==================== timer_counter_flat
timer_counter_flat, clock distribution:
Bar = 20 microns.
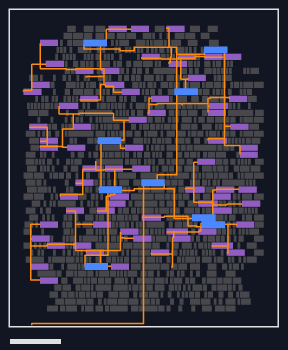

File: config.mk
export PLATFORM = sky130hd
export DESIGN_NAME = timer_counter_flat
export DESIGN_NICKNAME = d
export VERILOG_FILES = /design/src/rtl/timer_counter_if.sv /design/src/rtl/timer_counter.sv /design/src/flat_wrapper.sv
export SDC_FILE = /design/constraint.sdc
export NUM_CORES = 1
export LEC_CHECK = 0
export ABC_AREA = 1
export CAP_MARGIN = 20
export CORE_ASPECT_RATIO = 1.2
export CORE_MARGIN = 5
export CORE_UTILIZATION = 43
export CTS_CLUSTER_SIZE = 40
export DETAILED_ROUTE_END_ITERATION = 12
export HOLD_SLACK_MARGIN = 0.06
export MAX_ROUTING_LAYER = met4
export PLACE_DENSITY = 0.71
export SYNTH_ARGS = -nofsm -noshare
export SYNTH_HDL_FRONTEND = slang
export SYNTH_SLANG_ARGS = --single-unit
File: constraint.sdc
create_clock -name clk -period 1.6 [get_ports clk]
set_input_delay 0.32 -clock clk [delete_from_list [all_inputs] [get_ports clk]]
set_output_delay 0.32 -clock clk [all_outputs]
set_load 0.03 [all_outputs]
File: src/rtl/timer_counter_if.sv
`timescale 1ns/1ps
// CPU data-bus view of the countdown timer: M-stage address/byte-enable/write
// data towards the timer, combinational read data and interrupt back.
interface timer_counter_if;
   logic [31:0] addr;
   logic [3:0]  byteen;
   logic [31:0] wdata;
   logic [31:0] rdata;
   logic        irq;

   modport master (output addr, output byteen, output wdata, input rdata, input irq);
   modport slave  (input addr, input byteen, input wdata, output rdata, output irq);
endinterface

File: src/rtl/timer_counter.sv
`timescale 1ns/1ps
// Memory-mapped countdown timer: CTRL/PRESET/COUNT registers, a four-state
// counting FSM with one-shot and auto-reload modes, and a masked interrupt.
// Bus writes are applied after the FSM update so that a CPU write always wins
// over the FSM's own update of the same register on the same edge.
module timer_counter #(
   parameter logic [31:0] BASE = 32'h0000_7F00
) (
   input  logic            clk,
   input  logic            reset,
   timer_counter_if.slave  bus
);

   typedef enum logic [1:0] {
      ST_IDLE = 2'd0,
      ST_LOAD = 2'd1,
      ST_CNT  = 2'd2,
      ST_INT  = 2'd3
   } state_t;

   localparam logic [1:0] OFF_CTRL   = 2'd0;
   localparam logic [1:0] OFF_PRESET = 2'd1;
   localparam logic [1:0] OFF_COUNT  = 2'd2;

   state_t      state_q;
   logic [3:0]  ctrl_q;
   logic [31:0] preset_q;
   logic [31:0] count_q;
   logic        pend_q;

   logic [3:0]  ctrl_d;
   logic [31:0] preset_d;
   logic        hit;
   logic        wr_en;
   logic        wr_ctrl;
   logic        wr_preset;
   logic [1:0]  offset;

   assign hit       = (bus.addr[31:4] == BASE[31:4]);
   assign offset    = bus.addr[3:2];
   assign wr_en     = hit && (bus.byteen != 4'b0000);
   assign wr_ctrl   = wr_en && (offset == OFF_CTRL);
   assign wr_preset = wr_en && (offset == OFF_PRESET);

   // CTRL only keeps its low nibble, which lives entirely in byte lane 0
   assign ctrl_d = bus.byteen[0] ? bus.wdata[3:0] : ctrl_q;

   // PRESET merge: each lane is replaced only where its byte enable is set
   generate
      for (genvar gi = 0; gi < 4; gi++) begin : g_preset_lane
         assign preset_d[gi*8 +: 8] = bus.byteen[gi] ? bus.wdata[gi*8 +: 8]
                                                     : preset_q[gi*8 +: 8];
      end
   endgenerate

   // Zero-latency read mux reflecting the pre-edge register state
   always_comb begin
      bus.rdata = 32'd0;
      if (hit) begin
         case (offset)
            OFF_CTRL:   bus.rdata = {28'd0, ctrl_q};
            OFF_PRESET: bus.rdata = preset_q;
            OFF_COUNT:  bus.rdata = count_q;
            default:    bus.rdata = 32'd0;
         endcase
      end
   end

   assign bus.irq = ctrl_q[3] & pend_q;

   // Counting FSM followed by bus writes; the later assignments take priority
   always_ff @(posedge clk) begin
      if (reset) begin
         state_q  <= ST_IDLE;
         ctrl_q   <= 4'd0;
         preset_q <= 32'd0;
         count_q  <= 32'd0;
         pend_q   <= 1'b0;
      end else begin
         case (state_q)
            ST_IDLE: begin
               if (ctrl_q[0]) state_q <= ST_LOAD;
            end
            ST_LOAD: begin
               count_q <= preset_q;
               state_q <= ST_CNT;
            end
            ST_CNT: begin
               if (!ctrl_q[0]) begin
                  state_q <= ST_IDLE;
               end else if (count_q > 32'd1) begin
                  count_q <= count_q - 32'd1;
               end else begin
                  count_q <= 32'd0;
                  pend_q  <= 1'b1;
                  state_q <= ST_INT;
               end
            end
            ST_INT: begin
               // Only MODE 01 reloads; 00, 10 and 11 all behave as one-shot
               if (ctrl_q[2:1] == 2'b01) pend_q    <= 1'b0;
               else                      ctrl_q[0] <= 1'b0;
               state_q <= ST_IDLE;
            end
            default: state_q <= ST_IDLE;
         endcase

         if (wr_ctrl) begin
            ctrl_q <= ctrl_d;
            pend_q <= 1'b0;
         end
         if (wr_preset) begin
            preset_q <= preset_d;
            pend_q   <= 1'b0;
         end
      end
   end

endmodule

File: src/flat_wrapper.sv
// flat-port wrapper written by rule: the top's interface ports become plain ports
module timer_counter_flat 
#(
   parameter logic [31:0] BASE = 32'h0000_7F00
)
  (clk, reset, bus_addr, bus_byteen, bus_wdata, bus_rdata, bus_irq);
  timer_counter_if bus_i ();
  input  logic clk;
  input  logic reset;
  input wire logic [$bits(bus_i.addr)-1:0] bus_addr;
  input wire logic [$bits(bus_i.byteen)-1:0] bus_byteen;
  input wire logic [$bits(bus_i.wdata)-1:0] bus_wdata;
  output wire logic [$bits(bus_i.rdata)-1:0] bus_rdata;
  output wire logic [$bits(bus_i.irq)-1:0] bus_irq;
  assign bus_i.addr = bus_addr;
  assign bus_i.byteen = bus_byteen;
  assign bus_i.wdata = bus_wdata;
  assign bus_rdata = bus_i.rdata;
  assign bus_irq = bus_i.irq;
  timer_counter #(.BASE(BASE)) u_core (.clk(clk), .reset(reset), .bus(bus_i));
endmodule
==================== vram_writer_flat
$ cat src/rtl/vram_writer_if.sv
// Package and bus interface for vram_writer: job control, 4-bit pixel stream and masked
// 64-bit VRAM write port. `VRAM_WR_FLIP_EN adds the display-page flip signals.
package vram_writer_pkg;
  localparam logic [24:0] VRAM_PAGE1 = 25'h7A0000;
  localparam logic [24:0] VRAM_PAGE2 = 25'h7D0000;

  typedef enum logic [2:0] {
    S_IDLE,
    S_FILL,
    S_WRITE,
`ifdef VRAM_WR_FLIP_EN
    S_FLIP,
`endif
    S_DONE
  } state_t;
endpackage

interface vram_writer_if;
  logic        start;
  logic [21:0] start_addr;
  logic [18:0] pix_count;
  logic        busy;
  logic        done;
  logic        pix_valid;
  logic [3:0]  pix_data;
  logic        pix_ready;
  logic        mem_req;
  logic [21:0] mem_addr;
  logic [63:0] mem_wdata;
  logic [7:0]  mem_wmask;
  logic        mem_ack;
`ifdef VRAM_WR_FLIP_EN
  logic        backtrace;
  logic [31:0] vram_start;
`endif

  modport master (
    output start, start_addr, pix_count, pix_valid, pix_data, mem_ack,
    input  busy, done, pix_ready, mem_req, mem_addr, mem_wdata, mem_wmask
`ifdef VRAM_WR_FLIP_EN
    , output backtrace, input vram_start
`endif
  );

  modport slave (
    input  start, start_addr, pix_count, pix_valid, pix_data, mem_ack,
    output busy, done, pix_ready, mem_req, mem_addr, mem_wdata, mem_wmask
`ifdef VRAM_WR_FLIP_EN
    , input backtrace, output vram_start
`endif
  );
endinterface

$ cat src/rtl/vram_writer.sv
// Packs a 4-bit pixel stream 16-per-word and issues masked 64-bit VRAM writes.
// Optional `VRAM_WR_FLIP_EN: flip the displayed page in the vertical blank after the job.
module vram_writer #(
  parameter logic [24:0] VRAM_PAGE1 = vram_writer_pkg::VRAM_PAGE1
) (
  input  logic          clk,
  input  logic          reset_n,
  vram_writer_if.slave  bus
);
  import vram_writer_pkg::*;

  state_t      r_state;
  logic        r_busy;
  logic        r_done;
  logic        r_pix_ready;
  logic        r_mem_req;
  logic [21:0] r_mem_addr;
  logic [21:0] r_job_addr;
  logic [63:0] r_mem_wdata;
  logic [7:0]  r_mem_wmask;
  logic [3:0]  r_idx;
  logic [18:0] r_remaining;
`ifdef VRAM_WR_FLIP_EN
  logic [31:0] r_vram_start;
`endif

  // NOTE: all state is updated with non-blocking assignments so every branch sees
  // pre-edge values; blocking here would let r_idx/r_remaining race their own tests.
  always_ff @(posedge clk or negedge reset_n) begin
    if (!reset_n) begin
      r_state      <= S_IDLE;
      r_busy       <= 1'b0;
      r_done       <= 1'b0;
      r_pix_ready  <= 1'b0;
      r_mem_req    <= 1'b0;
      r_mem_addr   <= '0;
      r_job_addr   <= '0;
      r_mem_wdata  <= '0;
      r_mem_wmask  <= '0;
      r_idx        <= '0;
      r_remaining  <= '0;
`ifdef VRAM_WR_FLIP_EN
      r_vram_start <= {7'b0, VRAM_PAGE1};
`endif
    end else begin
      // NOTE: done defaults low each cycle so it can only ever be a one-cycle pulse.
      r_done <= 1'b0;
      case (r_state)
        S_IDLE: begin
          if (bus.start) begin
            r_busy      <= 1'b1;
            r_mem_addr  <= bus.start_addr;
            r_job_addr  <= bus.start_addr;
            r_remaining <= bus.pix_count;
            r_idx       <= '0;
            if (bus.pix_count == '0) begin
              r_state <= S_DONE;
            end else begin
              r_state     <= S_FILL;
              r_pix_ready <= 1'b1;
            end
          end
        end
        S_FILL: begin
          if (bus.pix_valid) begin
            r_mem_wdata[{r_idx, 2'b00} +: 4] <= bus.pix_data;
            r_mem_wmask[r_idx[3:1]]          <= 1'b1;
            r_idx       <= r_idx + 4'd1;
            r_remaining <= r_remaining - 19'd1;
            // Last slot of the word or last pixel of the job: request on the next cycle.
            if (r_idx == 4'hF || r_remaining == 19'd1) begin
              r_state     <= S_WRITE;
              r_pix_ready <= 1'b0;
              r_mem_req   <= 1'b1;
            end
          end
        end
        S_WRITE: begin
          if (bus.mem_ack) begin
            r_mem_req   <= 1'b0;
            r_mem_addr  <= r_mem_addr + 22'd1;
            r_mem_wdata <= '0;
            r_mem_wmask <= '0;
            r_idx       <= '0;
            if (r_remaining != '0) begin
              r_state     <= S_FILL;
              r_pix_ready <= 1'b1;
            end else begin
`ifdef VRAM_WR_FLIP_EN
              r_state <= S_FLIP;
`else
              r_state <= S_DONE;
`endif
            end
          end
        end
`ifdef VRAM_WR_FLIP_EN
        S_FLIP: begin
          if (bus.backtrace) begin
            r_vram_start <= {7'b0, r_job_addr, 3'b000};
            r_state      <= S_DONE;
          end
        end
`endif
        S_DONE: begin
          r_done  <= 1'b1;
          r_busy  <= 1'b0;
          r_state <= S_IDLE;
        end
        default: r_state <= S_IDLE;
      endcase
    end
  end

  assign bus.busy      = r_busy;
  assign bus.done      = r_done;
  assign bus.pix_ready = r_pix_ready;
  assign bus.mem_req   = r_mem_req;
  assign bus.mem_addr  = r_mem_addr;
  assign bus.mem_wdata = r_mem_wdata;
  assign bus.mem_wmask = r_mem_wmask;
`ifdef VRAM_WR_FLIP_EN
  assign bus.vram_start = r_vram_start;
`endif
endmodule

$ cat src/flat_wrapper.sv
// flat-port wrapper written by rule: the top's interface ports become plain ports
module vram_writer_flat import vram_writer_pkg::*;
#(
  parameter logic [24:0] VRAM_PAGE1 = vram_writer_pkg::VRAM_PAGE1
)
  (clk, reset_n, bus_start, bus_start_addr, bus_pix_count, bus_pix_valid, bus_pix_data, bus_mem_ack, bus_busy, bus_done, bus_pix_ready, bus_mem_req, bus_mem_addr, bus_mem_wdata, bus_mem_wmask);
  vram_writer_if bus_i ();
  input  logic clk;
  input  logic reset_n;
  input wire logic [$bits(bus_i.start)-1:0] bus_start;
  input wire logic [$bits(bus_i.start_addr)-1:0] bus_start_addr;
  input wire logic [$bits(bus_i.pix_count)-1:0] bus_pix_count;
  input wire logic [$bits(bus_i.pix_valid)-1:0] bus_pix_valid;
  input wire logic [$bits(bus_i.pix_data)-1:0] bus_pix_data;
  input wire logic [$bits(bus_i.mem_ack)-1:0] bus_mem_ack;
  output wire logic [$bits(bus_i.busy)-1:0] bus_busy;
  output wire logic [$bits(bus_i.done)-1:0] bus_done;
  output wire logic [$bits(bus_i.pix_ready)-1:0] bus_pix_ready;
  output wire logic [$bits(bus_i.mem_req)-1:0] bus_mem_req;
  output wire logic [$bits(bus_i.mem_addr)-1:0] bus_mem_addr;
  output wire logic [$bits(bus_i.mem_wdata)-1:0] bus_mem_wdata;
  output wire logic [$bits(bus_i.mem_wmask)-1:0] bus_mem_wmask;
  assign bus_i.start = bus_start;
  assign bus_i.start_addr = bus_start_addr;
  assign bus_i.pix_count = bus_pix_count;
  assign bus_i.pix_valid = bus_pix_valid;
  assign bus_i.pix_data = bus_pix_data;
  assign bus_i.mem_ack = bus_mem_ack;
  assign bus_busy = bus_i.busy;
  assign bus_done = bus_i.done;
  assign bus_pix_ready = bus_i.pix_ready;
  assign bus_mem_req = bus_i.mem_req;
  assign bus_mem_addr = bus_i.mem_addr;
  assign bus_mem_wdata = bus_i.mem_wdata;
  assign bus_mem_wmask = bus_i.mem_wmask;
  vram_writer #(.VRAM_PAGE1(VRAM_PAGE1)) u_core (.clk(clk), .reset_n(reset_n), .bus(bus_i));
endmodule
$ cat config.mk
export PLATFORM = sky130hd
export DESIGN_NAME = vram_writer_flat
export DESIGN_NICKNAME = d
export VERILOG_FILES = /design/src/rtl/vram_writer_if.sv /design/src/rtl/vram_writer.sv /design/src/flat_wrapper.sv
export SDC_FILE = /design/constraint.sdc
export NUM_CORES = 1
export LEC_CHECK = 0
export ABC_AREA = 1
export CAP_MARGIN = 20
export CORE_AREA = 2 2 87 151
export CTS_CLUSTER_SIZE = 40
export DETAILED_ROUTE_END_ITERATION = 16
export DIE_AREA = 0 0 89 153
export GPL_TIMING_DRIVEN = 0
export PLACE_DENSITY = 0.87
export SETUP_SLACK_MARGIN = 0.02
export SLEW_MARGIN = 20
export SYNTH_ARGS = -nofsm -noshare
export SYNTH_HDL_FRONTEND = slang
export SYNTH_SLANG_ARGS = --single-unit
$ cat constraint.sdc
create_clock -name clk -period 4.3 [get_ports clk]
set_input_delay 0.86 -clock clk [delete_from_list [all_inputs] [get_ports clk]]
set_output_delay 0.86 -clock clk [all_outputs]
set_load 0.03 [all_outputs]
==================== word_ram_rr_arbiter_flat
## config.mk

```make
export PLATFORM = sky130hd
export DESIGN_NAME = word_ram_rr_arbiter_flat
export DESIGN_NICKNAME = d
export VERILOG_FILES = /design/src/rtl/word_ram_rr_arbiter_pkg.sv /design/src/rtl/word_ram_rr_arbiter_if.sv /design/src/rtl/word_ram_rr_arbiter_picker.sv /design/src/rtl/word_ram_rr_arbiter.sv /design/src/flat_wrapper.sv
export SDC_FILE = /design/constraint.sdc
export NUM_CORES = 1
export LEC_CHECK = 0
export CAP_MARGIN = 20
export CORE_MARGIN = 1.5
export CORE_UTILIZATION = 35
export DETAILED_ROUTE_END_ITERATION = 12
export GPL_TIMING_DRIVEN = 0
export PLACE_DENSITY_LB_ADDON = 0.25
export SETUP_SLACK_MARGIN = 0.02
export SYNTH_ARGS = -nofsm -noshare
export SYNTH_HDL_FRONTEND = slang
export SYNTH_SLANG_ARGS = --single-unit
```

## constraint.sdc

```tcl
create_clock -name CLK -period 3.13 [get_ports CLK]
set_input_delay 0.4695 -clock CLK [delete_from_list [all_inputs] [get_ports CLK]]
set_output_delay 0.4695 -clock CLK [all_outputs]
set_load 0.03 [all_outputs]
```

## src/rtl/word_ram_rr_arbiter_pkg.sv

```systemverilog
// Shared types and constants for the word-wide RAM round-robin arbiter.
// State encoding, bus widths and the grant-index width helper.
package wrrarb_pkg;

  localparam int unsigned ADDR_W = 16;
  localparam int unsigned DATA_W = 8;

  typedef enum logic [1:0] {
    IDLE   = 2'd0,
    ACCESS = 2'd1,
    RDWAIT = 2'd2,
    DONE   = 2'd3
  } state_e;

  // A single core still needs a 1-bit index.
  function automatic int unsigned idx_width(input int unsigned n);
    return (n > 32'd1) ? 32'($clog2(n)) : 32'd1;
  endfunction

endpackage

```

## src/rtl/word_ram_rr_arbiter_if.sv

```systemverilog
// Core-array and RAM-side bus of the word RAM arbiter.
// slave is the arbiter's view, master the view of the cores plus RAM.
interface word_ram_rr_arbiter_if #(
  parameter int unsigned NumberOfCores = 4
);
  import wrrarb_pkg::*;

  logic [NumberOfCores-1:0]        REQ_WR;
  logic [NumberOfCores-1:0]        REQ_RR;
  logic [ADDR_W*NumberOfCores-1:0] REQ_ADDR;
  logic [DATA_W*NumberOfCores-1:0] REQ_WDATA;
  logic [NumberOfCores-1:0]        ACK;
  logic [DATA_W-1:0]               RDATA;
  logic                            RAM_WE;
  logic [ADDR_W-1:0]               RAM_ADDR;
  logic [DATA_W-1:0]               RAM_WDATA;
  logic [DATA_W-1:0]               RAM_RDATA;

  modport slave (
    input  REQ_WR, REQ_RR, REQ_ADDR, REQ_WDATA, RAM_RDATA,
    output ACK, RDATA, RAM_WE, RAM_ADDR, RAM_WDATA
  );

  modport master (
    output REQ_WR, REQ_RR, REQ_ADDR, REQ_WDATA, RAM_RDATA,
    input  ACK, RDATA, RAM_WE, RAM_ADDR, RAM_WDATA
  );

endinterface

```

## src/rtl/word_ram_rr_arbiter_picker.sv

```systemverilog
// Combinational round-robin pick: rotate the request vector by the pointer,
// find the first set bit, then map the offset back to a core index.
module rr_priority_picker import wrrarb_pkg::*; #(
  parameter int unsigned NumberOfCores = 4,
  parameter int unsigned IdxW          = idx_width(NumberOfCores)
) (
  input  logic [NumberOfCores-1:0] req_i,
  input  logic [IdxW-1:0]          ptr_i,
  output logic                     found_o,
  output logic [IdxW-1:0]          idx_o
);

  localparam logic [IdxW:0] NCores = (IdxW+1)'(NumberOfCores);

  logic [2*NumberOfCores-1:0] req_dbl;
  logic [NumberOfCores-1:0]   rot;
  logic [IdxW-1:0]            off;
  logic [IdxW:0]              sum;

  assign req_dbl = {req_i, req_i};
  assign rot     = req_dbl[ptr_i +: NumberOfCores];

  always_comb begin
    found_o = 1'b0;
    off     = '0;
    for (int unsigned i = 0; i < NumberOfCores; i++) begin
      if (!found_o && rot[i]) begin
        found_o = 1'b1;
        off     = IdxW'(i);
      end
    end
    // Wrap explicitly so non-power-of-2 core counts never yield an index >= NumberOfCores.
    sum = {1'b0, ptr_i} + {1'b0, off};
    if (sum >= NCores) begin
      sum = sum - NCores;
    end
    idx_o = sum[IdxW-1:0];
  end

endmodule

```

## src/rtl/word_ram_rr_arbiter.sv

```systemverilog
// Round-robin arbiter sharing one 8-bit/16-bit-address RAM port between cores.
// Each access runs IDLE -> ACCESS -> [RDWAIT] -> DONE; every output is registered.
module word_ram_rr_arbiter import wrrarb_pkg::*; #(
  parameter int unsigned  NumberOfCores = 4,
  parameter int unsigned  ReadLatency   = 1,
  localparam int unsigned IdxW          = idx_width(NumberOfCores)
) (
  input  logic                 CLK,
  input  logic                 WRRARB_RESET,
  input  logic                 WRRARB_HOLD,
  word_ram_rr_arbiter_if.slave bus,
  output logic                 BUSY,
  output logic [IdxW-1:0]      GRANT_IDX
);

  localparam logic [2:0]      CntInit = 3'(ReadLatency - 1);
  localparam logic [IdxW-1:0] LastIdx = IdxW'(NumberOfCores - 1);

  state_e                   state_q, state_d;
  logic [IdxW-1:0]          ptr_q, ptr_d;
  logic [IdxW-1:0]          grant_q, grant_d;
  logic                     op_wr_q, op_wr_d;
  logic [2:0]               cnt_q, cnt_d;
  logic [NumberOfCores-1:0] ack_q, ack_d;
  logic [DATA_W-1:0]        rdata_q, rdata_d;
  logic                     ram_we_q, ram_we_d;
  logic [ADDR_W-1:0]        ram_addr_q, ram_addr_d;
  logic [DATA_W-1:0]        ram_wdata_q, ram_wdata_d;
  logic                     busy_q, busy_d;

  logic [NumberOfCores-1:0] req;
  logic                     found;
  logic [IdxW-1:0]          pick;

  assign req = bus.REQ_WR | bus.REQ_RR;

  rr_priority_picker #(
    .NumberOfCores (NumberOfCores),
    .IdxW          (IdxW)
  ) u_picker (
    .req_i   (req),
    .ptr_i   (ptr_q),
    .found_o (found),
    .idx_o   (pick)
  );

  always_comb begin
    state_d     = state_q;
    ptr_d       = ptr_q;
    grant_d     = grant_q;
    op_wr_d     = op_wr_q;
    cnt_d       = cnt_q;
    ack_d       = '0;
    rdata_d     = rdata_q;
    ram_we_d    = 1'b0;
    ram_addr_d  = ram_addr_q;
    ram_wdata_d = '0;
    busy_d      = busy_q;

    unique case (state_q)
      IDLE: begin
        if (!WRRARB_HOLD && found) begin
          // Write wins when a core raises both WR and RR.
          grant_d    = pick;
          op_wr_d    = bus.REQ_WR[pick];
          ram_addr_d = bus.REQ_ADDR[ADDR_W*pick +: ADDR_W];
          ram_we_d   = bus.REQ_WR[pick];
          if (bus.REQ_WR[pick]) begin
            ram_wdata_d = bus.REQ_WDATA[DATA_W*pick +: DATA_W];
          end
          busy_d  = 1'b1;
          state_d = ACCESS;
        end
      end
      ACCESS: begin
        if (op_wr_q) begin
          ack_d[grant_q] = 1'b1;
          state_d        = DONE;
        end else begin
          cnt_d   = CntInit;
          state_d = RDWAIT;
        end
      end
      RDWAIT: begin
        if (cnt_q == 3'd0) begin
          rdata_d        = bus.RAM_RDATA;
          ack_d[grant_q] = 1'b1;
          state_d        = DONE;
        end else begin
          cnt_d = cnt_q - 3'd1;
        end
      end
      DONE: begin
        ptr_d   = (grant_q == LastIdx) ? '0 : grant_q + 1'b1;
        busy_d  = 1'b0;
        state_d = IDLE;
      end
    endcase
  end

  always_ff @(posedge CLK or posedge WRRARB_RESET) begin
    if (WRRARB_RESET) begin
      state_q     <= IDLE;
      ptr_q       <= '0;
      grant_q     <= '0;
      op_wr_q     <= 1'b0;
      cnt_q       <= '0;
      ack_q       <= '0;
      rdata_q     <= '0;
      ram_we_q    <= 1'b0;
      ram_addr_q  <= '0;
      ram_wdata_q <= '0;
      busy_q      <= 1'b0;
    end else begin
      state_q     <= state_d;
      ptr_q       <= ptr_d;
      grant_q     <= grant_d;
      op_wr_q     <= op_wr_d;
      cnt_q       <= cnt_d;
      ack_q       <= ack_d;
      rdata_q     <= rdata_d;
      ram_we_q    <= ram_we_d;
      ram_addr_q  <= ram_addr_d;
      ram_wdata_q <= ram_wdata_d;
      busy_q      <= busy_d;
    end
  end

  assign bus.ACK       = ack_q;
  assign bus.RDATA     = rdata_q;
  assign bus.RAM_WE    = ram_we_q;
  assign bus.RAM_ADDR  = ram_addr_q;
  assign bus.RAM_WDATA = ram_wdata_q;
  assign BUSY          = busy_q;
  assign GRANT_IDX     = grant_q;

endmodule

```

## src/flat_wrapper.sv

```systemverilog
// flat-port wrapper written by rule: the top's interface ports become plain ports
module word_ram_rr_arbiter_flat import wrrarb_pkg::*;
#(
  parameter int unsigned  NumberOfCores = 4,
  parameter int unsigned  ReadLatency   = 1,
  localparam int unsigned IdxW          = idx_width(NumberOfCores)
)
  (CLK, WRRARB_RESET, WRRARB_HOLD, BUSY, GRANT_IDX, bus_REQ_WR, bus_REQ_RR, bus_REQ_ADDR, bus_REQ_WDATA, bus_RAM_RDATA, bus_ACK, bus_RDATA, bus_RAM_WE, bus_RAM_ADDR, bus_RAM_WDATA);
  word_ram_rr_arbiter_if #(.NumberOfCores(NumberOfCores)) bus_i ();
  input  logic CLK;
  input  logic WRRARB_RESET;
  input  logic WRRARB_HOLD;
  output logic BUSY;
  output logic [IdxW-1:0] GRANT_IDX;
  input wire logic [$bits(bus_i.REQ_WR)-1:0] bus_REQ_WR;
  input wire logic [$bits(bus_i.REQ_RR)-1:0] bus_REQ_RR;
  input wire logic [$bits(bus_i.REQ_ADDR)-1:0] bus_REQ_ADDR;
  input wire logic [$bits(bus_i.REQ_WDATA)-1:0] bus_REQ_WDATA;
  input wire logic [$bits(bus_i.RAM_RDATA)-1:0] bus_RAM_RDATA;
  output wire logic [$bits(bus_i.ACK)-1:0] bus_ACK;
  output wire logic [$bits(bus_i.RDATA)-1:0] bus_RDATA;
  output wire logic [$bits(bus_i.RAM_WE)-1:0] bus_RAM_WE;
  output wire logic [$bits(bus_i.RAM_ADDR)-1:0] bus_RAM_ADDR;
  output wire logic [$bits(bus_i.RAM_WDATA)-1:0] bus_RAM_WDATA;
  assign bus_i.REQ_WR = bus_REQ_WR;
  assign bus_i.REQ_RR = bus_REQ_RR;
  assign bus_i.REQ_ADDR = bus_REQ_ADDR;
  assign bus_i.REQ_WDATA = bus_REQ_WDATA;
  assign bus_i.RAM_RDATA = bus_RAM_RDATA;
  assign bus_ACK = bus_i.ACK;
  assign bus_RDATA = bus_i.RDATA;
  assign bus_RAM_WE = bus_i.RAM_WE;
  assign bus_RAM_ADDR = bus_i.RAM_ADDR;
  assign bus_RAM_WDATA = bus_i.RAM_WDATA;
  word_ram_rr_arbiter #(.NumberOfCores(NumberOfCores), .ReadLatency(ReadLatency)) u_core (.CLK(CLK), .WRRARB_RESET(WRRARB_RESET), .WRRARB_HOLD(WRRARB_HOLD), .bus(bus_i), .BUSY(BUSY), .GRANT_IDX(GRANT_IDX));
endmodule
```

==================== param_multi_bit_fifo
File: src/rtl/param_multi_bit_fifo.sv
// Parametrised single-clock FIFO with occupancy, thresholds and sticky errors.
// Optional first-word-fall-through read port enabled by defining FIFO_FWFT_EN.
module param_multi_bit_fifo #(
   parameter int DATA_WIDTH = 8,
   parameter int DEPTH      = 8,
   parameter int AF_THRESH  = 6,
   parameter int AE_THRESH  = 2
) (
   input  logic                       clk,
   input  logic                       resetn,
   input  logic [DATA_WIDTH-1:0]      din,
   input  logic                       wr,
   input  logic                       rd,
   output logic [DATA_WIDTH-1:0]      dout,
   output logic                       dout_valid,
   output logic                       full,
   output logic                       empty,
   output logic                       almost_full,
   output logic                       almost_empty,
   output logic [$clog2(DEPTH):0]     count,
   output logic                       overflow,
   output logic                       underflow
);

   localparam int AW = $clog2(DEPTH);
   localparam int PW = AW + 1;

   logic [DATA_WIDTH-1:0] mem [DEPTH];
   logic [PW-1:0]         wr_ptr;
   logic [PW-1:0]         rd_ptr;
   logic [PW-1:0]         wr_ptr_n;
   logic [PW-1:0]         rd_ptr_n;
   logic [PW-1:0]         cnt_n;
   logic                  wr_ok;
   logic                  rd_ok;

   // Accept decisions use the registered flags; a pop frees a slot for a write at full.
   always_comb begin
      wr_ok    = wr && (!full || rd);
      rd_ok    = rd && !empty;
      wr_ptr_n = wr_ptr + PW'(wr_ok);
      rd_ptr_n = rd_ptr + PW'(rd_ok);
      cnt_n    = wr_ptr_n - rd_ptr_n;
   end

   // Pointers, occupancy, flags and sticky errors, all from next-state pointers.
   always_ff @(posedge clk or negedge resetn) begin
      if (!resetn) begin
         wr_ptr       <= '0;
         rd_ptr       <= '0;
         count        <= '0;
         full         <= 1'b0;
         empty        <= 1'b1;
         almost_full  <= 1'b0;
         almost_empty <= 1'b1;
         overflow     <= 1'b0;
         underflow    <= 1'b0;
      end else begin
         wr_ptr       <= wr_ptr_n;
         rd_ptr       <= rd_ptr_n;
         count        <= cnt_n;
         full         <= (wr_ptr_n[AW-1:0] == rd_ptr_n[AW-1:0]) &&
                         (wr_ptr_n[AW] != rd_ptr_n[AW]);
         empty        <= (wr_ptr_n == rd_ptr_n);
         almost_full  <= (cnt_n >= PW'(AF_THRESH));
         almost_empty <= (cnt_n <= PW'(AE_THRESH));
         if (wr && !wr_ok)
            overflow <= 1'b1;
         if (rd && !rd_ok)
            underflow <= 1'b1;
      end
   end

   // Storage array; contents are not cleared by reset.
   always_ff @(posedge clk) begin
      if (wr_ok)
         mem[wr_ptr[AW-1:0]] <= din;
   end

`ifdef FIFO_FWFT_EN
   // Head word is presented combinationally whenever the FIFO holds data.
   always_comb begin
      dout       = mem[rd_ptr[AW-1:0]];
      dout_valid = !empty;
   end
`else
   // Registered read: popped word appears one cycle after the accepted read.
   always_ff @(posedge clk or negedge resetn) begin
      if (!resetn) begin
         dout       <= '0;
         dout_valid <= 1'b0;
      end else begin
         dout_valid <= rd_ok;
         if (rd_ok)
            dout <= mem[rd_ptr[AW-1:0]];
      end
   end
`endif

endmodule

File: config.mk
export PLATFORM = sky130hd
export DESIGN_NAME = param_multi_bit_fifo
export DESIGN_NICKNAME = d
export VERILOG_FILES = /design/src/rtl/param_multi_bit_fifo.sv
export SDC_FILE = /design/constraint.sdc
export NUM_CORES = 1
export LEC_CHECK = 0
export CAP_MARGIN = 20
export CORE_ASPECT_RATIO = 0.9
export CORE_MARGIN = 2
export CORE_UTILIZATION = 40
export CTS_CLUSTER_DIAMETER = 30
export DETAILED_ROUTE_END_ITERATION = 10
export SETUP_SLACK_MARGIN = 0.3
export SYNTH_ARGS = -nofsm -noshare
export SYNTH_HDL_FRONTEND = slang
export SYNTH_SLANG_ARGS = --single-unit
File: constraint.sdc
create_clock -name clk -period 3 [get_ports clk]
set_clock_uncertainty 0.15 [all_clocks]
set_input_delay 0.6 -clock clk [delete_from_list [all_inputs] [get_ports clk]]
set_output_delay 0.6 -clock clk [all_outputs]
set_load 0.01 [all_outputs]

==> notes/layouts.md <==
Pictures saved along the way, in no particular order.

Gate families picked out.
Plate I
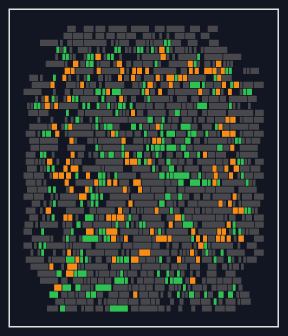
Plate II
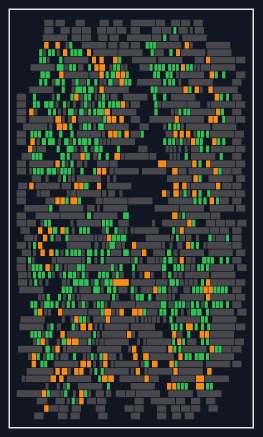
Plate III
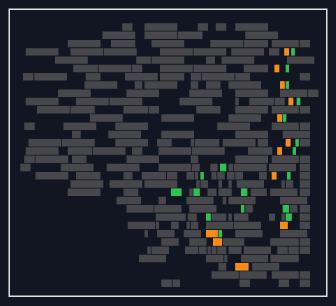
Plate IV
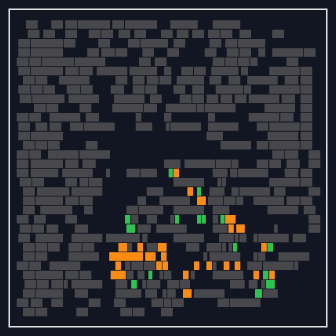
Plate III is param_multi_bit_fifo.
Plate IV is word_ram_rr_arbiter_flat.
Plate I is timer_counter_flat.
Plate II is vram_writer_flat.
Of these, fewest cells: Plate III

param_multi_bit_fifo, placement by cell class:
Bar = 20 microns.
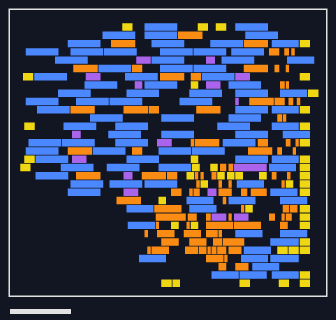
[orange] all other logic | cells: 94
[blue] flip-flops | cells: 91
[yellow] other buffers and delay cells | cells: 46
[purple] clock drivers and dummy loads | cells: 16

==> Slide: Implementation Results, param_multi_bit_fifo <==
Run Summary

Synth
  • Most used DFF post-synth: edfxtp_1
  • Yosys cell count: about 190
  • Logic family by area: multiplexers

Setup path
  • Critical Path Max Stage Delay: 0.47 ns
  • Worst setup path start: rd
  • CP most frequent cell: inv_1

Worst hold path
  • Min-Delay Path Depth: 1

GRT
  • GRT Util Overall: 0.1433

Detailed routing
  • Routed wl met2: 2826 microns

Finish
  • Top cell category: registers
  • Area delta synth->final: 21.36%
  • Max reg flops: between 60 and 70

Timing
  • Worst hold slack: approximately 0.32 ns
  • Fin crit share: 0.8648
  • Tmin final: approximately 2.6 ns
  • Setup ws final: just over 0.4 ns

Job
  • Warning total across the stage logs: 26
  • Max-Cap Viols: 0

Place
  • Area after DPL: 4128 sq um

Outcome
  • Status: completed

Clock network
  • Postcts setup bufs: 0
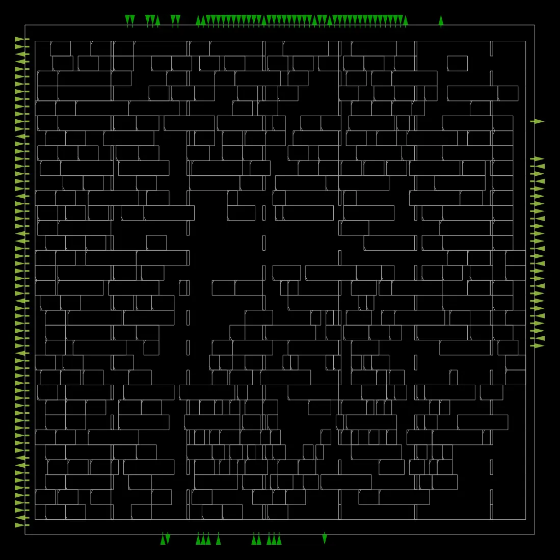
word_ram_rr_arbiter_flat: cell placement
Rows: 32
Core Util, Final: 0.5971

==> Slide: Implementation Results, word_ram_rr_arbiter_flat <==
Run Summary

Pwr
  • Clk power: 359 uW
  • P_comb: roughly 2800 uW
  • Seq pwr share: 0.245

Detailed routing
  • Final ANT Viol Nets: 0
  • DRC: 0

Setup path
  • Critical Path Max Stage Delay: between 0.5 and 0.6 ns
  • Crit start category: primary input

GRT
  • Met3 Resource Use GR: 0.04680
  • Initial antenna violation count: 0

Finish
  • Commonest Layout Cell: clkdlybuf4s50_1
  • Area delta synth->final: 64.76%
  • Nets: between 400 and 500

Worst hold path
  • Class of the most critical hold timing path: reg2reg

Outcome
  • Status: completed

Die
  • Floorplan Utilization: 0.3624

Timing
  • Clock Skews: approximately 0.006 ns
  • Setup TNS: 0 ns
  • Max transition margin: 0.6324

Clock network
  • Clk pin slew, worst setup/hold paths: 0.09 ns

Synth
  • Post-Syn Instances: just over 200
  • Avg Inst Size Synth: between 10 and 15 sq um

Place
  • Port bufs: ~150
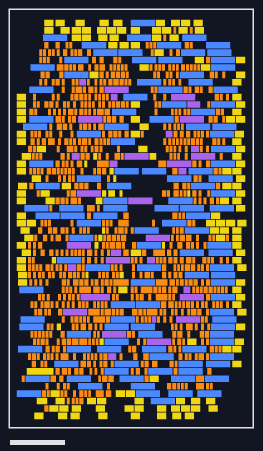
vram_writer_flat: placement by cell class
Bar = 20 microns.
[purple] clock drivers and dummy loads | cells: 32
[yellow] other buffers and delay cells | cells: 168
[blue] flip-flops | cells: 123
[orange] all other logic | cells: 793

==> Slide: Implementation Results, vram_writer_flat <==
Run Summary

Timing
  • Clock Skews: 0.008245 ns
  • Tmin final: ~2.5 ns

Synth
  • Cell with the most instances after synthesis: nand2_1
  • Mapped Area: approximately 6700 sq um
  • Yosys simple share: 0.3230
  • Synth cell types: 34

Finish
  • Seq cells: approximately 120
  • Multi-input gate share of total cell area: 0.3468

Clock network
  • H-Tree Depth: 4
  • CTS Sinks: around 120

Die
  • Tap Cells: 168

Setup path
  • Critical Path Max Stage Delay: between 0.4 and 0.5 ns
  • Worst reg2reg path depth: 9
  • Reg-to-Reg Start: u_core.r_idx[0]
  • Worst EP arrival: ~2.8 ns

Detailed routing
  • DR pass1 iterations: 5
  • Post-Route WL: approximately 20000 microns

Outcome
  • Status: completed

Place
  • Port bufs: 147

GRT
  • Initial antenna violation count: 0
timer_counter_flat, cell placement:
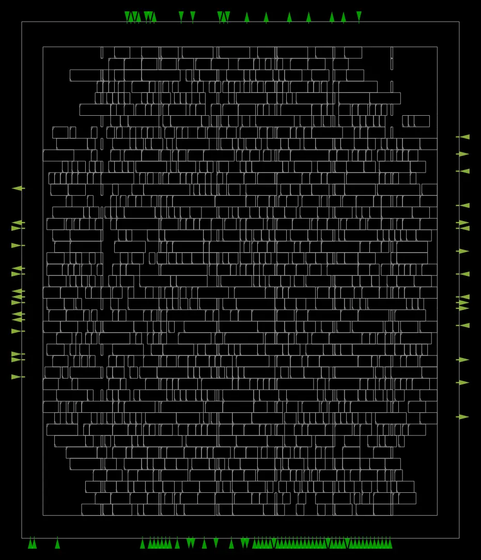
Rows: 41
Core Util, Final: 0.7630
Non-Filler Instances: 1137
register share of the cell area: 0.1805
Fillers: 766

## Picture notes: 'clock distribution' of timer_counter_flat
[orange] clock wires | length: 1080 microns
[purple] flip-flops | count: 71
[blue] cells driving clock nets | count: 9
routed clock nets: 10

==> Slide: Implementation Results, timer_counter_flat <==
Run Summary

Outcome
  • Violated checks: negative setup slack
  • Status: finished with violations

Worst hold path
  • Class of the most critical hold timing path: in2reg
  • Min-Delay Path Depth: 5

Timing
  • Worst hold slack: between 0.4 and 0.5 ns
  • # setup viols final: 37
  • Setup ws final: -0.2525 ns
  • Max transition margin: 0.7197

Place
  • Placed Cells: between 1000 and 1500
  • Dpl ws: -0.5982 ns

Pwr
  • Sw Share: 0.2246
  • Clk power: 2170 uW
  • P_leak: about 0.0037 uW

Synth
  • Most used DFF post-synth: dfxtp_1
  • Mapped Area: 4572 sq um

Finish
  • Largest regs: u_core.count_q: 32 flops, u_core.preset_q: 32 flops, u_core.ctrl_q: 4 flops
  • Most instantiated logic cells after routing: 152 x nand2_1, 116 x inv_1, 112 x nor2_1, 91 x buf_4, 61 x nor2_4

Detailed routing
  • DR pass1 iterations: 5

GRT
  • GRT met1 Usage: 0.2926

==================== bin_to_bcd_seq
bin_to_bcd_seq, gate families picked out:
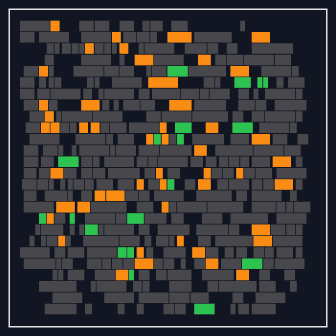

==> src/rtl/bin_to_bcd_seq.sv <==
// bin_to_bcd_seq: iterative binary-to-packed-BCD converter (double dabble).
// Processes one input bit per clock. A start/done handshake frames each conversion.
// Converts the ALU result into digits for the 7-segment display driver.
// Optional feature macro: OVERFLOW_CHECK_EN.
//   When it is defined, inputs above 10^DIGITS-1 raise ovf and saturate bcd to all 9s.
//   When it is undefined, ovf is tied low and bcd is bin mod 10^DIGITS.
module bin_to_bcd_seq #(
  parameter int BIN_W  = 14,
  parameter int DIGITS = 4
) (
  input  logic                  clk,
  input  logic                  rst,
  input  logic                  start,
  input  logic [BIN_W-1:0]      bin,
  output logic                  busy,
  output logic                  done,
  output logic [4*DIGITS-1:0]   bcd,
  output logic                  ovf
);

  localparam int BCD_W = 4 * DIGITS;
  localparam int CNT_W = (BIN_W > 1) ? $clog2(BIN_W) : 1;

  typedef enum logic [1:0] {
    S_IDLE  = 2'd0,
    S_SHIFT = 2'd1,
    S_DONE  = 2'd2
  } state_t;

  // Per-digit correction: any digit of 5 or more gets +3 before the shift.
  // The add is confined to its own nibble, so no carry passes between digits.
  function automatic logic [BCD_W-1:0] add3(input logic [BCD_W-1:0] s);
    logic [BCD_W-1:0] r;
    logic [3:0]       d;
    r = s;
    for (int i = 0; i < DIGITS; i++) begin
      d = s[4*i +: 4];
      r[4*i +: 4] = (d >= 4'd5) ? d + 4'd3 : d;
    end
    return r;
  endfunction

`ifdef OVERFLOW_CHECK_EN
  function automatic longint pow10(input int n);
    longint p;
    p = 1;
    for (int i = 0; i < n; i++) p = p * 10;
    return p;
  endfunction

  localparam logic [63:0]      LIMIT = 64'(pow10(DIGITS) - 1);
  localparam logic [BCD_W-1:0] ALL9  = {DIGITS{4'h9}};
`endif

  state_t             state_q, state_d;
  logic [BIN_W-1:0]   shreg_q, shreg_d;
  logic [BCD_W-1:0]   scratch_q, scratch_d;
  logic [BCD_W-1:0]   scratch_adj;
  logic [BCD_W-1:0]   shifted;
  logic [CNT_W-1:0]   cnt_q, cnt_d;
  logic [BCD_W-1:0]   bcd_q, bcd_d;
  logic               busy_q, busy_d;
  logic               done_q, done_d;
`ifdef OVERFLOW_CHECK_EN
  logic               ovf_pend_q, ovf_pend_d;
  logic               ovf_q, ovf_d;
`endif

  // Next-state and datapath logic for the IDLE -> SHIFT -> DONE sequence.
  // The registered outputs are computed from the next state.
  // As a result, done, busy and the new bcd are all visible in the DONE cycle.
  always_comb begin
    // NOTE: every signal gets a default here first; any path that left one unassigned would infer a latch.
    state_d     = state_q;
    shreg_d     = shreg_q;
    scratch_d   = scratch_q;
    cnt_d       = cnt_q;
    bcd_d       = bcd_q;
    scratch_adj = add3(scratch_q);
    shifted     = {scratch_adj[BCD_W-2:0], shreg_q[BIN_W-1]};
`ifdef OVERFLOW_CHECK_EN
    ovf_pend_d  = ovf_pend_q;
    ovf_d       = ovf_q;
`endif

    unique case (state_q)
      S_IDLE: begin
        if (start) begin
          shreg_d   = bin;
          scratch_d = '0;
          cnt_d     = '0;
          state_d   = S_SHIFT;
`ifdef OVERFLOW_CHECK_EN
          // Decide overflow at capture time. Later shifts destroy the operand.
          ovf_pend_d = (64'(bin) > LIMIT);
`endif
        end
      end

      S_SHIFT: begin
        // Correct the digits, then shift {scratch, shreg} left by one bit.
        // Bits that leave the top digit are dropped.
        scratch_d = shifted;
        shreg_d   = {shreg_q[BIN_W-2:0], 1'b0};
        cnt_d     = cnt_q + CNT_W'(1);
        if (cnt_q == CNT_W'(BIN_W - 1)) begin
          state_d = S_DONE;
`ifdef OVERFLOW_CHECK_EN
          bcd_d   = ovf_pend_q ? ALL9 : shifted;
          ovf_d   = ovf_pend_q;
`else
          bcd_d   = shifted;
`endif
        end
      end

      S_DONE: begin
        state_d = S_IDLE;
      end

      default: begin
        state_d = S_IDLE;
      end
    endcase

    busy_d = (state_d != S_IDLE);
    done_d = (state_d == S_DONE);
  end

  // State and output registers.
  // A synchronous reset overrides everything, including a conversion in flight.
  always_ff @(posedge clk) begin
    // NOTE: non-blocking assignments keep every flop sampling pre-edge values, independent of statement order.
    if (rst) begin
      state_q    <= S_IDLE;
      shreg_q    <= '0;
      scratch_q  <= '0;
      cnt_q      <= '0;
      bcd_q      <= '0;
      busy_q     <= 1'b0;
      done_q     <= 1'b0;
`ifdef OVERFLOW_CHECK_EN
      ovf_pend_q <= 1'b0;
      ovf_q      <= 1'b0;
`endif
    end else begin
      state_q    <= state_d;
      shreg_q    <= shreg_d;
      scratch_q  <= scratch_d;
      cnt_q      <= cnt_d;
      bcd_q      <= bcd_d;
      busy_q     <= busy_d;
      done_q     <= done_d;
`ifdef OVERFLOW_CHECK_EN
      ovf_pend_q <= ovf_pend_d;
      ovf_q      <= ovf_d;
`endif
    end
  end

  assign busy = busy_q;
  assign done = done_q;
  assign bcd  = bcd_q;
`ifdef OVERFLOW_CHECK_EN
  assign ovf  = ovf_q;
`else
  assign ovf  = 1'b0;
`endif

endmodule

==> config.mk <==
export PLATFORM = sky130hd
export DESIGN_NAME = bin_to_bcd_seq
export DESIGN_NICKNAME = d
export VERILOG_FILES = /design/src/rtl/bin_to_bcd_seq.sv
export SDC_FILE = /design/constraint.sdc
export NUM_CORES = 1
export LEC_CHECK = 0
export ABC_CLOCK_PERIOD_IN_PS = 1500
export CORE_MARGIN = 2
export CORE_UTILIZATION = 48
export DETAILED_ROUTE_END_ITERATION = 12
export PLACE_DENSITY = 0.75
export SLEW_MARGIN = 20
export SYNTH_ARGS = -nofsm -noshare
export SYNTH_HDL_FRONTEND = slang
export SYNTH_SLANG_ARGS = --single-unit
==> constraint.sdc <==
create_clock -name clk -period 1.5 [get_ports clk]
set_clock_uncertainty 0.2 [all_clocks]
set_input_delay 0.375 -clock clk [delete_from_list [all_inputs] [get_ports clk]]
set_output_delay 0.375 -clock clk [all_outputs]
set_load 0.02 [all_outputs]
==================== des_tx_byte_packer
`config.mk`:
```
export PLATFORM = sky130hd
export DESIGN_NAME = des_tx_byte_packer
export DESIGN_NICKNAME = d
export VERILOG_FILES = /design/src/rtl/des_tx_byte_packer.sv
export SDC_FILE = /design/constraint.sdc
export NUM_CORES = 1
export LEC_CHECK = 0
export ABC_AREA = 0
export CAP_MARGIN = 20
export CORE_MARGIN = 2
export CORE_UTILIZATION = 40
export CTS_BUF_LIST = sky130_fd_sc_hd__clkbuf_8 sky130_fd_sc_hd__clkbuf_16
export DETAILED_ROUTE_END_ITERATION = 7
export PLACE_DENSITY = 0.77
export SLEW_MARGIN = 0
export SYNTH_ARGS = -nofsm -noshare
export SYNTH_HDL_FRONTEND = slang
export SYNTH_SLANG_ARGS = --single-unit
```
`constraint.sdc`:
```
create_clock -name clk -period 2.4 [get_ports clk]
set_input_delay 0.36 -clock clk [delete_from_list [all_inputs] [get_ports clk]]
set_output_delay 0.36 -clock clk [all_outputs]
set_load 0.01 [all_outputs]
```
`src/rtl/des_tx_byte_packer.sv`:
```
// des_tx_byte_packer: splits one Triple-DES result block into bytes (MSB first)
// and writes them into the i2c_slave TX FIFO, stalling while the FIFO is full.
// Optional build macro TX_CHECKSUM_EN appends an XOR checksum byte per block.
module des_tx_byte_packer #(
  parameter int unsigned NUM_BYTES = 8,
  parameter int unsigned CNT_W     = 16
) (
  input  logic                   clk,
  input  logic                   rst,
  input  logic                   block_valid,
  input  logic [8*NUM_BYTES-1:0] block_data,
  output logic                   block_ready,
  input  logic                   fifo_full,
  output logic                   write_enable,
  output logic [7:0]             write_data,
  output logic                   busy,
  output logic                   block_done,
  output logic [CNT_W-1:0]       blocks_sent
);

  localparam int unsigned BLK_W  = 8 * NUM_BYTES;
  localparam int unsigned BCNT_W = $clog2(NUM_BYTES + 1);

`ifdef TX_CHECKSUM_EN
  typedef enum logic [1:0] {
    IDLE = 2'd0,
    SEND = 2'd1,
    CSUM = 2'd2,
    DONE = 2'd3
  } state_t;
`else
  typedef enum logic [1:0] {
    IDLE = 2'd0,
    SEND = 2'd1,
    DONE = 2'd3
  } state_t;
`endif

  state_t              state_q, state_d;
  logic [BLK_W-1:0]    shreg_q, shreg_d;
  logic [BCNT_W-1:0]   byte_cnt_q, byte_cnt_d;
  logic                block_done_q;
  logic [CNT_W-1:0]    blocks_sent_q;
`ifdef TX_CHECKSUM_EN
  logic [7:0]          csum_q, csum_d;
`endif

  assign block_done  = block_done_q;
  assign blocks_sent = blocks_sent_q;

  // Next-state, datapath updates and Mealy FIFO-write outputs
  always_comb begin
    state_d      = state_q;
    shreg_d      = shreg_q;
    byte_cnt_d   = byte_cnt_q;
`ifdef TX_CHECKSUM_EN
    csum_d       = csum_q;
`endif
    block_ready  = 1'b0;
    busy         = 1'b0;
    write_enable = 1'b0;
    write_data   = 8'h00;

    case (state_q)
      IDLE: begin
        block_ready = 1'b1;
        if (block_valid) begin
          shreg_d    = block_data;
          byte_cnt_d = BCNT_W'(NUM_BYTES);
`ifdef TX_CHECKSUM_EN
          csum_d     = 8'h00;
`endif
          state_d    = SEND;
        end
      end

      SEND: begin
        busy         = 1'b1;
        write_enable = !fifo_full;
        write_data   = shreg_q[BLK_W-1 -: 8];
        if (!fifo_full) begin
          shreg_d    = shreg_q << 8;
          byte_cnt_d = byte_cnt_q - BCNT_W'(1);
`ifdef TX_CHECKSUM_EN
          csum_d     = csum_q ^ shreg_q[BLK_W-1 -: 8];
`endif
          if (byte_cnt_q == BCNT_W'(1)) begin
`ifdef TX_CHECKSUM_EN
            state_d = CSUM;
`else
            state_d = DONE;
`endif
          end
        end
      end

`ifdef TX_CHECKSUM_EN
      CSUM: begin
        busy         = 1'b1;
        write_enable = !fifo_full;
        write_data   = csum_q;
        if (!fifo_full) begin
          state_d = DONE;
        end
      end
`endif

      DONE: begin
        busy    = 1'b1;
        state_d = IDLE;
      end

      default: begin
        state_d = IDLE;
      end
    endcase

    // Handshake and write outputs are forced quiet while reset is held
    if (rst) begin
      block_ready  = 1'b0;
      busy         = 1'b0;
      write_enable = 1'b0;
      write_data   = 8'h00;
    end
  end

  // State, shift register, counters; done pulse and count land on DONE entry
  always_ff @(posedge clk) begin
    if (rst) begin
      state_q       <= IDLE;
      shreg_q       <= '0;
      byte_cnt_q    <= '0;
      block_done_q  <= 1'b0;
      blocks_sent_q <= '0;
`ifdef TX_CHECKSUM_EN
      csum_q        <= 8'h00;
`endif
    end else begin
      state_q      <= state_d;
      shreg_q      <= shreg_d;
      byte_cnt_q   <= byte_cnt_d;
      block_done_q <= (state_d == DONE);
      if (state_d == DONE) begin
        blocks_sent_q <= blocks_sent_q + CNT_W'(1);
      end
`ifdef TX_CHECKSUM_EN
      csum_q       <= csum_d;
`endif
    end
  end

endmodule

```
==================== apb_rr_arbiter_flat
File: config.mk
export PLATFORM = sky130hd
export DESIGN_NAME = apb_rr_arbiter_flat
export DESIGN_NICKNAME = d
export VERILOG_FILES = /design/src/rtl/apb_ic_pkg.sv /design/src/rtl/apb_rr_arbiter_if.sv /design/src/rtl/apb_rr_arbiter_rr_pick.sv /design/src/rtl/apb_rr_arbiter.sv /design/src/flat_wrapper.sv
export SDC_FILE = /design/constraint.sdc
export NUM_CORES = 1
export LEC_CHECK = 0
export ABC_AREA = 1
export CAP_MARGIN = 20
export CORE_AREA = 3 3 156 158
export DETAILED_ROUTE_END_ITERATION = 8
export DIE_AREA = 0 0 159 161
export PLACE_DENSITY = 0.6
export SLEW_MARGIN = 15
export SYNTH_ARGS = -nofsm -noshare
export SYNTH_HDL_FRONTEND = slang
export SYNTH_SLANG_ARGS = --single-unit
File: constraint.sdc
create_clock -name PCLK -period 5.3 [get_ports PCLK]
set_input_delay 1.06 -clock PCLK [delete_from_list [all_inputs] [get_ports PCLK]]
set_output_delay 1.06 -clock PCLK [all_outputs]
set_load 0.02 [all_outputs]
File: src/rtl/apb_ic_pkg.sv
// ----------------------------------------------------------------------------
// apb_ic_pkg
// Shared definitions for the APB slave interconnect and the memory-port
// round-robin arbiter (apb_rr_arbiter).
//   arb_state_t  : arbiter FSM states
//   ADDR_W_DEF   : default address width
//   DATA_W_DEF   : default data width
//   DEPTH_ADDR   : number of addressable words behind the shared memory port,
//                  also used by the slave interconnect for its decode limit
// ----------------------------------------------------------------------------
package apb_ic_pkg;

    typedef enum logic [1:0] {
        IDLE = 2'd0,
        BUSY = 2'd1,
        RESP = 2'd2
    } arb_state_t;

    localparam int ADDR_W_DEF = 32;
    localparam int DATA_W_DEF = 32;
    localparam int DEPTH_ADDR = 1024;

endpackage

File: src/rtl/apb_rr_arbiter_if.sv
// ----------------------------------------------------------------------------
// apb_rr_arbiter_if
// Bundles the requester channels and the downstream memory port of the
// round-robin arbiter.
//   req_valid/req_write/req_addr/req_wdata : per-channel commands (flattened,
//                                            channel i at [i*W +: W])
//   req_ack/resp_rdata/resp_err            : completion returned to channels
//   mem_req/mem_write/mem_addr/mem_wdata   : command to the memory port
//   mem_ready/mem_rdata                    : memory completion
// Modports:
//   master : the arbiter's view (drives acks and the memory command)
//   slave  : the environment's view (requesters plus memory)
// ----------------------------------------------------------------------------
interface apb_rr_arbiter_if
    import apb_ic_pkg::*;
#(
    parameter int NUM_REQ = 4,
    parameter int ADDR_W  = ADDR_W_DEF,
    parameter int DATA_W  = DATA_W_DEF
);

    logic [NUM_REQ-1:0]        req_valid;
    logic [NUM_REQ-1:0]        req_write;
    logic [NUM_REQ*ADDR_W-1:0] req_addr;
    logic [NUM_REQ*DATA_W-1:0] req_wdata;
    logic [NUM_REQ-1:0]        req_ack;
    logic [DATA_W-1:0]         resp_rdata;
    logic                      resp_err;

    logic                      mem_req;
    logic                      mem_write;
    logic [ADDR_W-1:0]         mem_addr;
    logic [DATA_W-1:0]         mem_wdata;
    logic                      mem_ready;
    logic [DATA_W-1:0]         mem_rdata;

    modport master (
        input  req_valid, req_write, req_addr, req_wdata, mem_ready, mem_rdata,
        output req_ack, resp_rdata, resp_err, mem_req, mem_write, mem_addr, mem_wdata
    );

    modport slave (
        output req_valid, req_write, req_addr, req_wdata, mem_ready, mem_rdata,
        input  req_ack, resp_rdata, resp_err, mem_req, mem_write, mem_addr, mem_wdata
    );

endinterface

File: src/rtl/apb_rr_arbiter_rr_pick.sv
// ----------------------------------------------------------------------------
// rr_pick
// Purely combinational rotate-priority picker. Searches req starting at
// last_grant+1 and wrapping modulo NUM_REQ (NUM_REQ need not be a power of
// two); the channel at last_grant is therefore searched last.
//   req        in  NUM_REQ  request vector
//   last_grant in  IDX_W    most recently granted channel
//   any_valid  out 1        at least one request present
//   grant_idx  out IDX_W    selected channel (0 when any_valid is low)
// ----------------------------------------------------------------------------
module rr_pick #(
    parameter int NUM_REQ = 4,
    parameter int IDX_W   = $clog2(NUM_REQ)
) (
    input  logic [NUM_REQ-1:0] req,
    input  logic [IDX_W-1:0]   last_grant,
    output logic               any_valid,
    output logic [IDX_W-1:0]   grant_idx
);

    logic [IDX_W-1:0] cand;

    // Walk from the lowest-priority offset to the highest so that the
    // nearest requester after last_grant is the last one to overwrite.
    always_comb begin
        any_valid = 1'b0;
        grant_idx = '0;
        cand      = '0;
        for (int k = NUM_REQ; k >= 1; k--) begin
            cand = IDX_W'((int'(last_grant) + k) % NUM_REQ);
            if (req[cand]) begin
                any_valid = 1'b1;
                grant_idx = cand;
            end
        end
    end

endmodule

File: src/rtl/apb_rr_arbiter.sv
// ----------------------------------------------------------------------------
// apb_rr_arbiter
// Round-robin arbiter sharing one memory port between NUM_REQ request
// channels. One command is granted at a time, driven to the memory port until
// mem_ready, then acknowledged to its channel with a one-cycle req_ack pulse
// carrying read data (zero for writes).
//   PCLK    in  clock
//   PRESET  in  asynchronous active-low reset
//   bus     apb_rr_arbiter_if.master (requester channels + memory port)
// Optional feature macro: ARB_TIMEOUT_EN
//   Defined   : a BUSY cycle counter aborts a command after TIMEOUT_CYCLES
//               cycles without mem_ready, acknowledging it with resp_err = 1.
//   Undefined : BUSY waits indefinitely and resp_err is tied to 0.
// ----------------------------------------------------------------------------
module apb_rr_arbiter
    import apb_ic_pkg::*;
#(
    parameter int NUM_REQ        = 4,
    parameter int ADDR_W         = ADDR_W_DEF,
    parameter int DATA_W         = DATA_W_DEF,
    parameter int TIMEOUT_CYCLES = 64
) (
    input  logic                 PCLK,
    input  logic                 PRESET,
    apb_rr_arbiter_if.master     bus
);

    localparam int IDX_W = $clog2(NUM_REQ);

    // Elaboration-time sanity check on the configuration.
    if (NUM_REQ < 2 || NUM_REQ > 16 || TIMEOUT_CYCLES < 1) begin : g_param_check
        $error("apb_rr_arbiter: NUM_REQ must be 2..16 and TIMEOUT_CYCLES >= 1");
    end

    arb_state_t       state;
    logic [IDX_W-1:0] last_grant;
    logic [IDX_W-1:0] grant_idx;
    logic             pick_valid;
    logic [IDX_W-1:0] pick_idx;

    rr_pick #(
        .NUM_REQ (NUM_REQ),
        .IDX_W   (IDX_W)
    ) u_pick (
        .req        (bus.req_valid),
        .last_grant (last_grant),
        .any_valid  (pick_valid),
        .grant_idx  (pick_idx)
    );

`ifdef ARB_TIMEOUT_EN
    localparam int CNT_W = $clog2(TIMEOUT_CYCLES + 1);
    logic [CNT_W-1:0] tmo_cnt;
    logic             err_q;

    assign bus.resp_err = err_q;
`else
    assign bus.resp_err = 1'b0;
`endif

    // Single-process FSM. Every output is a register: the memory command is
    // loaded on grant and cleared on completion, and the ack/data pair lives
    // only in RESP. mem_write doubles as the latched direction of the
    // in-flight command, so it is still valid on the completing BUSY edge.
    always_ff @(posedge PCLK or negedge PRESET) begin
        if (!PRESET) begin
            state          <= IDLE;
            last_grant     <= IDX_W'(NUM_REQ - 1);
            grant_idx      <= '0;
            bus.mem_req    <= 1'b0;
            bus.mem_write  <= 1'b0;
            bus.mem_addr   <= '0;
            bus.mem_wdata  <= '0;
            bus.req_ack    <= '0;
            bus.resp_rdata <= '0;
`ifdef ARB_TIMEOUT_EN
            tmo_cnt        <= '0;
            err_q          <= 1'b0;
`endif
        end else begin
            case (state)
                IDLE: begin
                    if (pick_valid) begin
                        grant_idx     <= pick_idx;
                        last_grant    <= pick_idx;
                        bus.mem_req   <= 1'b1;
                        bus.mem_write <= bus.req_write[pick_idx];
                        bus.mem_addr  <= bus.req_addr[pick_idx*ADDR_W +: ADDR_W];
                        bus.mem_wdata <= bus.req_wdata[pick_idx*DATA_W +: DATA_W];
`ifdef ARB_TIMEOUT_EN
                        tmo_cnt       <= '0;
`endif
                        state         <= BUSY;
                    end
                end

                BUSY: begin
                    if (bus.mem_ready) begin
                        bus.req_ack    <= NUM_REQ'(1) << grant_idx;
                        bus.resp_rdata <= bus.mem_write ? '0 : bus.mem_rdata;
                        bus.mem_req    <= 1'b0;
                        bus.mem_write  <= 1'b0;
                        bus.mem_addr   <= '0;
                        bus.mem_wdata  <= '0;
                        state          <= RESP;
                    end
`ifdef ARB_TIMEOUT_EN
                    // mem_ready is tested first so it wins on the terminal count.
                    else if (tmo_cnt == CNT_W'(TIMEOUT_CYCLES - 1)) begin
                        bus.req_ack    <= NUM_REQ'(1) << grant_idx;
                        bus.resp_rdata <= '0;
                        err_q          <= 1'b1;
                        bus.mem_req    <= 1'b0;
                        bus.mem_write  <= 1'b0;
                        bus.mem_addr   <= '0;
                        bus.mem_wdata  <= '0;
                        state          <= RESP;
                    end else begin
                        tmo_cnt <= tmo_cnt + 1'b1;
                    end
`endif
                end

                RESP: begin
                    bus.req_ack    <= '0;
                    bus.resp_rdata <= '0;
`ifdef ARB_TIMEOUT_EN
                    err_q          <= 1'b0;
`endif
                    state          <= IDLE;
                end

                default: begin
                    state <= IDLE;
                end
            endcase
        end
    end

endmodule

File: src/flat_wrapper.sv
// flat-port wrapper written by rule: the top's interface ports become plain ports
module apb_rr_arbiter_flat import apb_ic_pkg::*;
#(
    parameter int NUM_REQ        = 4,
    parameter int ADDR_W         = ADDR_W_DEF,
    parameter int DATA_W         = DATA_W_DEF,
    parameter int TIMEOUT_CYCLES = 64
)
  (PCLK, PRESET, bus_req_valid, bus_req_write, bus_req_addr, bus_req_wdata, bus_mem_ready, bus_mem_rdata, bus_req_ack, bus_resp_rdata, bus_resp_err, bus_mem_req, bus_mem_write, bus_mem_addr, bus_mem_wdata);
  apb_rr_arbiter_if #(.NUM_REQ(NUM_REQ), .ADDR_W(ADDR_W), .DATA_W(DATA_W)) bus_i ();
  input  logic PCLK;
  input  logic PRESET;
  input wire logic [$bits(bus_i.req_valid)-1:0] bus_req_valid;
  input wire logic [$bits(bus_i.req_write)-1:0] bus_req_write;
  input wire logic [$bits(bus_i.req_addr)-1:0] bus_req_addr;
  input wire logic [$bits(bus_i.req_wdata)-1:0] bus_req_wdata;
  input wire logic [$bits(bus_i.mem_ready)-1:0] bus_mem_ready;
  input wire logic [$bits(bus_i.mem_rdata)-1:0] bus_mem_rdata;
  output wire logic [$bits(bus_i.req_ack)-1:0] bus_req_ack;
  output wire logic [$bits(bus_i.resp_rdata)-1:0] bus_resp_rdata;
  output wire logic [$bits(bus_i.resp_err)-1:0] bus_resp_err;
  output wire logic [$bits(bus_i.mem_req)-1:0] bus_mem_req;
  output wire logic [$bits(bus_i.mem_write)-1:0] bus_mem_write;
  output wire logic [$bits(bus_i.mem_addr)-1:0] bus_mem_addr;
  output wire logic [$bits(bus_i.mem_wdata)-1:0] bus_mem_wdata;
  assign bus_i.req_valid = bus_req_valid;
  assign bus_i.req_write = bus_req_write;
  assign bus_i.req_addr = bus_req_addr;
  assign bus_i.req_wdata = bus_req_wdata;
  assign bus_i.mem_ready = bus_mem_ready;
  assign bus_i.mem_rdata = bus_mem_rdata;
  assign bus_req_ack = bus_i.req_ack;
  assign bus_resp_rdata = bus_i.resp_rdata;
  assign bus_resp_err = bus_i.resp_err;
  assign bus_mem_req = bus_i.mem_req;
  assign bus_mem_write = bus_i.mem_write;
  assign bus_mem_addr = bus_i.mem_addr;
  assign bus_mem_wdata = bus_i.mem_wdata;
  apb_rr_arbiter #(.NUM_REQ(NUM_REQ), .ADDR_W(ADDR_W), .DATA_W(DATA_W), .TIMEOUT_CYCLES(TIMEOUT_CYCLES)) u_core (.PCLK(PCLK), .PRESET(PRESET), .bus(bus_i));
endmodule
bin_to_bcd_seq, cell placement:
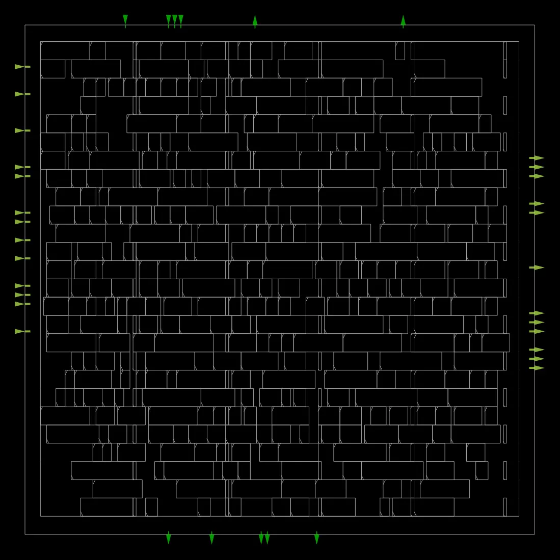
area of the core: 5042 sq um
Seq cells: 54

## Picture notes: 'gate families picked out' of bin_to_bcd_seq
[orange] inverting AOI/OAI gates | cells: 50 | most used: o22ai_1 | where: all over the die
[green] NAND gates | cells: 19

==> Slide: Implementation Results, bin_to_bcd_seq <==
Run Summary

Die
  • Die height: roughly 76 microns
  • Die Size: a little under 6000 sq um
  • Floorplan Utilization: 0.4923
  • Boundary pin count: 36

Finish
  • Gate Area: approximately 1700 sq um

Setup path
  • Critical Path Sink: bcd[2]
  • Peak fanout along the critical path: 3
  • Top delay family on crit path: AND-OR/OR-AND gates

GRT
  • GRT busiest layer: met2
  • Congestion Overflow GR: 0

Clock network
  • CTS tree: built
  • Clk ins delay skew pair: ~0.31 ns

Outcome
  • Status: finished with violations
  • Violated checks: negative setup slack

Timing
  • # setup viols final: 21
  • Setup TNS: -0.9363 ns
  • Setup ws final: -0.08053 ns

Detailed routing
  • Vias per cell: ~5.4
  • DRC: 0

Pwr
  • Clk network pwr share: 0.300
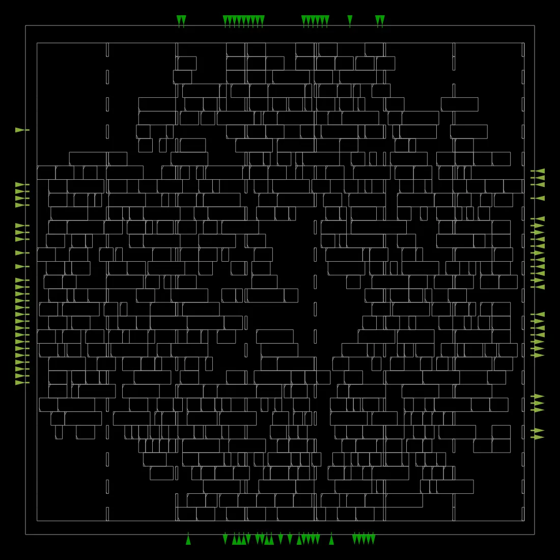
des_tx_byte_packer: cell placement
Rows: 35
Non-Filler Instances: 628

des_tx_byte_packer, clock distribution:
Bar = 20 microns.
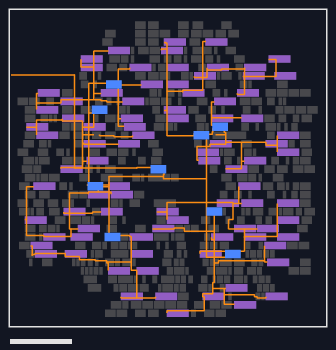
[purple] flip-flops | count: 87
[blue] cells driving clock nets | count: 9
[orange] clock wires | length: 1010 microns
flops lie: all over the die
routed clock nets: 10

==> Slide: Implementation Results, des_tx_byte_packer <==
Run Summary

Outcome
  • Status: completed

Synth
  • Ao+oa area frac: 0.1438
  • Most common library cells after synthesis: 87 x dfxtp_1, 83 x nor2_1, 58 x mux2i_1
  • MUX share of area: 0.1530

GRT
  • Largest net degree at the start of global routing: 50
  • Met3 Resource Use GR: 0.04210

Die
  • Area of the core: a little over 9000 sq um

Worst hold path
  • Hold EP: blocks_sent[0]

Pwr
  • Pwr/cell area: around 610 nW/um^2
  • Sequential logic power: 1610 uW

Timing
  • FMAX: approximately 0.45 GHz
  • RSZ-0062 raised after global routing: false

Finish
  • Fillers: between 800 and 900
  • Share of layout cells above drive strength 1: 0.07415

Detailed routing
  • DRC: 0
  • Vias per cell: slightly above 5

Setup path
  • Flop2flop setup slack: roughly 0.34 ns
  • Peak fanout along the critical path: 22
apb_rr_arbiter_flat, metal 2:
Cells faint in the background.
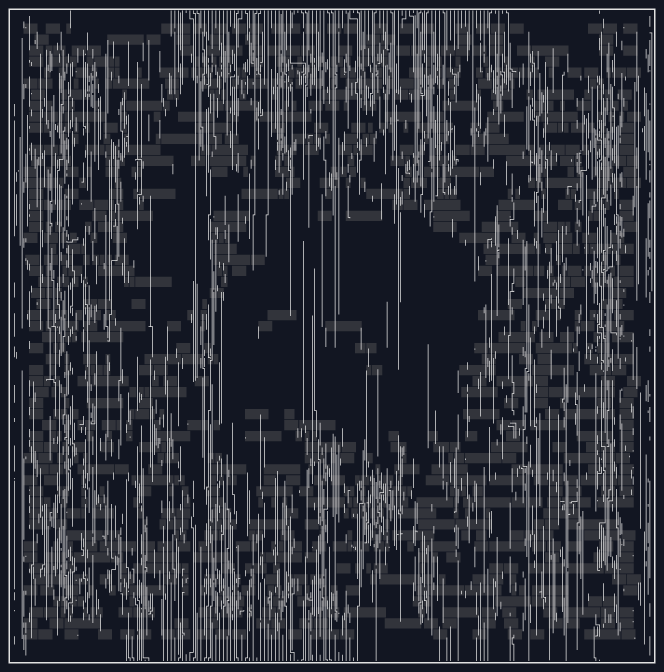
share of all routed wire: 48%
longest straight run: 90.6 microns
wire length on this layer: 13600 microns
nets with wire on the layer: 1191

==> Slide: Implementation Results, apb_rr_arbiter_flat <==
Run Summary

Outcome
  • Status: completed

Pwr
  • Seq pwr share: 0.198
  • Main power group: combinational cells
  • Total power: approximately 7200 uW

Timing
  • Tmin final: around 3.5 ns
  • RSZ-0062 raised after global routing: false
  • Slew of the pin with the lowest slew margin: 1.111 ns

Setup path
  • WP buf/inv: 3
  • Peak fanout along the critical path: about 94

Finish
  • Non-clock buffers, area share: 0.3790
  • Register area: 2705 sq um
  • Share of layout cells above drive strength 1: 0.03566

Detailed routing
  • Met3 routed wirelength: ~2300 microns

Clock network
  • CTS tree: built

Synth
  • Synth cell types: 23

GRT
  • Met3 Resource Use GR: 0.06463

==================== fifo_ctrl
fifo_ctrl, cell placement:
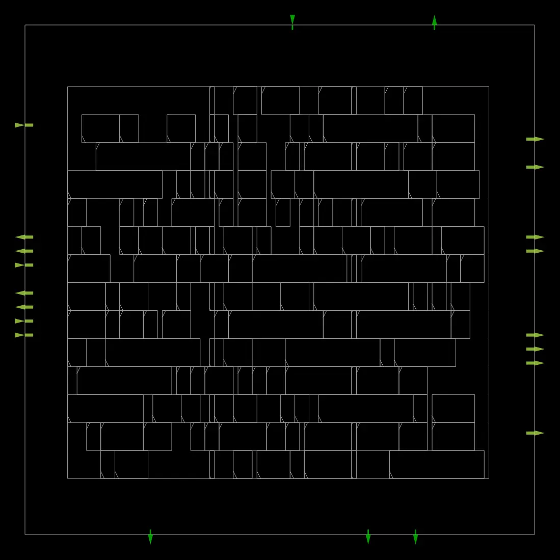

===== src/rtl/fifo_ctrl.sv =====
// Pointer/flag controller that turns a dual-port async-read ram into a
// first-word-fall-through FIFO with sticky overflow/underflow flags.
module fifo_ctrl #(
    parameter int AWIDTH   = 3,
    parameter int AF_LEVEL = 6
) (
    input  logic              clk,
    input  logic              reset,
    input  logic              push,
    input  logic              pop,
    input  logic              clr_err,
    output logic              w_en,
    output logic [AWIDTH-1:0] waddress,
    output logic [AWIDTH-1:0] raddress,
    output logic              full,
    output logic              empty,
    output logic              almost_full,
    output logic [AWIDTH:0]   count,
    output logic              overflow,
    output logic              underflow
);

    localparam logic [AWIDTH:0] AF_THR = AF_LEVEL[AWIDTH:0];

    logic [AWIDTH:0] wptr;
    logic [AWIDTH:0] rptr;
    logic            do_wr;
    logic            do_rd;

    assign waddress    = wptr[AWIDTH-1:0];
    assign raddress    = rptr[AWIDTH-1:0];
    assign empty       = (wptr == rptr);
    assign full        = (wptr[AWIDTH] != rptr[AWIDTH]) &&
                         (wptr[AWIDTH-1:0] == rptr[AWIDTH-1:0]);
    assign count       = wptr - rptr;
    assign almost_full = (count >= AF_THR);

    // Reset gates the write strobe so the ram is never written while held in reset.
    assign do_wr = push & ~full & ~reset;
    assign do_rd = pop & ~empty;
    assign w_en  = do_wr;

    always_ff @(posedge clk or posedge reset) begin
        if (reset) begin
            wptr <= '0;
            rptr <= '0;
        end else begin
            if (do_wr) wptr <= wptr + 1'b1;
            if (do_rd) rptr <= rptr + 1'b1;
        end
    end

    // A new error in the same cycle as clr_err keeps the flag set.
    always_ff @(posedge clk or posedge reset) begin
        if (reset) begin
            overflow  <= 1'b0;
            underflow <= 1'b0;
        end else begin
            if (push && full)      overflow <= 1'b1;
            else if (clr_err)      overflow <= 1'b0;
            if (pop && empty)      underflow <= 1'b1;
            else if (clr_err)      underflow <= 1'b0;
        end
    end

endmodule


===== config.mk =====
export PLATFORM = sky130hd
export DESIGN_NAME = fifo_ctrl
export DESIGN_NICKNAME = d
export VERILOG_FILES = /design/src/rtl/fifo_ctrl.sv
export SDC_FILE = /design/constraint.sdc
export NUM_CORES = 1
export LEC_CHECK = 0
export ABC_AREA = 1
export CAP_MARGIN = 20
export CORE_MARGIN = 4
export CORE_UTILIZATION = 44
export CTS_BUF_LIST = sky130_fd_sc_hd__clkbuf_4
export CTS_CLUSTER_DIAMETER = 30
export DETAILED_ROUTE_END_ITERATION = 8
export GPL_ROUTABILITY_DRIVEN = 0
export MAX_ROUTING_LAYER = met4
export PLACE_DENSITY_LB_ADDON = 0.08
export SETUP_SLACK_MARGIN = 0.5
export SLEW_MARGIN = 25
export SYNTH_ARGS = -nofsm -noshare
export SYNTH_HDL_FRONTEND = slang
export SYNTH_SLANG_ARGS = --single-unit
export TNS_END_PERCENT = 5

===== constraint.sdc =====
create_clock -name clk -period 1.5 [get_ports clk]
set_input_delay 0.3 -clock clk [delete_from_list [all_inputs] [get_ports clk]]
set_output_delay 0.3 -clock clk [all_outputs]
set_load 0.01 [all_outputs]

==================== fifo_wr_arbiter_flat
### src/rtl/fifo_wr_arbiter_if.sv
// fifo_wr_arbiter_if: requester handshake and FIFO write-port bundle shared by producers and arbiter
interface fifo_wr_arbiter_if #(
  parameter int FIFO_WIDTH = 16,
  parameter int NUM_REQ    = 4
);
  logic [NUM_REQ-1:0]            req_valid;
  logic [NUM_REQ*FIFO_WIDTH-1:0] req_data;
  logic [NUM_REQ-1:0]            req_ready;
  logic                          wr_en;
  logic [FIFO_WIDTH-1:0]         data_in;
  logic                          full;
  logic                          almostfull;
  logic                          wr_ack;
  logic                          overflow;
  modport master (
    output req_valid, req_data, full, almostfull, wr_ack, overflow,
    input  req_ready, wr_en, data_in
  );
  modport slave (
    input  req_valid, req_data, full, almostfull, wr_ack, overflow,
    output req_ready, wr_en, data_in
  );
endinterface

### src/rtl/fifo_wr_arbiter.sv
// fifo_wr_arbiter: round-robin burst arbiter sharing one FIFO write port among NUM_REQ producers
module fifo_wr_arbiter #(
  parameter int FIFO_WIDTH = 16,
  parameter int NUM_REQ    = 4,
  parameter int MAX_BURST  = 4
) (
  input  logic                       clk,
  input  logic                       rst_n,
  fifo_wr_arbiter_if.slave           bus,
  output logic [$clog2(NUM_REQ)-1:0] grant_id,
  output logic                       busy,
  output logic [15:0]                ack_cnt,
  output logic [15:0]                drop_cnt
);
  localparam int IW = $clog2(NUM_REQ);
  typedef enum logic {IDLE, GRANT} state_t;
  state_t                state_q, state_d;
  logic [IW-1:0]         owner_q, owner_d, last_q, last_d, pick, idx;
  logic [3:0]            cnt_q, cnt_d;
  logic                  wr_en_q, wr_en_d;
  logic [FIFO_WIDTH-1:0] data_q, data_d;
  logic [15:0]           ack_q, ack_d, drop_q, drop_d;
  logic                  throttle, accept;
  assign throttle      = bus.full || (bus.almostfull && wr_en_q);
  assign accept        = state_q == GRANT && !throttle && bus.req_valid[owner_q];
  assign bus.req_ready = (state_q == GRANT && !throttle) ? NUM_REQ'(1) << owner_q : '0;
  assign bus.wr_en     = wr_en_q;
  assign bus.data_in   = data_q;
  assign grant_id      = owner_q;
  assign busy          = state_q == GRANT;
  assign ack_cnt       = ack_q;
  assign drop_cnt      = drop_q;
  always_comb begin
    pick = last_q;
    idx  = last_q;
    for (int k = NUM_REQ; k >= 1; k--) begin
      idx = IW'((int'(last_q) + k) % NUM_REQ);
      if (bus.req_valid[idx]) pick = idx;
    end
  end
  always_comb begin
    state_d = state_q;
    owner_d = owner_q;
    last_d  = last_q;
    cnt_d   = accept ? cnt_q + 4'd1 : cnt_q;
    if (state_q == IDLE) begin
      cnt_d = '0;
      if (|bus.req_valid) begin
        state_d = GRANT;
        owner_d = pick;
      end
    end else if (!bus.req_valid[owner_q] || (accept && cnt_q + 4'd1 == 4'(MAX_BURST))) begin
      state_d = IDLE;
      last_d  = owner_q;
      cnt_d   = '0;
    end
    wr_en_d = accept;
    data_d  = accept ? bus.req_data[int'(owner_q)*FIFO_WIDTH +: FIFO_WIDTH] : data_q;
    ack_d   = (bus.wr_ack && ack_q != 16'hFFFF) ? ack_q + 16'd1 : ack_q;
    drop_d  = (bus.overflow && drop_q != 16'hFFFF) ? drop_q + 16'd1 : drop_q;
  end
  always_ff @(posedge clk or negedge rst_n) begin
    if (!rst_n) begin
      state_q <= IDLE;
      owner_q <= '0;
      last_q  <= IW'(NUM_REQ - 1);
      cnt_q   <= '0;
      wr_en_q <= 1'b0;
      data_q  <= '0;
      ack_q   <= '0;
      drop_q  <= '0;
    end else begin
      state_q <= state_d;
      owner_q <= owner_d;
      last_q  <= last_d;
      cnt_q   <= cnt_d;
      wr_en_q <= wr_en_d;
      data_q  <= data_d;
      ack_q   <= ack_d;
      drop_q  <= drop_d;
    end
  end
endmodule

### src/flat_wrapper.sv
// flat-port wrapper written by rule: the top's interface ports become plain ports
module fifo_wr_arbiter_flat 
#(
  parameter int FIFO_WIDTH = 16,
  parameter int NUM_REQ    = 4,
  parameter int MAX_BURST  = 4
)
  (clk, rst_n, grant_id, busy, ack_cnt, drop_cnt, bus_req_valid, bus_req_data, bus_full, bus_almostfull, bus_wr_ack, bus_overflow, bus_req_ready, bus_wr_en, bus_data_in);
  fifo_wr_arbiter_if #(.FIFO_WIDTH(FIFO_WIDTH), .NUM_REQ(NUM_REQ)) bus_i ();
  input  logic clk;
  input  logic rst_n;
  output logic [$clog2(NUM_REQ)-1:0] grant_id;
  output logic busy;
  output logic [15:0] ack_cnt;
  output logic [15:0] drop_cnt;
  input wire logic [$bits(bus_i.req_valid)-1:0] bus_req_valid;
  input wire logic [$bits(bus_i.req_data)-1:0] bus_req_data;
  input wire logic [$bits(bus_i.full)-1:0] bus_full;
  input wire logic [$bits(bus_i.almostfull)-1:0] bus_almostfull;
  input wire logic [$bits(bus_i.wr_ack)-1:0] bus_wr_ack;
  input wire logic [$bits(bus_i.overflow)-1:0] bus_overflow;
  output wire logic [$bits(bus_i.req_ready)-1:0] bus_req_ready;
  output wire logic [$bits(bus_i.wr_en)-1:0] bus_wr_en;
  output wire logic [$bits(bus_i.data_in)-1:0] bus_data_in;
  assign bus_i.req_valid = bus_req_valid;
  assign bus_i.req_data = bus_req_data;
  assign bus_i.full = bus_full;
  assign bus_i.almostfull = bus_almostfull;
  assign bus_i.wr_ack = bus_wr_ack;
  assign bus_i.overflow = bus_overflow;
  assign bus_req_ready = bus_i.req_ready;
  assign bus_wr_en = bus_i.wr_en;
  assign bus_data_in = bus_i.data_in;
  fifo_wr_arbiter #(.FIFO_WIDTH(FIFO_WIDTH), .NUM_REQ(NUM_REQ), .MAX_BURST(MAX_BURST)) u_core (.clk(clk), .rst_n(rst_n), .bus(bus_i), .grant_id(grant_id), .busy(busy), .ack_cnt(ack_cnt), .drop_cnt(drop_cnt));
endmodule
### config.mk
export PLATFORM = sky130hd
export DESIGN_NAME = fifo_wr_arbiter_flat
export DESIGN_NICKNAME = d
export VERILOG_FILES = /design/src/rtl/fifo_wr_arbiter_if.sv /design/src/rtl/fifo_wr_arbiter.sv /design/src/flat_wrapper.sv
export SDC_FILE = /design/constraint.sdc
export NUM_CORES = 1
export LEC_CHECK = 0
export CAP_MARGIN = 20
export CELL_PAD_IN_SITES_DETAIL_PLACEMENT = 1
export CELL_PAD_IN_SITES_GLOBAL_PLACEMENT = 1
export CORE_AREA = 8 8 97 120
export DETAILED_ROUTE_END_ITERATION = 10
export DIE_AREA = 0 0 105 128
export PLACE_DENSITY_LB_ADDON = 0.1
export RECOVER_POWER = 25
export SYNTH_ARGS = -nofsm -noshare
export SYNTH_HDL_FRONTEND = slang
export SYNTH_SLANG_ARGS = --single-unit
### constraint.sdc
create_clock -name clk -period 2.3 [get_ports clk]
set_input_delay 0.23 -clock clk [delete_from_list [all_inputs] [get_ports clk]]
set_output_delay 0.23 -clock clk [all_outputs]
set_load 0.02 [all_outputs]
==================== uart_tx_drain_flat
--- src/rtl/uart_pkg.sv ---
// Shared UART definitions: frame geometry and the transmit/receive state encoding.
package uart_pkg;

  localparam int unsigned UART_DATA_BITS  = 8;
  localparam int unsigned UART_FRAME_BITS = 10;

  typedef enum logic [1:0] {
    IDLE  = 2'd0,
    START = 2'd1,
    DATA  = 2'd2,
    STOP  = 2'd3
  } uart_state_t;

endpackage

--- src/rtl/uart_tx_drain_if.sv ---
// FIFO read port between the host-output FIFO (slave) and the UART drain (master).
interface uart_tx_drain_if;
  import uart_pkg::*;

  logic [UART_DATA_BITS-1:0] fifo_d;
  logic                      fifo_empty;
  logic                      fifo_rd_en;

  modport master (input fifo_d, input fifo_empty, output fifo_rd_en);
  modport slave  (output fifo_d, output fifo_empty, input fifo_rd_en);

endinterface

--- src/rtl/uart_baud_cnt.sv ---
// Bit-period counter: counts 0..CLKS_PER_BIT-1 while run is high, tick marks the last cycle of a bit.
module uart_baud_cnt #(
  parameter int unsigned CLKS_PER_BIT = 868
) (
  input  logic clk,
  input  logic rst_n,
  input  logic run,
  output logic tick
);

  localparam int unsigned CNT_W = $clog2(CLKS_PER_BIT);

  logic [CNT_W-1:0] r_cnt;
  logic             w_last;

  assign w_last = (r_cnt == CNT_W'(CLKS_PER_BIT - 1));
  assign tick   = run && w_last;

  always_ff @(posedge clk or negedge rst_n) begin
    if (!rst_n) begin
      r_cnt <= '0;
    end else if (!run || w_last) begin
      r_cnt <= '0;
    end else begin
      r_cnt <= r_cnt + CNT_W'(1);
    end
  end

endmodule

--- src/rtl/uart_tx_drain.sv ---
// 8N1 UART transmitter that pops bytes from the host-output FIFO and shifts them out LSB first.
module uart_tx_drain
  import uart_pkg::*;
#(
  parameter int unsigned CLKS_PER_BIT = 868
) (
  input  logic                    clk,
  input  logic                    rst_n,
  input  logic                    tx_en,
  uart_tx_drain_if.master         fifo_if,
  output logic                    txd,
  output logic                    busy
);

  localparam int unsigned BIT_CNT_W = $clog2(UART_DATA_BITS);

  uart_state_t               r_state;
  logic [UART_DATA_BITS-1:0] r_shift;
  logic [BIT_CNT_W-1:0]      r_bit_cnt;
  logic                      r_txd;
  logic                      r_busy;
  logic                      w_tick;
  logic                      w_run;
  logic                      w_pop;

  // Pop only from IDLE and never while reset is held, so a reset cannot swallow a byte.
  assign w_pop              = rst_n && (r_state == IDLE) && tx_en && !fifo_if.fifo_empty;
  assign fifo_if.fifo_rd_en = w_pop;
  assign w_run              = (r_state != IDLE);
  assign txd                = r_txd;
  assign busy               = r_busy;

  uart_baud_cnt #(
    .CLKS_PER_BIT (CLKS_PER_BIT)
  ) u_baud (
    .clk   (clk),
    .rst_n (rst_n),
    .run   (w_run),
    .tick  (w_tick)
  );

  always_ff @(posedge clk or negedge rst_n) begin
    if (!rst_n) begin
      r_state   <= IDLE;
      r_shift   <= '0;
      r_bit_cnt <= '0;
      r_txd     <= 1'b1;
      r_busy    <= 1'b0;
    end else begin
      case (r_state)
        IDLE: begin
          if (w_pop) begin
            r_shift   <= fifo_if.fifo_d;
            r_bit_cnt <= '0;
            r_txd     <= 1'b0;
            r_busy    <= 1'b1;
            r_state   <= START;
          end
        end
        START: begin
          if (w_tick) begin
            r_txd   <= r_shift[0];
            r_shift <= r_shift >> 1;
            r_state <= DATA;
          end
        end
        DATA: begin
          // r_bit_cnt names the data bit currently on the line.
          if (w_tick) begin
            if (r_bit_cnt == BIT_CNT_W'(UART_DATA_BITS - 1)) begin
              r_txd   <= 1'b1;
              r_state <= STOP;
            end else begin
              r_txd     <= r_shift[0];
              r_shift   <= r_shift >> 1;
              r_bit_cnt <= r_bit_cnt + BIT_CNT_W'(1);
            end
          end
        end
        STOP: begin
          if (w_tick) begin
            r_busy  <= 1'b0;
            r_state <= IDLE;
          end
        end
        default: r_state <= IDLE;
      endcase
    end
  end

endmodule

--- src/flat_wrapper.sv ---
// flat-port wrapper written by rule: the top's interface ports become plain ports
module uart_tx_drain_flat import uart_pkg::*;
#(
  parameter int unsigned CLKS_PER_BIT = 868
)
  (clk, rst_n, tx_en, txd, busy, fifo_if_fifo_d, fifo_if_fifo_empty, fifo_if_fifo_rd_en);
  uart_tx_drain_if fifo_if_i ();
  input  logic clk;
  input  logic rst_n;
  input  logic tx_en;
  output logic txd;
  output logic busy;
  input wire logic [$bits(fifo_if_i.fifo_d)-1:0] fifo_if_fifo_d;
  input wire logic [$bits(fifo_if_i.fifo_empty)-1:0] fifo_if_fifo_empty;
  output wire logic [$bits(fifo_if_i.fifo_rd_en)-1:0] fifo_if_fifo_rd_en;
  assign fifo_if_i.fifo_d = fifo_if_fifo_d;
  assign fifo_if_i.fifo_empty = fifo_if_fifo_empty;
  assign fifo_if_fifo_rd_en = fifo_if_i.fifo_rd_en;
  uart_tx_drain #(.CLKS_PER_BIT(CLKS_PER_BIT)) u_core (.clk(clk), .rst_n(rst_n), .tx_en(tx_en), .fifo_if(fifo_if_i), .txd(txd), .busy(busy));
endmodule
--- config.mk ---
export PLATFORM = sky130hd
export DESIGN_NAME = uart_tx_drain_flat
export DESIGN_NICKNAME = d
export VERILOG_FILES = /design/src/rtl/uart_pkg.sv /design/src/rtl/uart_tx_drain_if.sv /design/src/rtl/uart_baud_cnt.sv /design/src/rtl/uart_tx_drain.sv /design/src/flat_wrapper.sv
export SDC_FILE = /design/constraint.sdc
export NUM_CORES = 1
export LEC_CHECK = 0
export ABC_CLOCK_PERIOD_IN_PS = 7600
export CORE_MARGIN = 2
export CORE_UTILIZATION = 60
export DETAILED_ROUTE_END_ITERATION = 8
export GPL_TIMING_DRIVEN = 0
export PLACE_DENSITY = 0.9
export SLEW_MARGIN = 20
export SYNTH_ARGS = -nofsm -noshare
export SYNTH_HDL_FRONTEND = slang
export SYNTH_HIERARCHICAL = 1
export SYNTH_SLANG_ARGS = --single-unit
--- constraint.sdc ---
create_clock -name clk -period 7.6 [get_ports clk]
set_clock_uncertainty 0.05 [all_clocks]
set_input_delay 1.52 -clock clk [delete_from_list [all_inputs] [get_ports clk]]
set_output_delay 1.52 -clock clk [all_outputs]
set_load 0.05 [all_outputs]
==================== lfsr_draw_flat
`config.mk`:
```
export PLATFORM = sky130hd
export DESIGN_NAME = lfsr_draw_flat
export DESIGN_NICKNAME = d
export VERILOG_FILES = /design/src/rtl/lfsr_draw_if.sv /design/src/rtl/lfsr_draw.sv /design/src/flat_wrapper.sv
export SDC_FILE = /design/constraint.sdc
export NUM_CORES = 1
export LEC_CHECK = 0
export ABC_AREA = 1
export ABC_CLOCK_PERIOD_IN_PS = 3900
export CAP_MARGIN = 30
export CORE_MARGIN = 2
export CORE_UTILIZATION = 55
export DETAILED_ROUTE_END_ITERATION = 10
export PLACE_DENSITY = 0.85
export SLEW_MARGIN = 20
export SYNTH_ARGS = -nofsm -noshare
export SYNTH_HDL_FRONTEND = slang
export SYNTH_SLANG_ARGS = --single-unit
export TNS_END_PERCENT = 20
```
`constraint.sdc`:
```
create_clock -name clk -period 3.9 [get_ports clk]
set_clock_uncertainty 0.2 [all_clocks]
set_input_delay 0.585 -clock clk [delete_from_list [all_inputs] [get_ports clk]]
set_output_delay 0.585 -clock clk [all_outputs]
set_load 0.02 [all_outputs]
```
`src/rtl/lfsr_draw_if.sv`:
```
// Draw request/response bundle: req/ready handshake in, one-cycle valid pulse out
// with the drawn value and its fallback flag held until the next completion.
interface lfsr_draw_if #(
  parameter int unsigned OUT_W = 4
);
  logic             req;
  logic             ready;
  logic             valid;
  logic [OUT_W-1:0] value;
  logic             fallback;

  modport master (
    output req,
    input  ready,
    input  valid,
    input  value,
    input  fallback
  );

  modport slave (
    input  req,
    output ready,
    output valid,
    output value,
    output fallback
  );
endinterface

```
`src/rtl/lfsr_draw.sv`:
```
// Galois-free Fibonacci LFSR that draws bounded values by rejection sampling; each attempt
// costs SHIFTS+1 cycles, requests are taken only while idle (ready) and never queued.
module lfsr_draw #(
  parameter int unsigned      WIDTH   = 16,
  parameter logic [WIDTH-1:0] TAPS    = 16'hB400,
  parameter logic [WIDTH-1:0] SEED    = 16'h000F,
  parameter int unsigned      SHIFTS  = WIDTH,
  parameter int unsigned      OUT_W   = 4,
  parameter int unsigned      LIMIT   = 9,
  parameter int unsigned      MAX_TRY = 8
) (
  input  logic             clk,
  input  logic             restart,
  input  logic             seed_load,
  input  logic [WIDTH-1:0] seed_in,
  input  logic             free_run,
  lfsr_draw_if.slave       draw,
  output logic [WIDTH-1:0] state
);

  localparam int unsigned CNT_W = $clog2(SHIFTS + 1);
  localparam int unsigned ATT_W = $clog2(MAX_TRY + 1);

  localparam logic [CNT_W-1:0] CNT_ONE  = CNT_W'(1);
  localparam logic [CNT_W-1:0] CNT_LAST = CNT_W'(SHIFTS - 1);
  localparam logic [CNT_W-1:0] CNT_FULL = CNT_W'(SHIFTS);
  localparam logic [ATT_W-1:0] ATT_ONE  = ATT_W'(1);
  localparam logic [ATT_W-1:0] ATT_LAST = ATT_W'(MAX_TRY - 1);
  localparam logic [OUT_W:0]   LIM_EXT  = (OUT_W + 1)'(LIMIT);
  localparam bit               SINGLE   = (SHIFTS == 1);

  typedef enum logic [1:0] {
    IDLE,
    SHIFT,
    CHECK
  } fsm_e;

  fsm_e             fsm_q, fsm_d;
  logic [WIDTH-1:0] lfsr_q, lfsr_d;
  logic [CNT_W-1:0] cnt_q, cnt_d;
  logic [ATT_W-1:0] att_q, att_d;
  logic [OUT_W-1:0] value_q, value_d;
  logic             fallback_q, fallback_d;
  logic             valid_q, valid_d;

  logic [WIDTH-1:0] lfsr_step;
  logic [WIDTH-1:0] lfsr_n;
  logic [OUT_W-1:0] candidate;
  logic             cand_ok;

  always_comb begin
    lfsr_step  = {lfsr_q[WIDTH-2:0], ^(lfsr_q & TAPS)};
    candidate  = lfsr_q[OUT_W-1:0];
    cand_ok    = ({1'b0, candidate} < LIM_EXT);

    fsm_d      = fsm_q;
    lfsr_n     = lfsr_q;
    cnt_d      = cnt_q;
    att_d      = att_q;
    value_d    = value_q;
    fallback_d = fallback_q;
    valid_d    = 1'b0;

    unique case (fsm_q)
      IDLE: begin
        if (draw.req) begin
          lfsr_n = lfsr_step;
          cnt_d  = CNT_ONE;
          att_d  = '0;
          fsm_d  = SINGLE ? CHECK : SHIFT;
        end else if (free_run) begin
          lfsr_n = lfsr_step;
        end
      end

      SHIFT: begin
        // A retry already spent its first shift on the CHECK edge, so it idles one
        // cycle at full count to keep every attempt at SHIFTS+1 cycles.
        if (cnt_q == CNT_FULL) begin
          fsm_d = CHECK;
        end else begin
          lfsr_n = lfsr_step;
          cnt_d  = cnt_q + CNT_ONE;
          if (cnt_q == CNT_LAST && att_q == '0) begin
            fsm_d = CHECK;
          end
        end
      end

      CHECK: begin
        if (cand_ok) begin
          value_d    = candidate;
          fallback_d = 1'b0;
          valid_d    = 1'b1;
          fsm_d      = IDLE;
        end else if (att_q != ATT_LAST) begin
          att_d  = att_q + ATT_ONE;
          lfsr_n = lfsr_step;
          cnt_d  = CNT_ONE;
          fsm_d  = SHIFT;
        end else begin
          value_d    = '0;
          fallback_d = 1'b1;
          valid_d    = 1'b1;
          fsm_d      = IDLE;
        end
      end

      default: begin
        fsm_d = IDLE;
      end
    endcase

    if (seed_load) begin
      lfsr_n     = seed_in;
      fsm_d      = IDLE;
      cnt_d      = '0;
      att_d      = '0;
      value_d    = value_q;
      fallback_d = fallback_q;
      valid_d    = 1'b0;
    end

    // The all-zero state is a lock-up point for an XOR LFSR; recover to SEED instead.
    lfsr_d = (lfsr_n == '0) ? SEED : lfsr_n;
  end

  always_ff @(posedge clk) begin
    if (restart) begin
      fsm_q      <= IDLE;
      lfsr_q     <= SEED;
      cnt_q      <= '0;
      att_q      <= '0;
      value_q    <= '0;
      fallback_q <= 1'b0;
      valid_q    <= 1'b0;
    end else begin
      fsm_q      <= fsm_d;
      lfsr_q     <= lfsr_d;
      cnt_q      <= cnt_d;
      att_q      <= att_d;
      value_q    <= value_d;
      fallback_q <= fallback_d;
      valid_q    <= valid_d;
    end
  end

  assign draw.ready    = (fsm_q == IDLE);
  assign draw.valid    = valid_q;
  assign draw.value    = value_q;
  assign draw.fallback = fallback_q;
  assign state         = lfsr_q;

endmodule
```
`src/flat_wrapper.sv`:
```
// flat-port wrapper written by rule: the top's interface ports become plain ports
module lfsr_draw_flat 
#(
  parameter int unsigned      WIDTH   = 16,
  parameter logic [WIDTH-1:0] TAPS    = 16'hB400,
  parameter logic [WIDTH-1:0] SEED    = 16'h000F,
  parameter int unsigned      SHIFTS  = WIDTH,
  parameter int unsigned      OUT_W   = 4,
  parameter int unsigned      LIMIT   = 9,
  parameter int unsigned      MAX_TRY = 8
)
  (clk, restart, seed_load, seed_in, free_run, state, draw_req, draw_ready, draw_valid, draw_value, draw_fallback);
  lfsr_draw_if #(.OUT_W(OUT_W)) draw_i ();
  input  logic clk;
  input  logic restart;
  input  logic seed_load;
  input  logic [WIDTH-1:0] seed_in;
  input  logic free_run;
  output logic [WIDTH-1:0] state;
  input wire logic [$bits(draw_i.req)-1:0] draw_req;
  output wire logic [$bits(draw_i.ready)-1:0] draw_ready;
  output wire logic [$bits(draw_i.valid)-1:0] draw_valid;
  output wire logic [$bits(draw_i.value)-1:0] draw_value;
  output wire logic [$bits(draw_i.fallback)-1:0] draw_fallback;
  assign draw_i.req = draw_req;
  assign draw_ready = draw_i.ready;
  assign draw_valid = draw_i.valid;
  assign draw_value = draw_i.value;
  assign draw_fallback = draw_i.fallback;
  lfsr_draw #(.WIDTH(WIDTH), .TAPS(TAPS), .SEED(SEED), .SHIFTS(SHIFTS), .OUT_W(OUT_W), .LIMIT(LIMIT), .MAX_TRY(MAX_TRY)) u_core (.clk(clk), .restart(restart), .seed_load(seed_load), .seed_in(seed_in), .free_run(free_run), .draw(draw_i), .state(state));
endmodule
```
uart_tx_drain_flat, placement by cell class:
Bar = 20 microns.
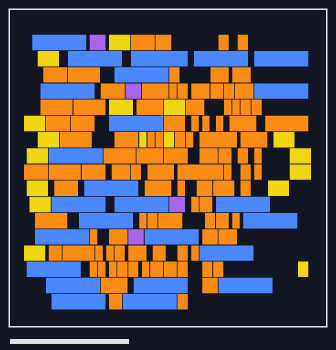
[blue] flip-flops | cells: 25
[orange] all other logic | cells: 101
[purple] clock drivers and dummy loads | cells: 4
[yellow] other buffers and delay cells | cells: 17

==> Slide: Implementation Results, uart_tx_drain_flat <==
Run Summary

Pwr
  • Maximum VDD drop: approximately 340 uV
  • P_int: around 390 uW
  • Comb power frac: 0.554

Outcome
  • Status: completed

Detailed routing
  • Routed wl met2: ~1400 microns
  • Met3 routed wirelength: 94 microns

GRT
  • Vias in the first global route: between 1000 and 1500
  • GRT busiest layer: met2

Setup path
  • Worst Path Required: ~6 ns
  • Critical Path Max Stage Delay: 0.82 ns

Finish
  • Core Util, Final: 0.7361
  • Share of layout cells above drive strength 1: 0.2109
  • Multi-input gate share of total cell area: 0.4734

Place
  • GPL Wtd Cong: 0.8053
  • Area after DPL: 1614 sq um

Die
  • Tap Cells: 28

Clock network
  • Post-cts hold buffer count: 0
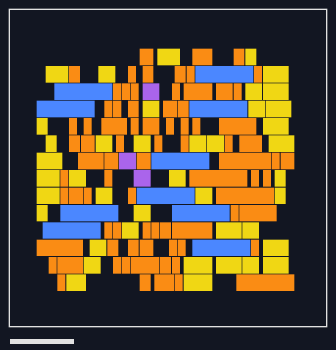
fifo_ctrl: placement by cell class
Bar = 10 microns.
[orange] all other logic | cells: 80
[purple] cells driving clock nets | cells: 3
[yellow] other buffers and delay cells | cells: 41
[blue] flip-flops | cells: 10

About 'cell placement' of fifo_ctrl:
Core Util, Final: 0.7576
register share of the cell area: 0.2119
area of the core: 1559 sq um

==> Slide: Implementation Results, fifo_ctrl <==
Run Summary

Setup path
  • Worst reg2reg path depth: 9

Outcome
  • Violated checks: negative setup slack
  • Status: finished with violations

Clock network
  • Clock buffer count from CTS: 3
  • H-Tree Depth: 1
  • Resized Gates After CTS: 57
  • CTS tree: built

GRT
  • First-pass GRT wire length: around 3000 microns

Die
  • Boundary pin count: 21

Pwr
  • Sw Share: 0.4350
  • P_int: about 1800 uW
  • Pwr/cell area: between 2000 and 3000 nW/um^2
  • Clk network pwr share: 0.057

Timing
  • Fin crit share: 1.287
  • # setup viols final: 7
  • FMAX: approximately 0.52 GHz
  • Setup ws final: -0.4301 ns
  • Worst hold slack: between 0.4 and 0.5 ns
  • Clock Skews: roughly 0.0046 ns

Finish
  • Fin area: 1181 sq um
  • Area delta synth->final: 55.78%

Synth
  • Most common library cells after synthesis: 29 x nand2_1, 14 x inv_1, 11 x nand3_1
  • Post-synth EDFFs: 0
  • Synth cell types: 20

Detailed routing
  • Max layer used: met4
  • Post-Route WL: ~1800 microns
fifo_wr_arbiter_flat, gate families picked out:
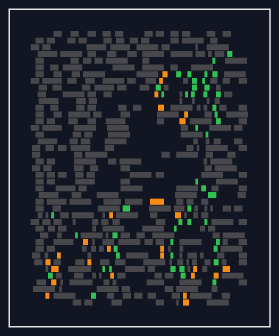
[orange] inverting AOI/OAI gates | cells: 26 | most used: a21oi_1
[green] NAND gates | cells: 48 | most used: nand2_1

fifo_wr_arbiter_flat, metal 2:
Cells faint in the background.
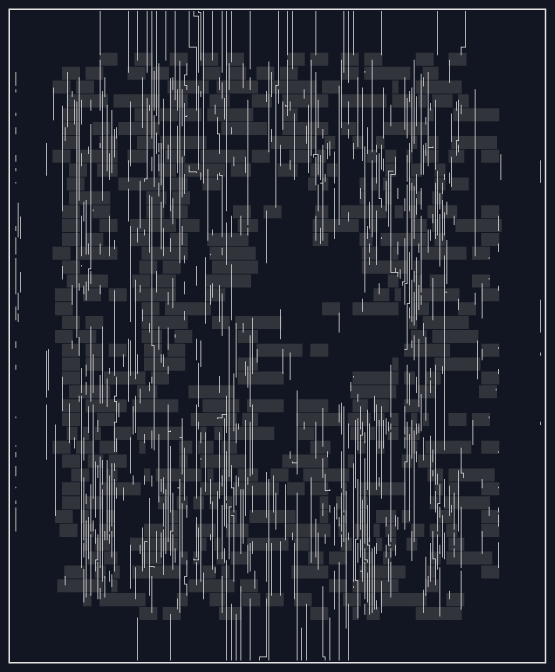
share of all routed wire: 49%
longest straight run: 46.2 microns
nets with wire on the layer: 457
main direction: vertical
wire length on this layer: 4780 microns

==> Slide: Implementation Results, fifo_wr_arbiter_flat <==
Run Summary

Die
  • Rows: 41
  • Die height: 128 microns

Setup path
  • Slowest cell on the critical path: clkdlybuf4s50_1
  • Peak fanout along the critical path: 7
  • Worst reg2reg path depth: 5
  • Crit path cell chain: nand2b_1 -> nor2_2 -> nand2_1 -> nor2_1 -> clkdlybuf4s50_1
  • Worst setup path start: u_core.busy

Pwr
  • Clk network pwr share: 0.215

Timing
  • Tmin final: 2.153 ns
  • Final hold violation count: 0
  • Pins Over Slew Limit: 26

GRT
  • GRT met1 Usage: 0.1554

Job
  • Warning total across the stage logs: 26
  • Max-Cap Viols: 1

Detailed routing
  • Wirelength per Cell: between 15 and 20 microns

Outcome
  • Violated checks: max-capacitance violations, max-slew violations
  • Status: finished with violations

Finish
  • Nonclk buf count: 137
  • Fillers: 1079
  • Top cell category: logic gates
  • Area delta synth->final: 55.96%

Clock network
  • CTS tree: built
  • Clk pin slew, worst setup/hold paths: around 0.05 ns

Synth
  • Area leader share: 0.4480
lfsr_draw_flat, gate families picked out:
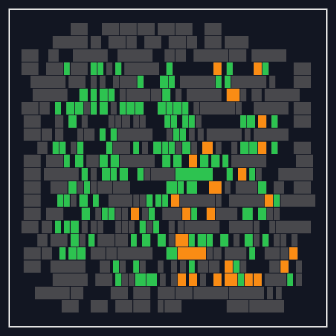
[orange] inverting AOI/OAI gates | cells: 25 | most used: a21oi_1
[green] NAND gates | cells: 121 | most used: nand2_1

==> Slide: Implementation Results, lfsr_draw_flat <==
Run Summary

Clock network
  • Clock buffer count from CTS: 5

Place
  • Port bufs: 43

Die
  • Rows: 22
  • Die Size: approximately 4200 sq um
  • Floorplan Utilization: 0.5658

Synth
  • Register share after synthesis: 0.3214
  • Yosys simple share: 0.4486

Detailed routing
  • Detailed-route via count: 2039
  • Final ANT Viol Nets: 0

Setup path
  • Critical path class: in2reg
  • Worst reg2reg path depth: 16

Finish
  • ClkCell Share: 0.03341
  • Share of layout cells above drive strength 1: 0.1268
  • Most instantiated logic cells after routing: 74 x nand2_1, 44 x inv_1, 43 x clkdlybuf4s50_1, 40 x nand3_1, 34 x nor2_1
  • Antenna cells: 0

GRT
  • Largest net degree at the start of global routing: 33

Timing
  • Setup ws final: between 0.7 and 0.8 ns
  • Tmin final: between 3 and 4 ns

Worst hold path
  • Hold Path Origin: u_core.draw.fallback

Pwr
  • P_int: between 500 and 600 uW
  • Clk network pwr share: 0.310
  • Main power group: sequential cells
  • Sequential logic power: around 370 uW

Outcome
  • Status: completed

==> gallery <==
Clock distribution.
picture 1
Bar = 20 microns.
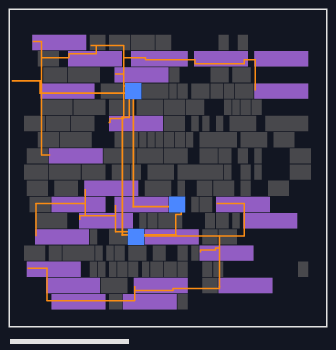
picture 2
Bar = 20 microns.
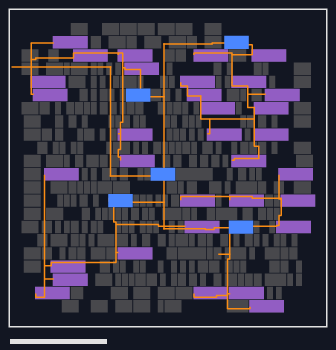
picture 3
Bar = 10 microns.
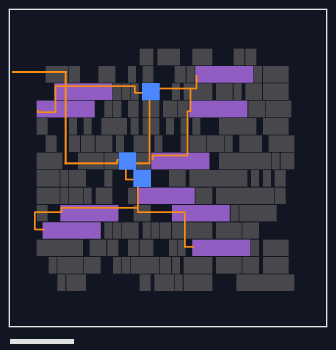
picture 4
Bar = 20 microns.
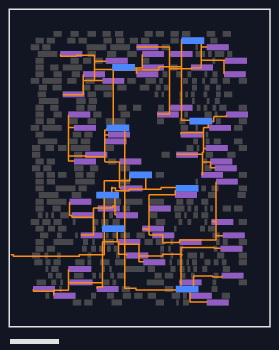
- picture 2 = lfsr_draw_flat
- picture 1 = uart_tx_drain_flat
- picture 4 = fifo_wr_arbiter_flat
- picture 3 = fifo_ctrl

Key to picture 2:
[purple] flip-flops | count: 33
[blue] cells driving clock nets | count: 5
[orange] clock wires | length: 440 microns
routed clock nets: 6
flops lie: all over the die


==================== caterr_filter_ctrl_flat
caterr_filter_ctrl_flat, clock distribution:
Bar = 10 microns.
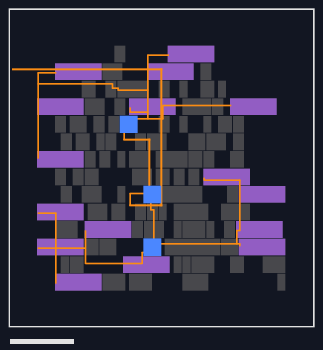

==> src/rtl/caterr_pkg.sv <==
// Shared definitions for the CATERR filter controller: FSM states and default timing constants.
package caterr_pkg;

    typedef enum logic [1:0] {
        ST_OFF      = 2'd0,
        ST_WAIT_RST = 2'd1,
        ST_SETTLE   = 2'd2,
        ST_ARMED    = 2'd3
    } state_t;

    // 1 ms of stable-high CATERR at 2 MHz before the filter opens
    localparam int SETTLE_CNT_DEF = 2000;
    localparam int LEVEL_CNT_DEF  = 32;

endpackage

==> src/rtl/caterr_filter_ctrl_if.sv <==
// Platform-side signal bundle of the CATERR filter controller.
// master drives power-good/reset/raw CATERR; slave (the controller) returns the qualified indications.
interface caterr_filter_ctrl_if;
    logic iCpuPwrgd;
    logic iPltRst_n;
    logic iCpuCatErr_n;
    logic oCatErrFilterEvent;
    logic oCatErrSync_n;
    logic oCatErrIerr;
    logic oCatErrMcerr;

    modport master (
        output iCpuPwrgd, iPltRst_n, iCpuCatErr_n,
        input  oCatErrFilterEvent, oCatErrSync_n, oCatErrIerr, oCatErrMcerr
    );

    modport slave (
        input  iCpuPwrgd, iPltRst_n, iCpuCatErr_n,
        output oCatErrFilterEvent, oCatErrSync_n, oCatErrIerr, oCatErrMcerr
    );
endinterface

==> src/rtl/sync_2ff.sv <==
// Two-flop synchronizer for one asynchronous bit; reset value is a parameter.
// Latency 2 cycles; no backpressure.
module sync_2ff #(
    parameter logic RST_VAL = 1'b1
) (
    input  logic iClk,
    input  logic iRst_n,
    input  logic iD,
    output logic oQ
);
    logic meta;

    always_ff @(posedge iClk) begin
        if (!iRst_n) begin
            meta <= RST_VAL;
            oQ   <= RST_VAL;
        end else begin
            meta <= iD;
            oQ   <= meta;
        end
    end
endmodule

==> src/rtl/caterr_filter_ctrl.sv <==
// CATERR filter controller: opens the crashlog filter once CATERR is stably high after reset,
// optionally classifying low runs as IERR/MCERR (macro CATERR_CLASSIFY_EN). Latency: CATERR sync 2 cycles, outputs registered; no backpressure.
module caterr_filter_ctrl
    import caterr_pkg::*;
#(
    parameter int SETTLE_CNT = SETTLE_CNT_DEF,
    parameter int LEVEL_CNT  = LEVEL_CNT_DEF
) (
    input  logic                 iClk,
    input  logic                 iRst_n,
    caterr_filter_ctrl_if.slave  bus
);
    localparam int SW = $clog2(SETTLE_CNT + 1);
    localparam logic [SW-1:0] SETTLE_LAST = SW'(SETTLE_CNT - 1);

    if (SETTLE_CNT < 1 || LEVEL_CNT < 1) begin : gBadParam
        $error("caterr_filter_ctrl: SETTLE_CNT and LEVEL_CNT must be at least 1");
    end

    state_t          state, stateNext;
    logic [SW-1:0]   settleCnt, settleCntNext;
    logic            catErrSync_n;
    logic            filterEvent;

    sync_2ff #(.RST_VAL(1'b1)) uSync (
        .iClk   (iClk),
        .iRst_n (iRst_n),
        .iD     (bus.iCpuCatErr_n),
        .oQ     (catErrSync_n)
    );

    always_comb begin
        stateNext     = state;
        settleCntNext = settleCnt;
        // Power-good loss outranks platform reset in the same cycle
        if (state != ST_OFF && !bus.iCpuPwrgd) begin
            stateNext = ST_OFF;
        end else begin
            case (state)
                ST_OFF:      if (bus.iCpuPwrgd) stateNext = ST_WAIT_RST;
                ST_WAIT_RST: if (bus.iPltRst_n) stateNext = ST_SETTLE;
                ST_SETTLE: begin
                    if (!bus.iPltRst_n)              stateNext = ST_WAIT_RST;
                    else if (!catErrSync_n)          settleCntNext = '0;
                    else if (settleCnt == SETTLE_LAST) stateNext = ST_ARMED;
                    else                             settleCntNext = settleCnt + SW'(1);
                end
                ST_ARMED:    if (!bus.iPltRst_n) stateNext = ST_WAIT_RST;
                default:     stateNext = ST_OFF;
            endcase
        end
        if (stateNext != ST_SETTLE) settleCntNext = '0;
    end

    always_ff @(posedge iClk) begin
        if (!iRst_n) begin
            state       <= ST_OFF;
            settleCnt   <= '0;
            filterEvent <= 1'b0;
        end else begin
            state       <= stateNext;
            settleCnt   <= settleCntNext;
            filterEvent <= (stateNext == ST_ARMED);
        end
    end

    assign bus.oCatErrFilterEvent = filterEvent;
    assign bus.oCatErrSync_n      = catErrSync_n;

`ifdef CATERR_CLASSIFY_EN
    localparam int LW = $clog2(LEVEL_CNT + 1);
    localparam logic [LW-1:0] LEVEL_MAX = LW'(LEVEL_CNT);
    localparam logic [LW-1:0] LEVEL_PRE = LW'(LEVEL_CNT - 1);

    logic [LW-1:0] lowCnt;
    logic          ierr;
    logic          mcerr;
    logic          keepArmed;

    // A run still open when the filter closes is dropped without classification
    assign keepArmed = (state == ST_ARMED) && (stateNext == ST_ARMED);

    always_ff @(posedge iClk) begin
        if (!iRst_n || !keepArmed) begin
            lowCnt <= '0;
            ierr   <= 1'b0;
            mcerr  <= 1'b0;
        end else if (!catErrSync_n) begin
            if (lowCnt != LEVEL_MAX) lowCnt <= lowCnt + LW'(1);
            if (lowCnt == LEVEL_PRE) ierr <= 1'b1;
            mcerr <= 1'b0;
        end else begin
            mcerr  <= (lowCnt != '0) && (lowCnt != LEVEL_MAX);
            lowCnt <= '0;
        end
    end

    assign bus.oCatErrIerr  = ierr;
    assign bus.oCatErrMcerr = mcerr;
`else
    assign bus.oCatErrIerr  = 1'b0;
    assign bus.oCatErrMcerr = 1'b0;
`endif

endmodule

==> src/flat_wrapper.sv <==
// flat-port wrapper written by rule: the top's interface ports become plain ports
module caterr_filter_ctrl_flat import caterr_pkg::*;
#(
    parameter int SETTLE_CNT = SETTLE_CNT_DEF,
    parameter int LEVEL_CNT  = LEVEL_CNT_DEF
)
  (iClk, iRst_n, bus_iCpuPwrgd, bus_iPltRst_n, bus_iCpuCatErr_n, bus_oCatErrFilterEvent, bus_oCatErrSync_n, bus_oCatErrIerr, bus_oCatErrMcerr);
  caterr_filter_ctrl_if bus_i ();
  input  logic iClk;
  input  logic iRst_n;
  input wire logic [$bits(bus_i.iCpuPwrgd)-1:0] bus_iCpuPwrgd;
  input wire logic [$bits(bus_i.iPltRst_n)-1:0] bus_iPltRst_n;
  input wire logic [$bits(bus_i.iCpuCatErr_n)-1:0] bus_iCpuCatErr_n;
  output wire logic [$bits(bus_i.oCatErrFilterEvent)-1:0] bus_oCatErrFilterEvent;
  output wire logic [$bits(bus_i.oCatErrSync_n)-1:0] bus_oCatErrSync_n;
  output wire logic [$bits(bus_i.oCatErrIerr)-1:0] bus_oCatErrIerr;
  output wire logic [$bits(bus_i.oCatErrMcerr)-1:0] bus_oCatErrMcerr;
  assign bus_i.iCpuPwrgd = bus_iCpuPwrgd;
  assign bus_i.iPltRst_n = bus_iPltRst_n;
  assign bus_i.iCpuCatErr_n = bus_iCpuCatErr_n;
  assign bus_oCatErrFilterEvent = bus_i.oCatErrFilterEvent;
  assign bus_oCatErrSync_n = bus_i.oCatErrSync_n;
  assign bus_oCatErrIerr = bus_i.oCatErrIerr;
  assign bus_oCatErrMcerr = bus_i.oCatErrMcerr;
  caterr_filter_ctrl #(.SETTLE_CNT(SETTLE_CNT), .LEVEL_CNT(LEVEL_CNT)) u_core (.iClk(iClk), .iRst_n(iRst_n), .bus(bus_i));
endmodule
==> config.mk <==
export PLATFORM = sky130hd
export DESIGN_NAME = caterr_filter_ctrl_flat
export DESIGN_NICKNAME = d
export VERILOG_FILES = /design/src/rtl/caterr_pkg.sv /design/src/rtl/caterr_filter_ctrl_if.sv /design/src/rtl/sync_2ff.sv /design/src/rtl/caterr_filter_ctrl.sv /design/src/flat_wrapper.sv
export SDC_FILE = /design/constraint.sdc
export NUM_CORES = 1
export LEC_CHECK = 0
export CAP_MARGIN = 20
export CORE_AREA = 4 4 43 45
export CTS_BUF_LIST = sky130_fd_sc_hd__clkbuf_4 sky130_fd_sc_hd__clkbuf_8 sky130_fd_sc_hd__clkbuf_16
export DETAILED_ROUTE_END_ITERATION = 12
export DIE_AREA = 0 0 47 49
export PLACE_DENSITY = 0.78
export SYNTH_ARGS = -nofsm -noshare
export SYNTH_HDL_FRONTEND = slang
export SYNTH_SLANG_ARGS = --single-unit
export TNS_END_PERCENT = 20
==> constraint.sdc <==
create_clock -name iClk -period 3.5 [get_ports iClk]
set_clock_uncertainty 0.2 [all_clocks]
set_input_delay 0.7 -clock iClk [delete_from_list [all_inputs] [get_ports iClk]]
set_output_delay 0.7 -clock iClk [all_outputs]
set_load 0.01 [all_outputs]
==================== fetch_unit
### src/rtl/fetch_unit.sv
// LEGv8 instruction fetch stage: owns the PC, issues one outstanding request at a
// time, and presents a registered IF/ID instruction with decode stall and branch redirect.
module fetch_unit #(
    parameter int unsigned     N        = 64,
    parameter logic [N-1:0]    RESET_PC = '0
) (
    input  logic          clk,
    input  logic          reset,
    output logic          imem_req,
    output logic [N-1:0]  imem_addr,
    input  logic          imem_gnt,
    input  logic          imem_rvalid,
    input  logic [31:0]   imem_rdata,
    input  logic          stall,
    input  logic          redirect,
    input  logic [N-1:0]  redirect_pc,
    output logic          if_valid,
    output logic [N-1:0]  if_pc,
    output logic [31:0]   if_instr,
    output logic [10:0]   if_op
);

    typedef enum logic [1:0] {
        FETCH = 2'd0,
        WAIT  = 2'd1,
        HOLD  = 2'd2,
        DROP  = 2'd3
    } state_t;

    localparam logic [N-1:0] PC_STEP    = N'(4);
    localparam logic [N-1:0] ALIGN_MASK = {{(N-2){1'b1}}, 2'b00};

    state_t        state_q, state_d;
    logic [N-1:0]  pc_q, pc_d;
    logic [N-1:0]  inflight_pc_q, inflight_pc_d;
    logic [31:0]   hold_instr_q, hold_instr_d;
    logic [N-1:0]  hold_pc_q, hold_pc_d;
    logic          if_valid_q, if_valid_d;
    logic [N-1:0]  if_pc_q, if_pc_d;
    logic [31:0]   if_instr_q, if_instr_d;

    logic [N-1:0]  redirect_tgt;
    logic          out_loadable;

    assign redirect_tgt = redirect_pc & ALIGN_MASK;
    assign out_loadable = !if_valid_q || !stall;

    // Gating with reset keeps the request low while reset is held, even though
    // the state register already reads FETCH.
    assign imem_req  = (state_q == FETCH) && reset;
    assign imem_addr = pc_q;
    assign if_valid  = if_valid_q;
    assign if_pc     = if_pc_q;
    assign if_instr  = if_instr_q;
    assign if_op     = if_instr_q[31:21];

    always_comb begin
        state_d       = state_q;
        pc_d          = pc_q;
        inflight_pc_d = inflight_pc_q;
        hold_instr_d  = hold_instr_q;
        hold_pc_d     = hold_pc_q;
        if_valid_d    = if_valid_q && stall;
        if_pc_d       = if_pc_q;
        if_instr_d    = if_instr_q;

        // A redirect flushes the output regardless of stall.
        if (redirect) begin
            if_valid_d = 1'b0;
        end

        unique case (state_q)
            FETCH: begin
                if (imem_gnt) begin
                    inflight_pc_d = pc_q;
                    if (redirect) begin
                        state_d = DROP;
                        pc_d    = redirect_tgt;
                    end else begin
                        state_d = WAIT;
                        pc_d    = pc_q + PC_STEP;
                    end
                end else if (redirect) begin
                    pc_d = redirect_tgt;
                end
            end
            WAIT: begin
                if (redirect) begin
                    pc_d    = redirect_tgt;
                    state_d = imem_rvalid ? FETCH : DROP;
                end else if (imem_rvalid) begin
                    if (out_loadable) begin
                        if_instr_d = imem_rdata;
                        if_pc_d    = inflight_pc_q;
                        if_valid_d = 1'b1;
                        state_d    = FETCH;
                    end else begin
                        hold_instr_d = imem_rdata;
                        hold_pc_d    = inflight_pc_q;
                        state_d      = HOLD;
                    end
                end
            end
            HOLD: begin
                if (redirect) begin
                    pc_d    = redirect_tgt;
                    state_d = FETCH;
                end else if (out_loadable) begin
                    if_instr_d = hold_instr_q;
                    if_pc_d    = hold_pc_q;
                    if_valid_d = 1'b1;
                    state_d    = FETCH;
                end
            end
            DROP: begin
                // The outstanding response belongs to a flushed path; swallow it.
                if (redirect) begin
                    pc_d = redirect_tgt;
                end
                if (imem_rvalid) begin
                    state_d = FETCH;
                end
            end
            default: begin
                state_d = FETCH;
            end
        endcase
    end

    always_ff @(posedge clk or negedge reset) begin
        if (!reset) begin
            state_q       <= FETCH;
            pc_q          <= RESET_PC;
            inflight_pc_q <= '0;
            hold_instr_q  <= '0;
            hold_pc_q     <= '0;
            if_valid_q    <= 1'b0;
            if_pc_q       <= '0;
            if_instr_q    <= '0;
        end else begin
            state_q       <= state_d;
            pc_q          <= pc_d;
            inflight_pc_q <= inflight_pc_d;
            hold_instr_q  <= hold_instr_d;
            hold_pc_q     <= hold_pc_d;
            if_valid_q    <= if_valid_d;
            if_pc_q       <= if_pc_d;
            if_instr_q    <= if_instr_d;
        end
    end

endmodule

### config.mk
export PLATFORM = sky130hd
export DESIGN_NAME = fetch_unit
export DESIGN_NICKNAME = d
export VERILOG_FILES = /design/src/rtl/fetch_unit.sv
export SDC_FILE = /design/constraint.sdc
export NUM_CORES = 1
export LEC_CHECK = 0
export ABC_CLOCK_PERIOD_IN_PS = 6600
export CAP_MARGIN = 20
export CORE_AREA = 2 2 155 195
export CTS_CLUSTER_DIAMETER = 50
export DETAILED_ROUTE_END_ITERATION = 10
export DIE_AREA = 0 0 157 197
export PLACE_DENSITY_LB_ADDON = 0.05
export SETUP_SLACK_MARGIN = 0.05
export SYNTH_ARGS = -nofsm -noshare
export SYNTH_HDL_FRONTEND = slang
export SYNTH_SLANG_ARGS = --single-unit
### constraint.sdc
create_clock -name clk -period 6.6 [get_ports clk]
set_clock_uncertainty 0.05 [all_clocks]
set_input_delay 0.99 -clock clk [delete_from_list [all_inputs] [get_ports clk]]
set_output_delay 0.99 -clock clk [all_outputs]
set_load 0.005 [all_outputs]
fetch_unit, metal 2:
Cells faint in the background.
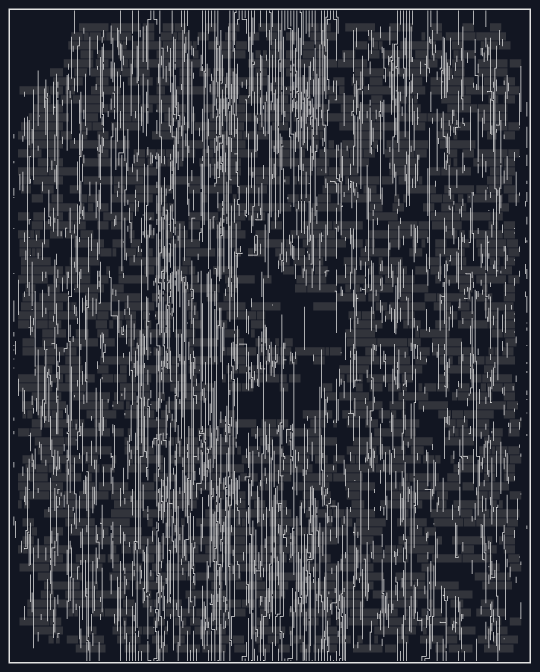
main direction: vertical
longest straight run: 61.5 microns
share of all routed wire: 48%
nets with wire on the layer: 1344
wire length on this layer: 16800 microns

fetch_unit, gate families picked out:
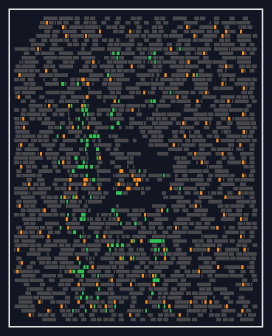
[green] NAND gates | cells: 109 | most used: nand2_1
[orange] inverting AOI/OAI gates | cells: 151 | most used: a21oi_1 | where: all over the die

==> Slide: Implementation Results, fetch_unit <==
Run Summary

Synth
  • Logic family by area: multiplexers
  • Async SR Flop Fraction: 1.000
  • Synth cell types: 44
  • Chip Area, Yosys: between 10000 and 15000 sq um

Pwr
  • Sw Share: 0.3008
  • P_sw: 2258 uW

Clock network
  • Clk ins delay skew pair: just over 0.5 ns

Setup path
  • Top delay family on crit path: simple AND/OR/NAND/NOR gates
  • Worst setup path start: state_q[0]
  • R2R Path End: if_pc[5]
  • Slowest cell on the critical path: and3_4

Detailed routing
  • DRC: 0

Place
  • Dpl ws: about 2.9 ns
  • Port bufs: 272

Outcome
  • Status: completed
caterr_filter_ctrl_flat, metal 2:
Cells faint in the background.
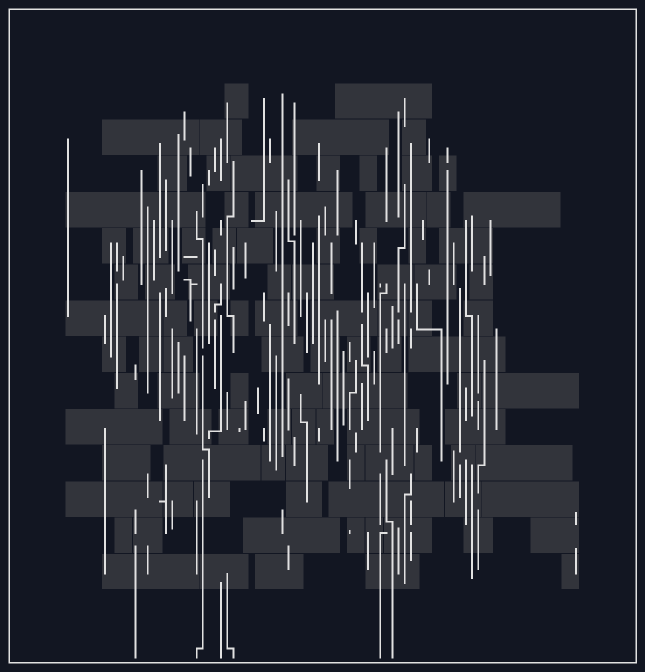
share of all routed wire: 46%
wire length on this layer: 767 microns

Notes on 'clock distribution' of caterr_filter_ctrl_flat above:
[purple] flip-flops | count: 16
[blue] cells driving clock nets | count: 3
[orange] clock wires | length: 215 microns
routed clock nets: 4

==> Slide: Implementation Results, caterr_filter_ctrl_flat <==
Run Summary

Die
  • Floorplan Utilization: 0.5544
  • Boundary pin count: 9
  • Tap Cells: 16

Setup path
  • R2R Path End: u_core.settleCnt[7]

Synth
  • Area leader share: 0.3926
  • Yosys reg bits: 16
  • Mapped Area: just over 800 sq um

GRT
  • First-pass GRT wire length: ~2800 microns
  • Initial antenna violation count: 0

Outcome
  • Status: completed

Finish
  • Nets: 107
  • Most instantiated logic cells after routing: 16 x dfxtp_1, 8 x nand3_1, 8 x a21oi_1, 7 x nand2_1, 6 x clkdlybuf4s50_1
  • Top reg by flops: u_core.settleCnt
  • Commonest Layout Cell: dfxtp_1
  • Seq cells: 16

Detailed routing
  • DRC: 0
  • Detailed-route via count: 715

## Gallery

Placement by cell class.
panel A
Bar = 10 microns.
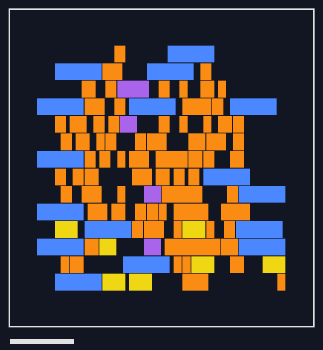
panel B
Bar = 50 microns.
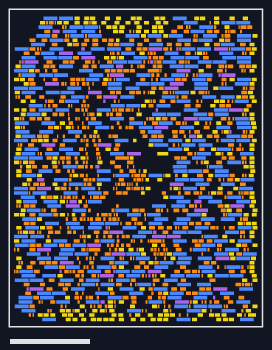
panel A -> caterr_filter_ctrl_flat
panel B -> fetch_unit

Key to panel B:
[orange] all other logic | cells: 796
[yellow] other buffers and delay cells | cells: 282
[purple] clock drivers and dummy loads | cells: 61
[blue] flip-flops | cells: 323



==> layout pictures side by side <==
Placement by cell class.
Bar = 20 microns.
image #1
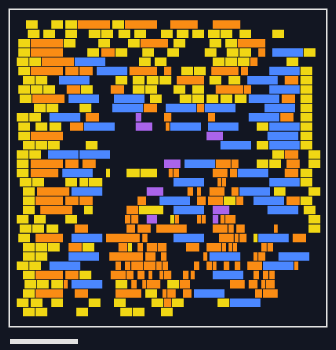
image #2
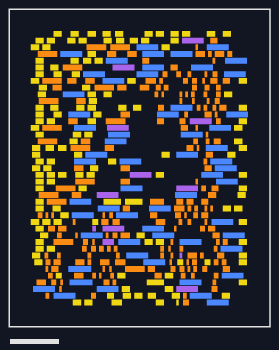
image #3
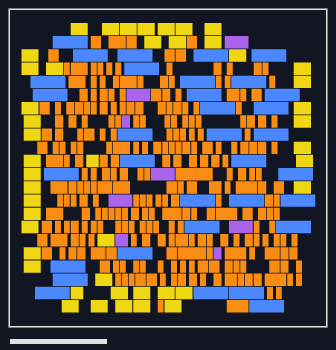
image #4
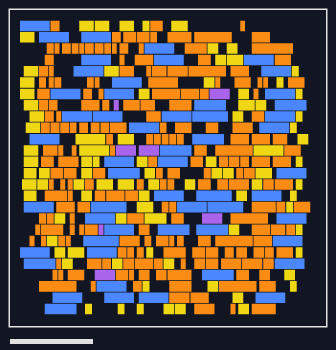
image #5
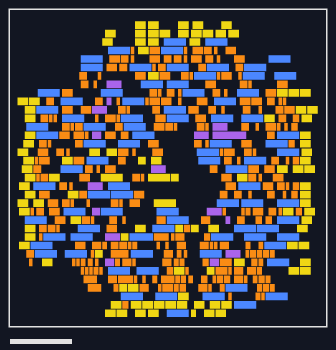
image #6
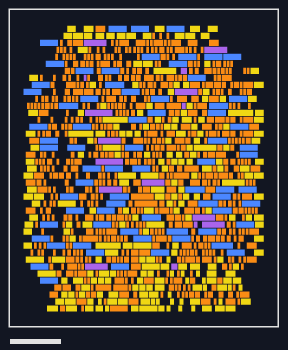
Of these, smallest die: image #3
Image #4 comes from bin_to_bcd_seq.
Image #3 comes from lfsr_draw_flat.
Image #1 comes from word_ram_rr_arbiter_flat.
Image #2 comes from fifo_wr_arbiter_flat.
Image #5 comes from des_tx_byte_packer.
Image #6 comes from timer_counter_flat.


## Gallery

Gate families picked out.
shot_01.png
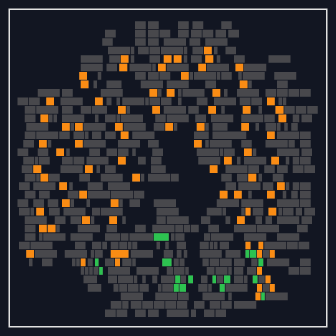
shot_02.png
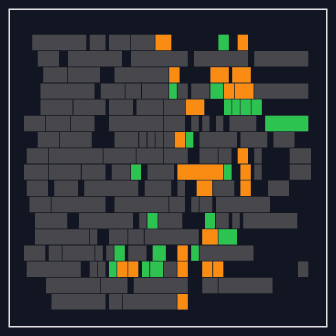
shot_03.png
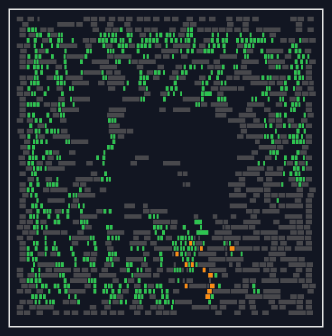
shot_04.png
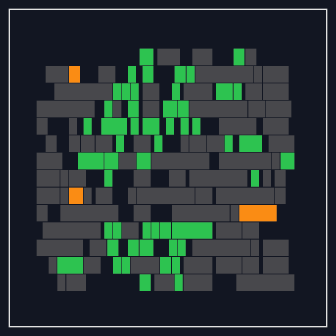
shot_05.png
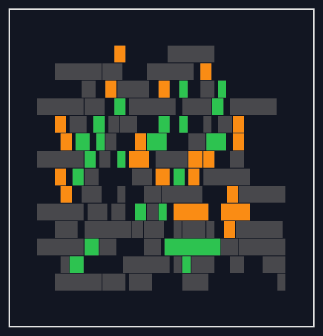
The one with the fewest cells is shot_05.png.
shot_03.png is apb_rr_arbiter_flat.
shot_02.png is uart_tx_drain_flat.
shot_01.png is des_tx_byte_packer.
shot_05.png is caterr_filter_ctrl_flat.
shot_04.png is fifo_ctrl.

Power figures rest on the tool's default switching activity, not on a simulated workload.
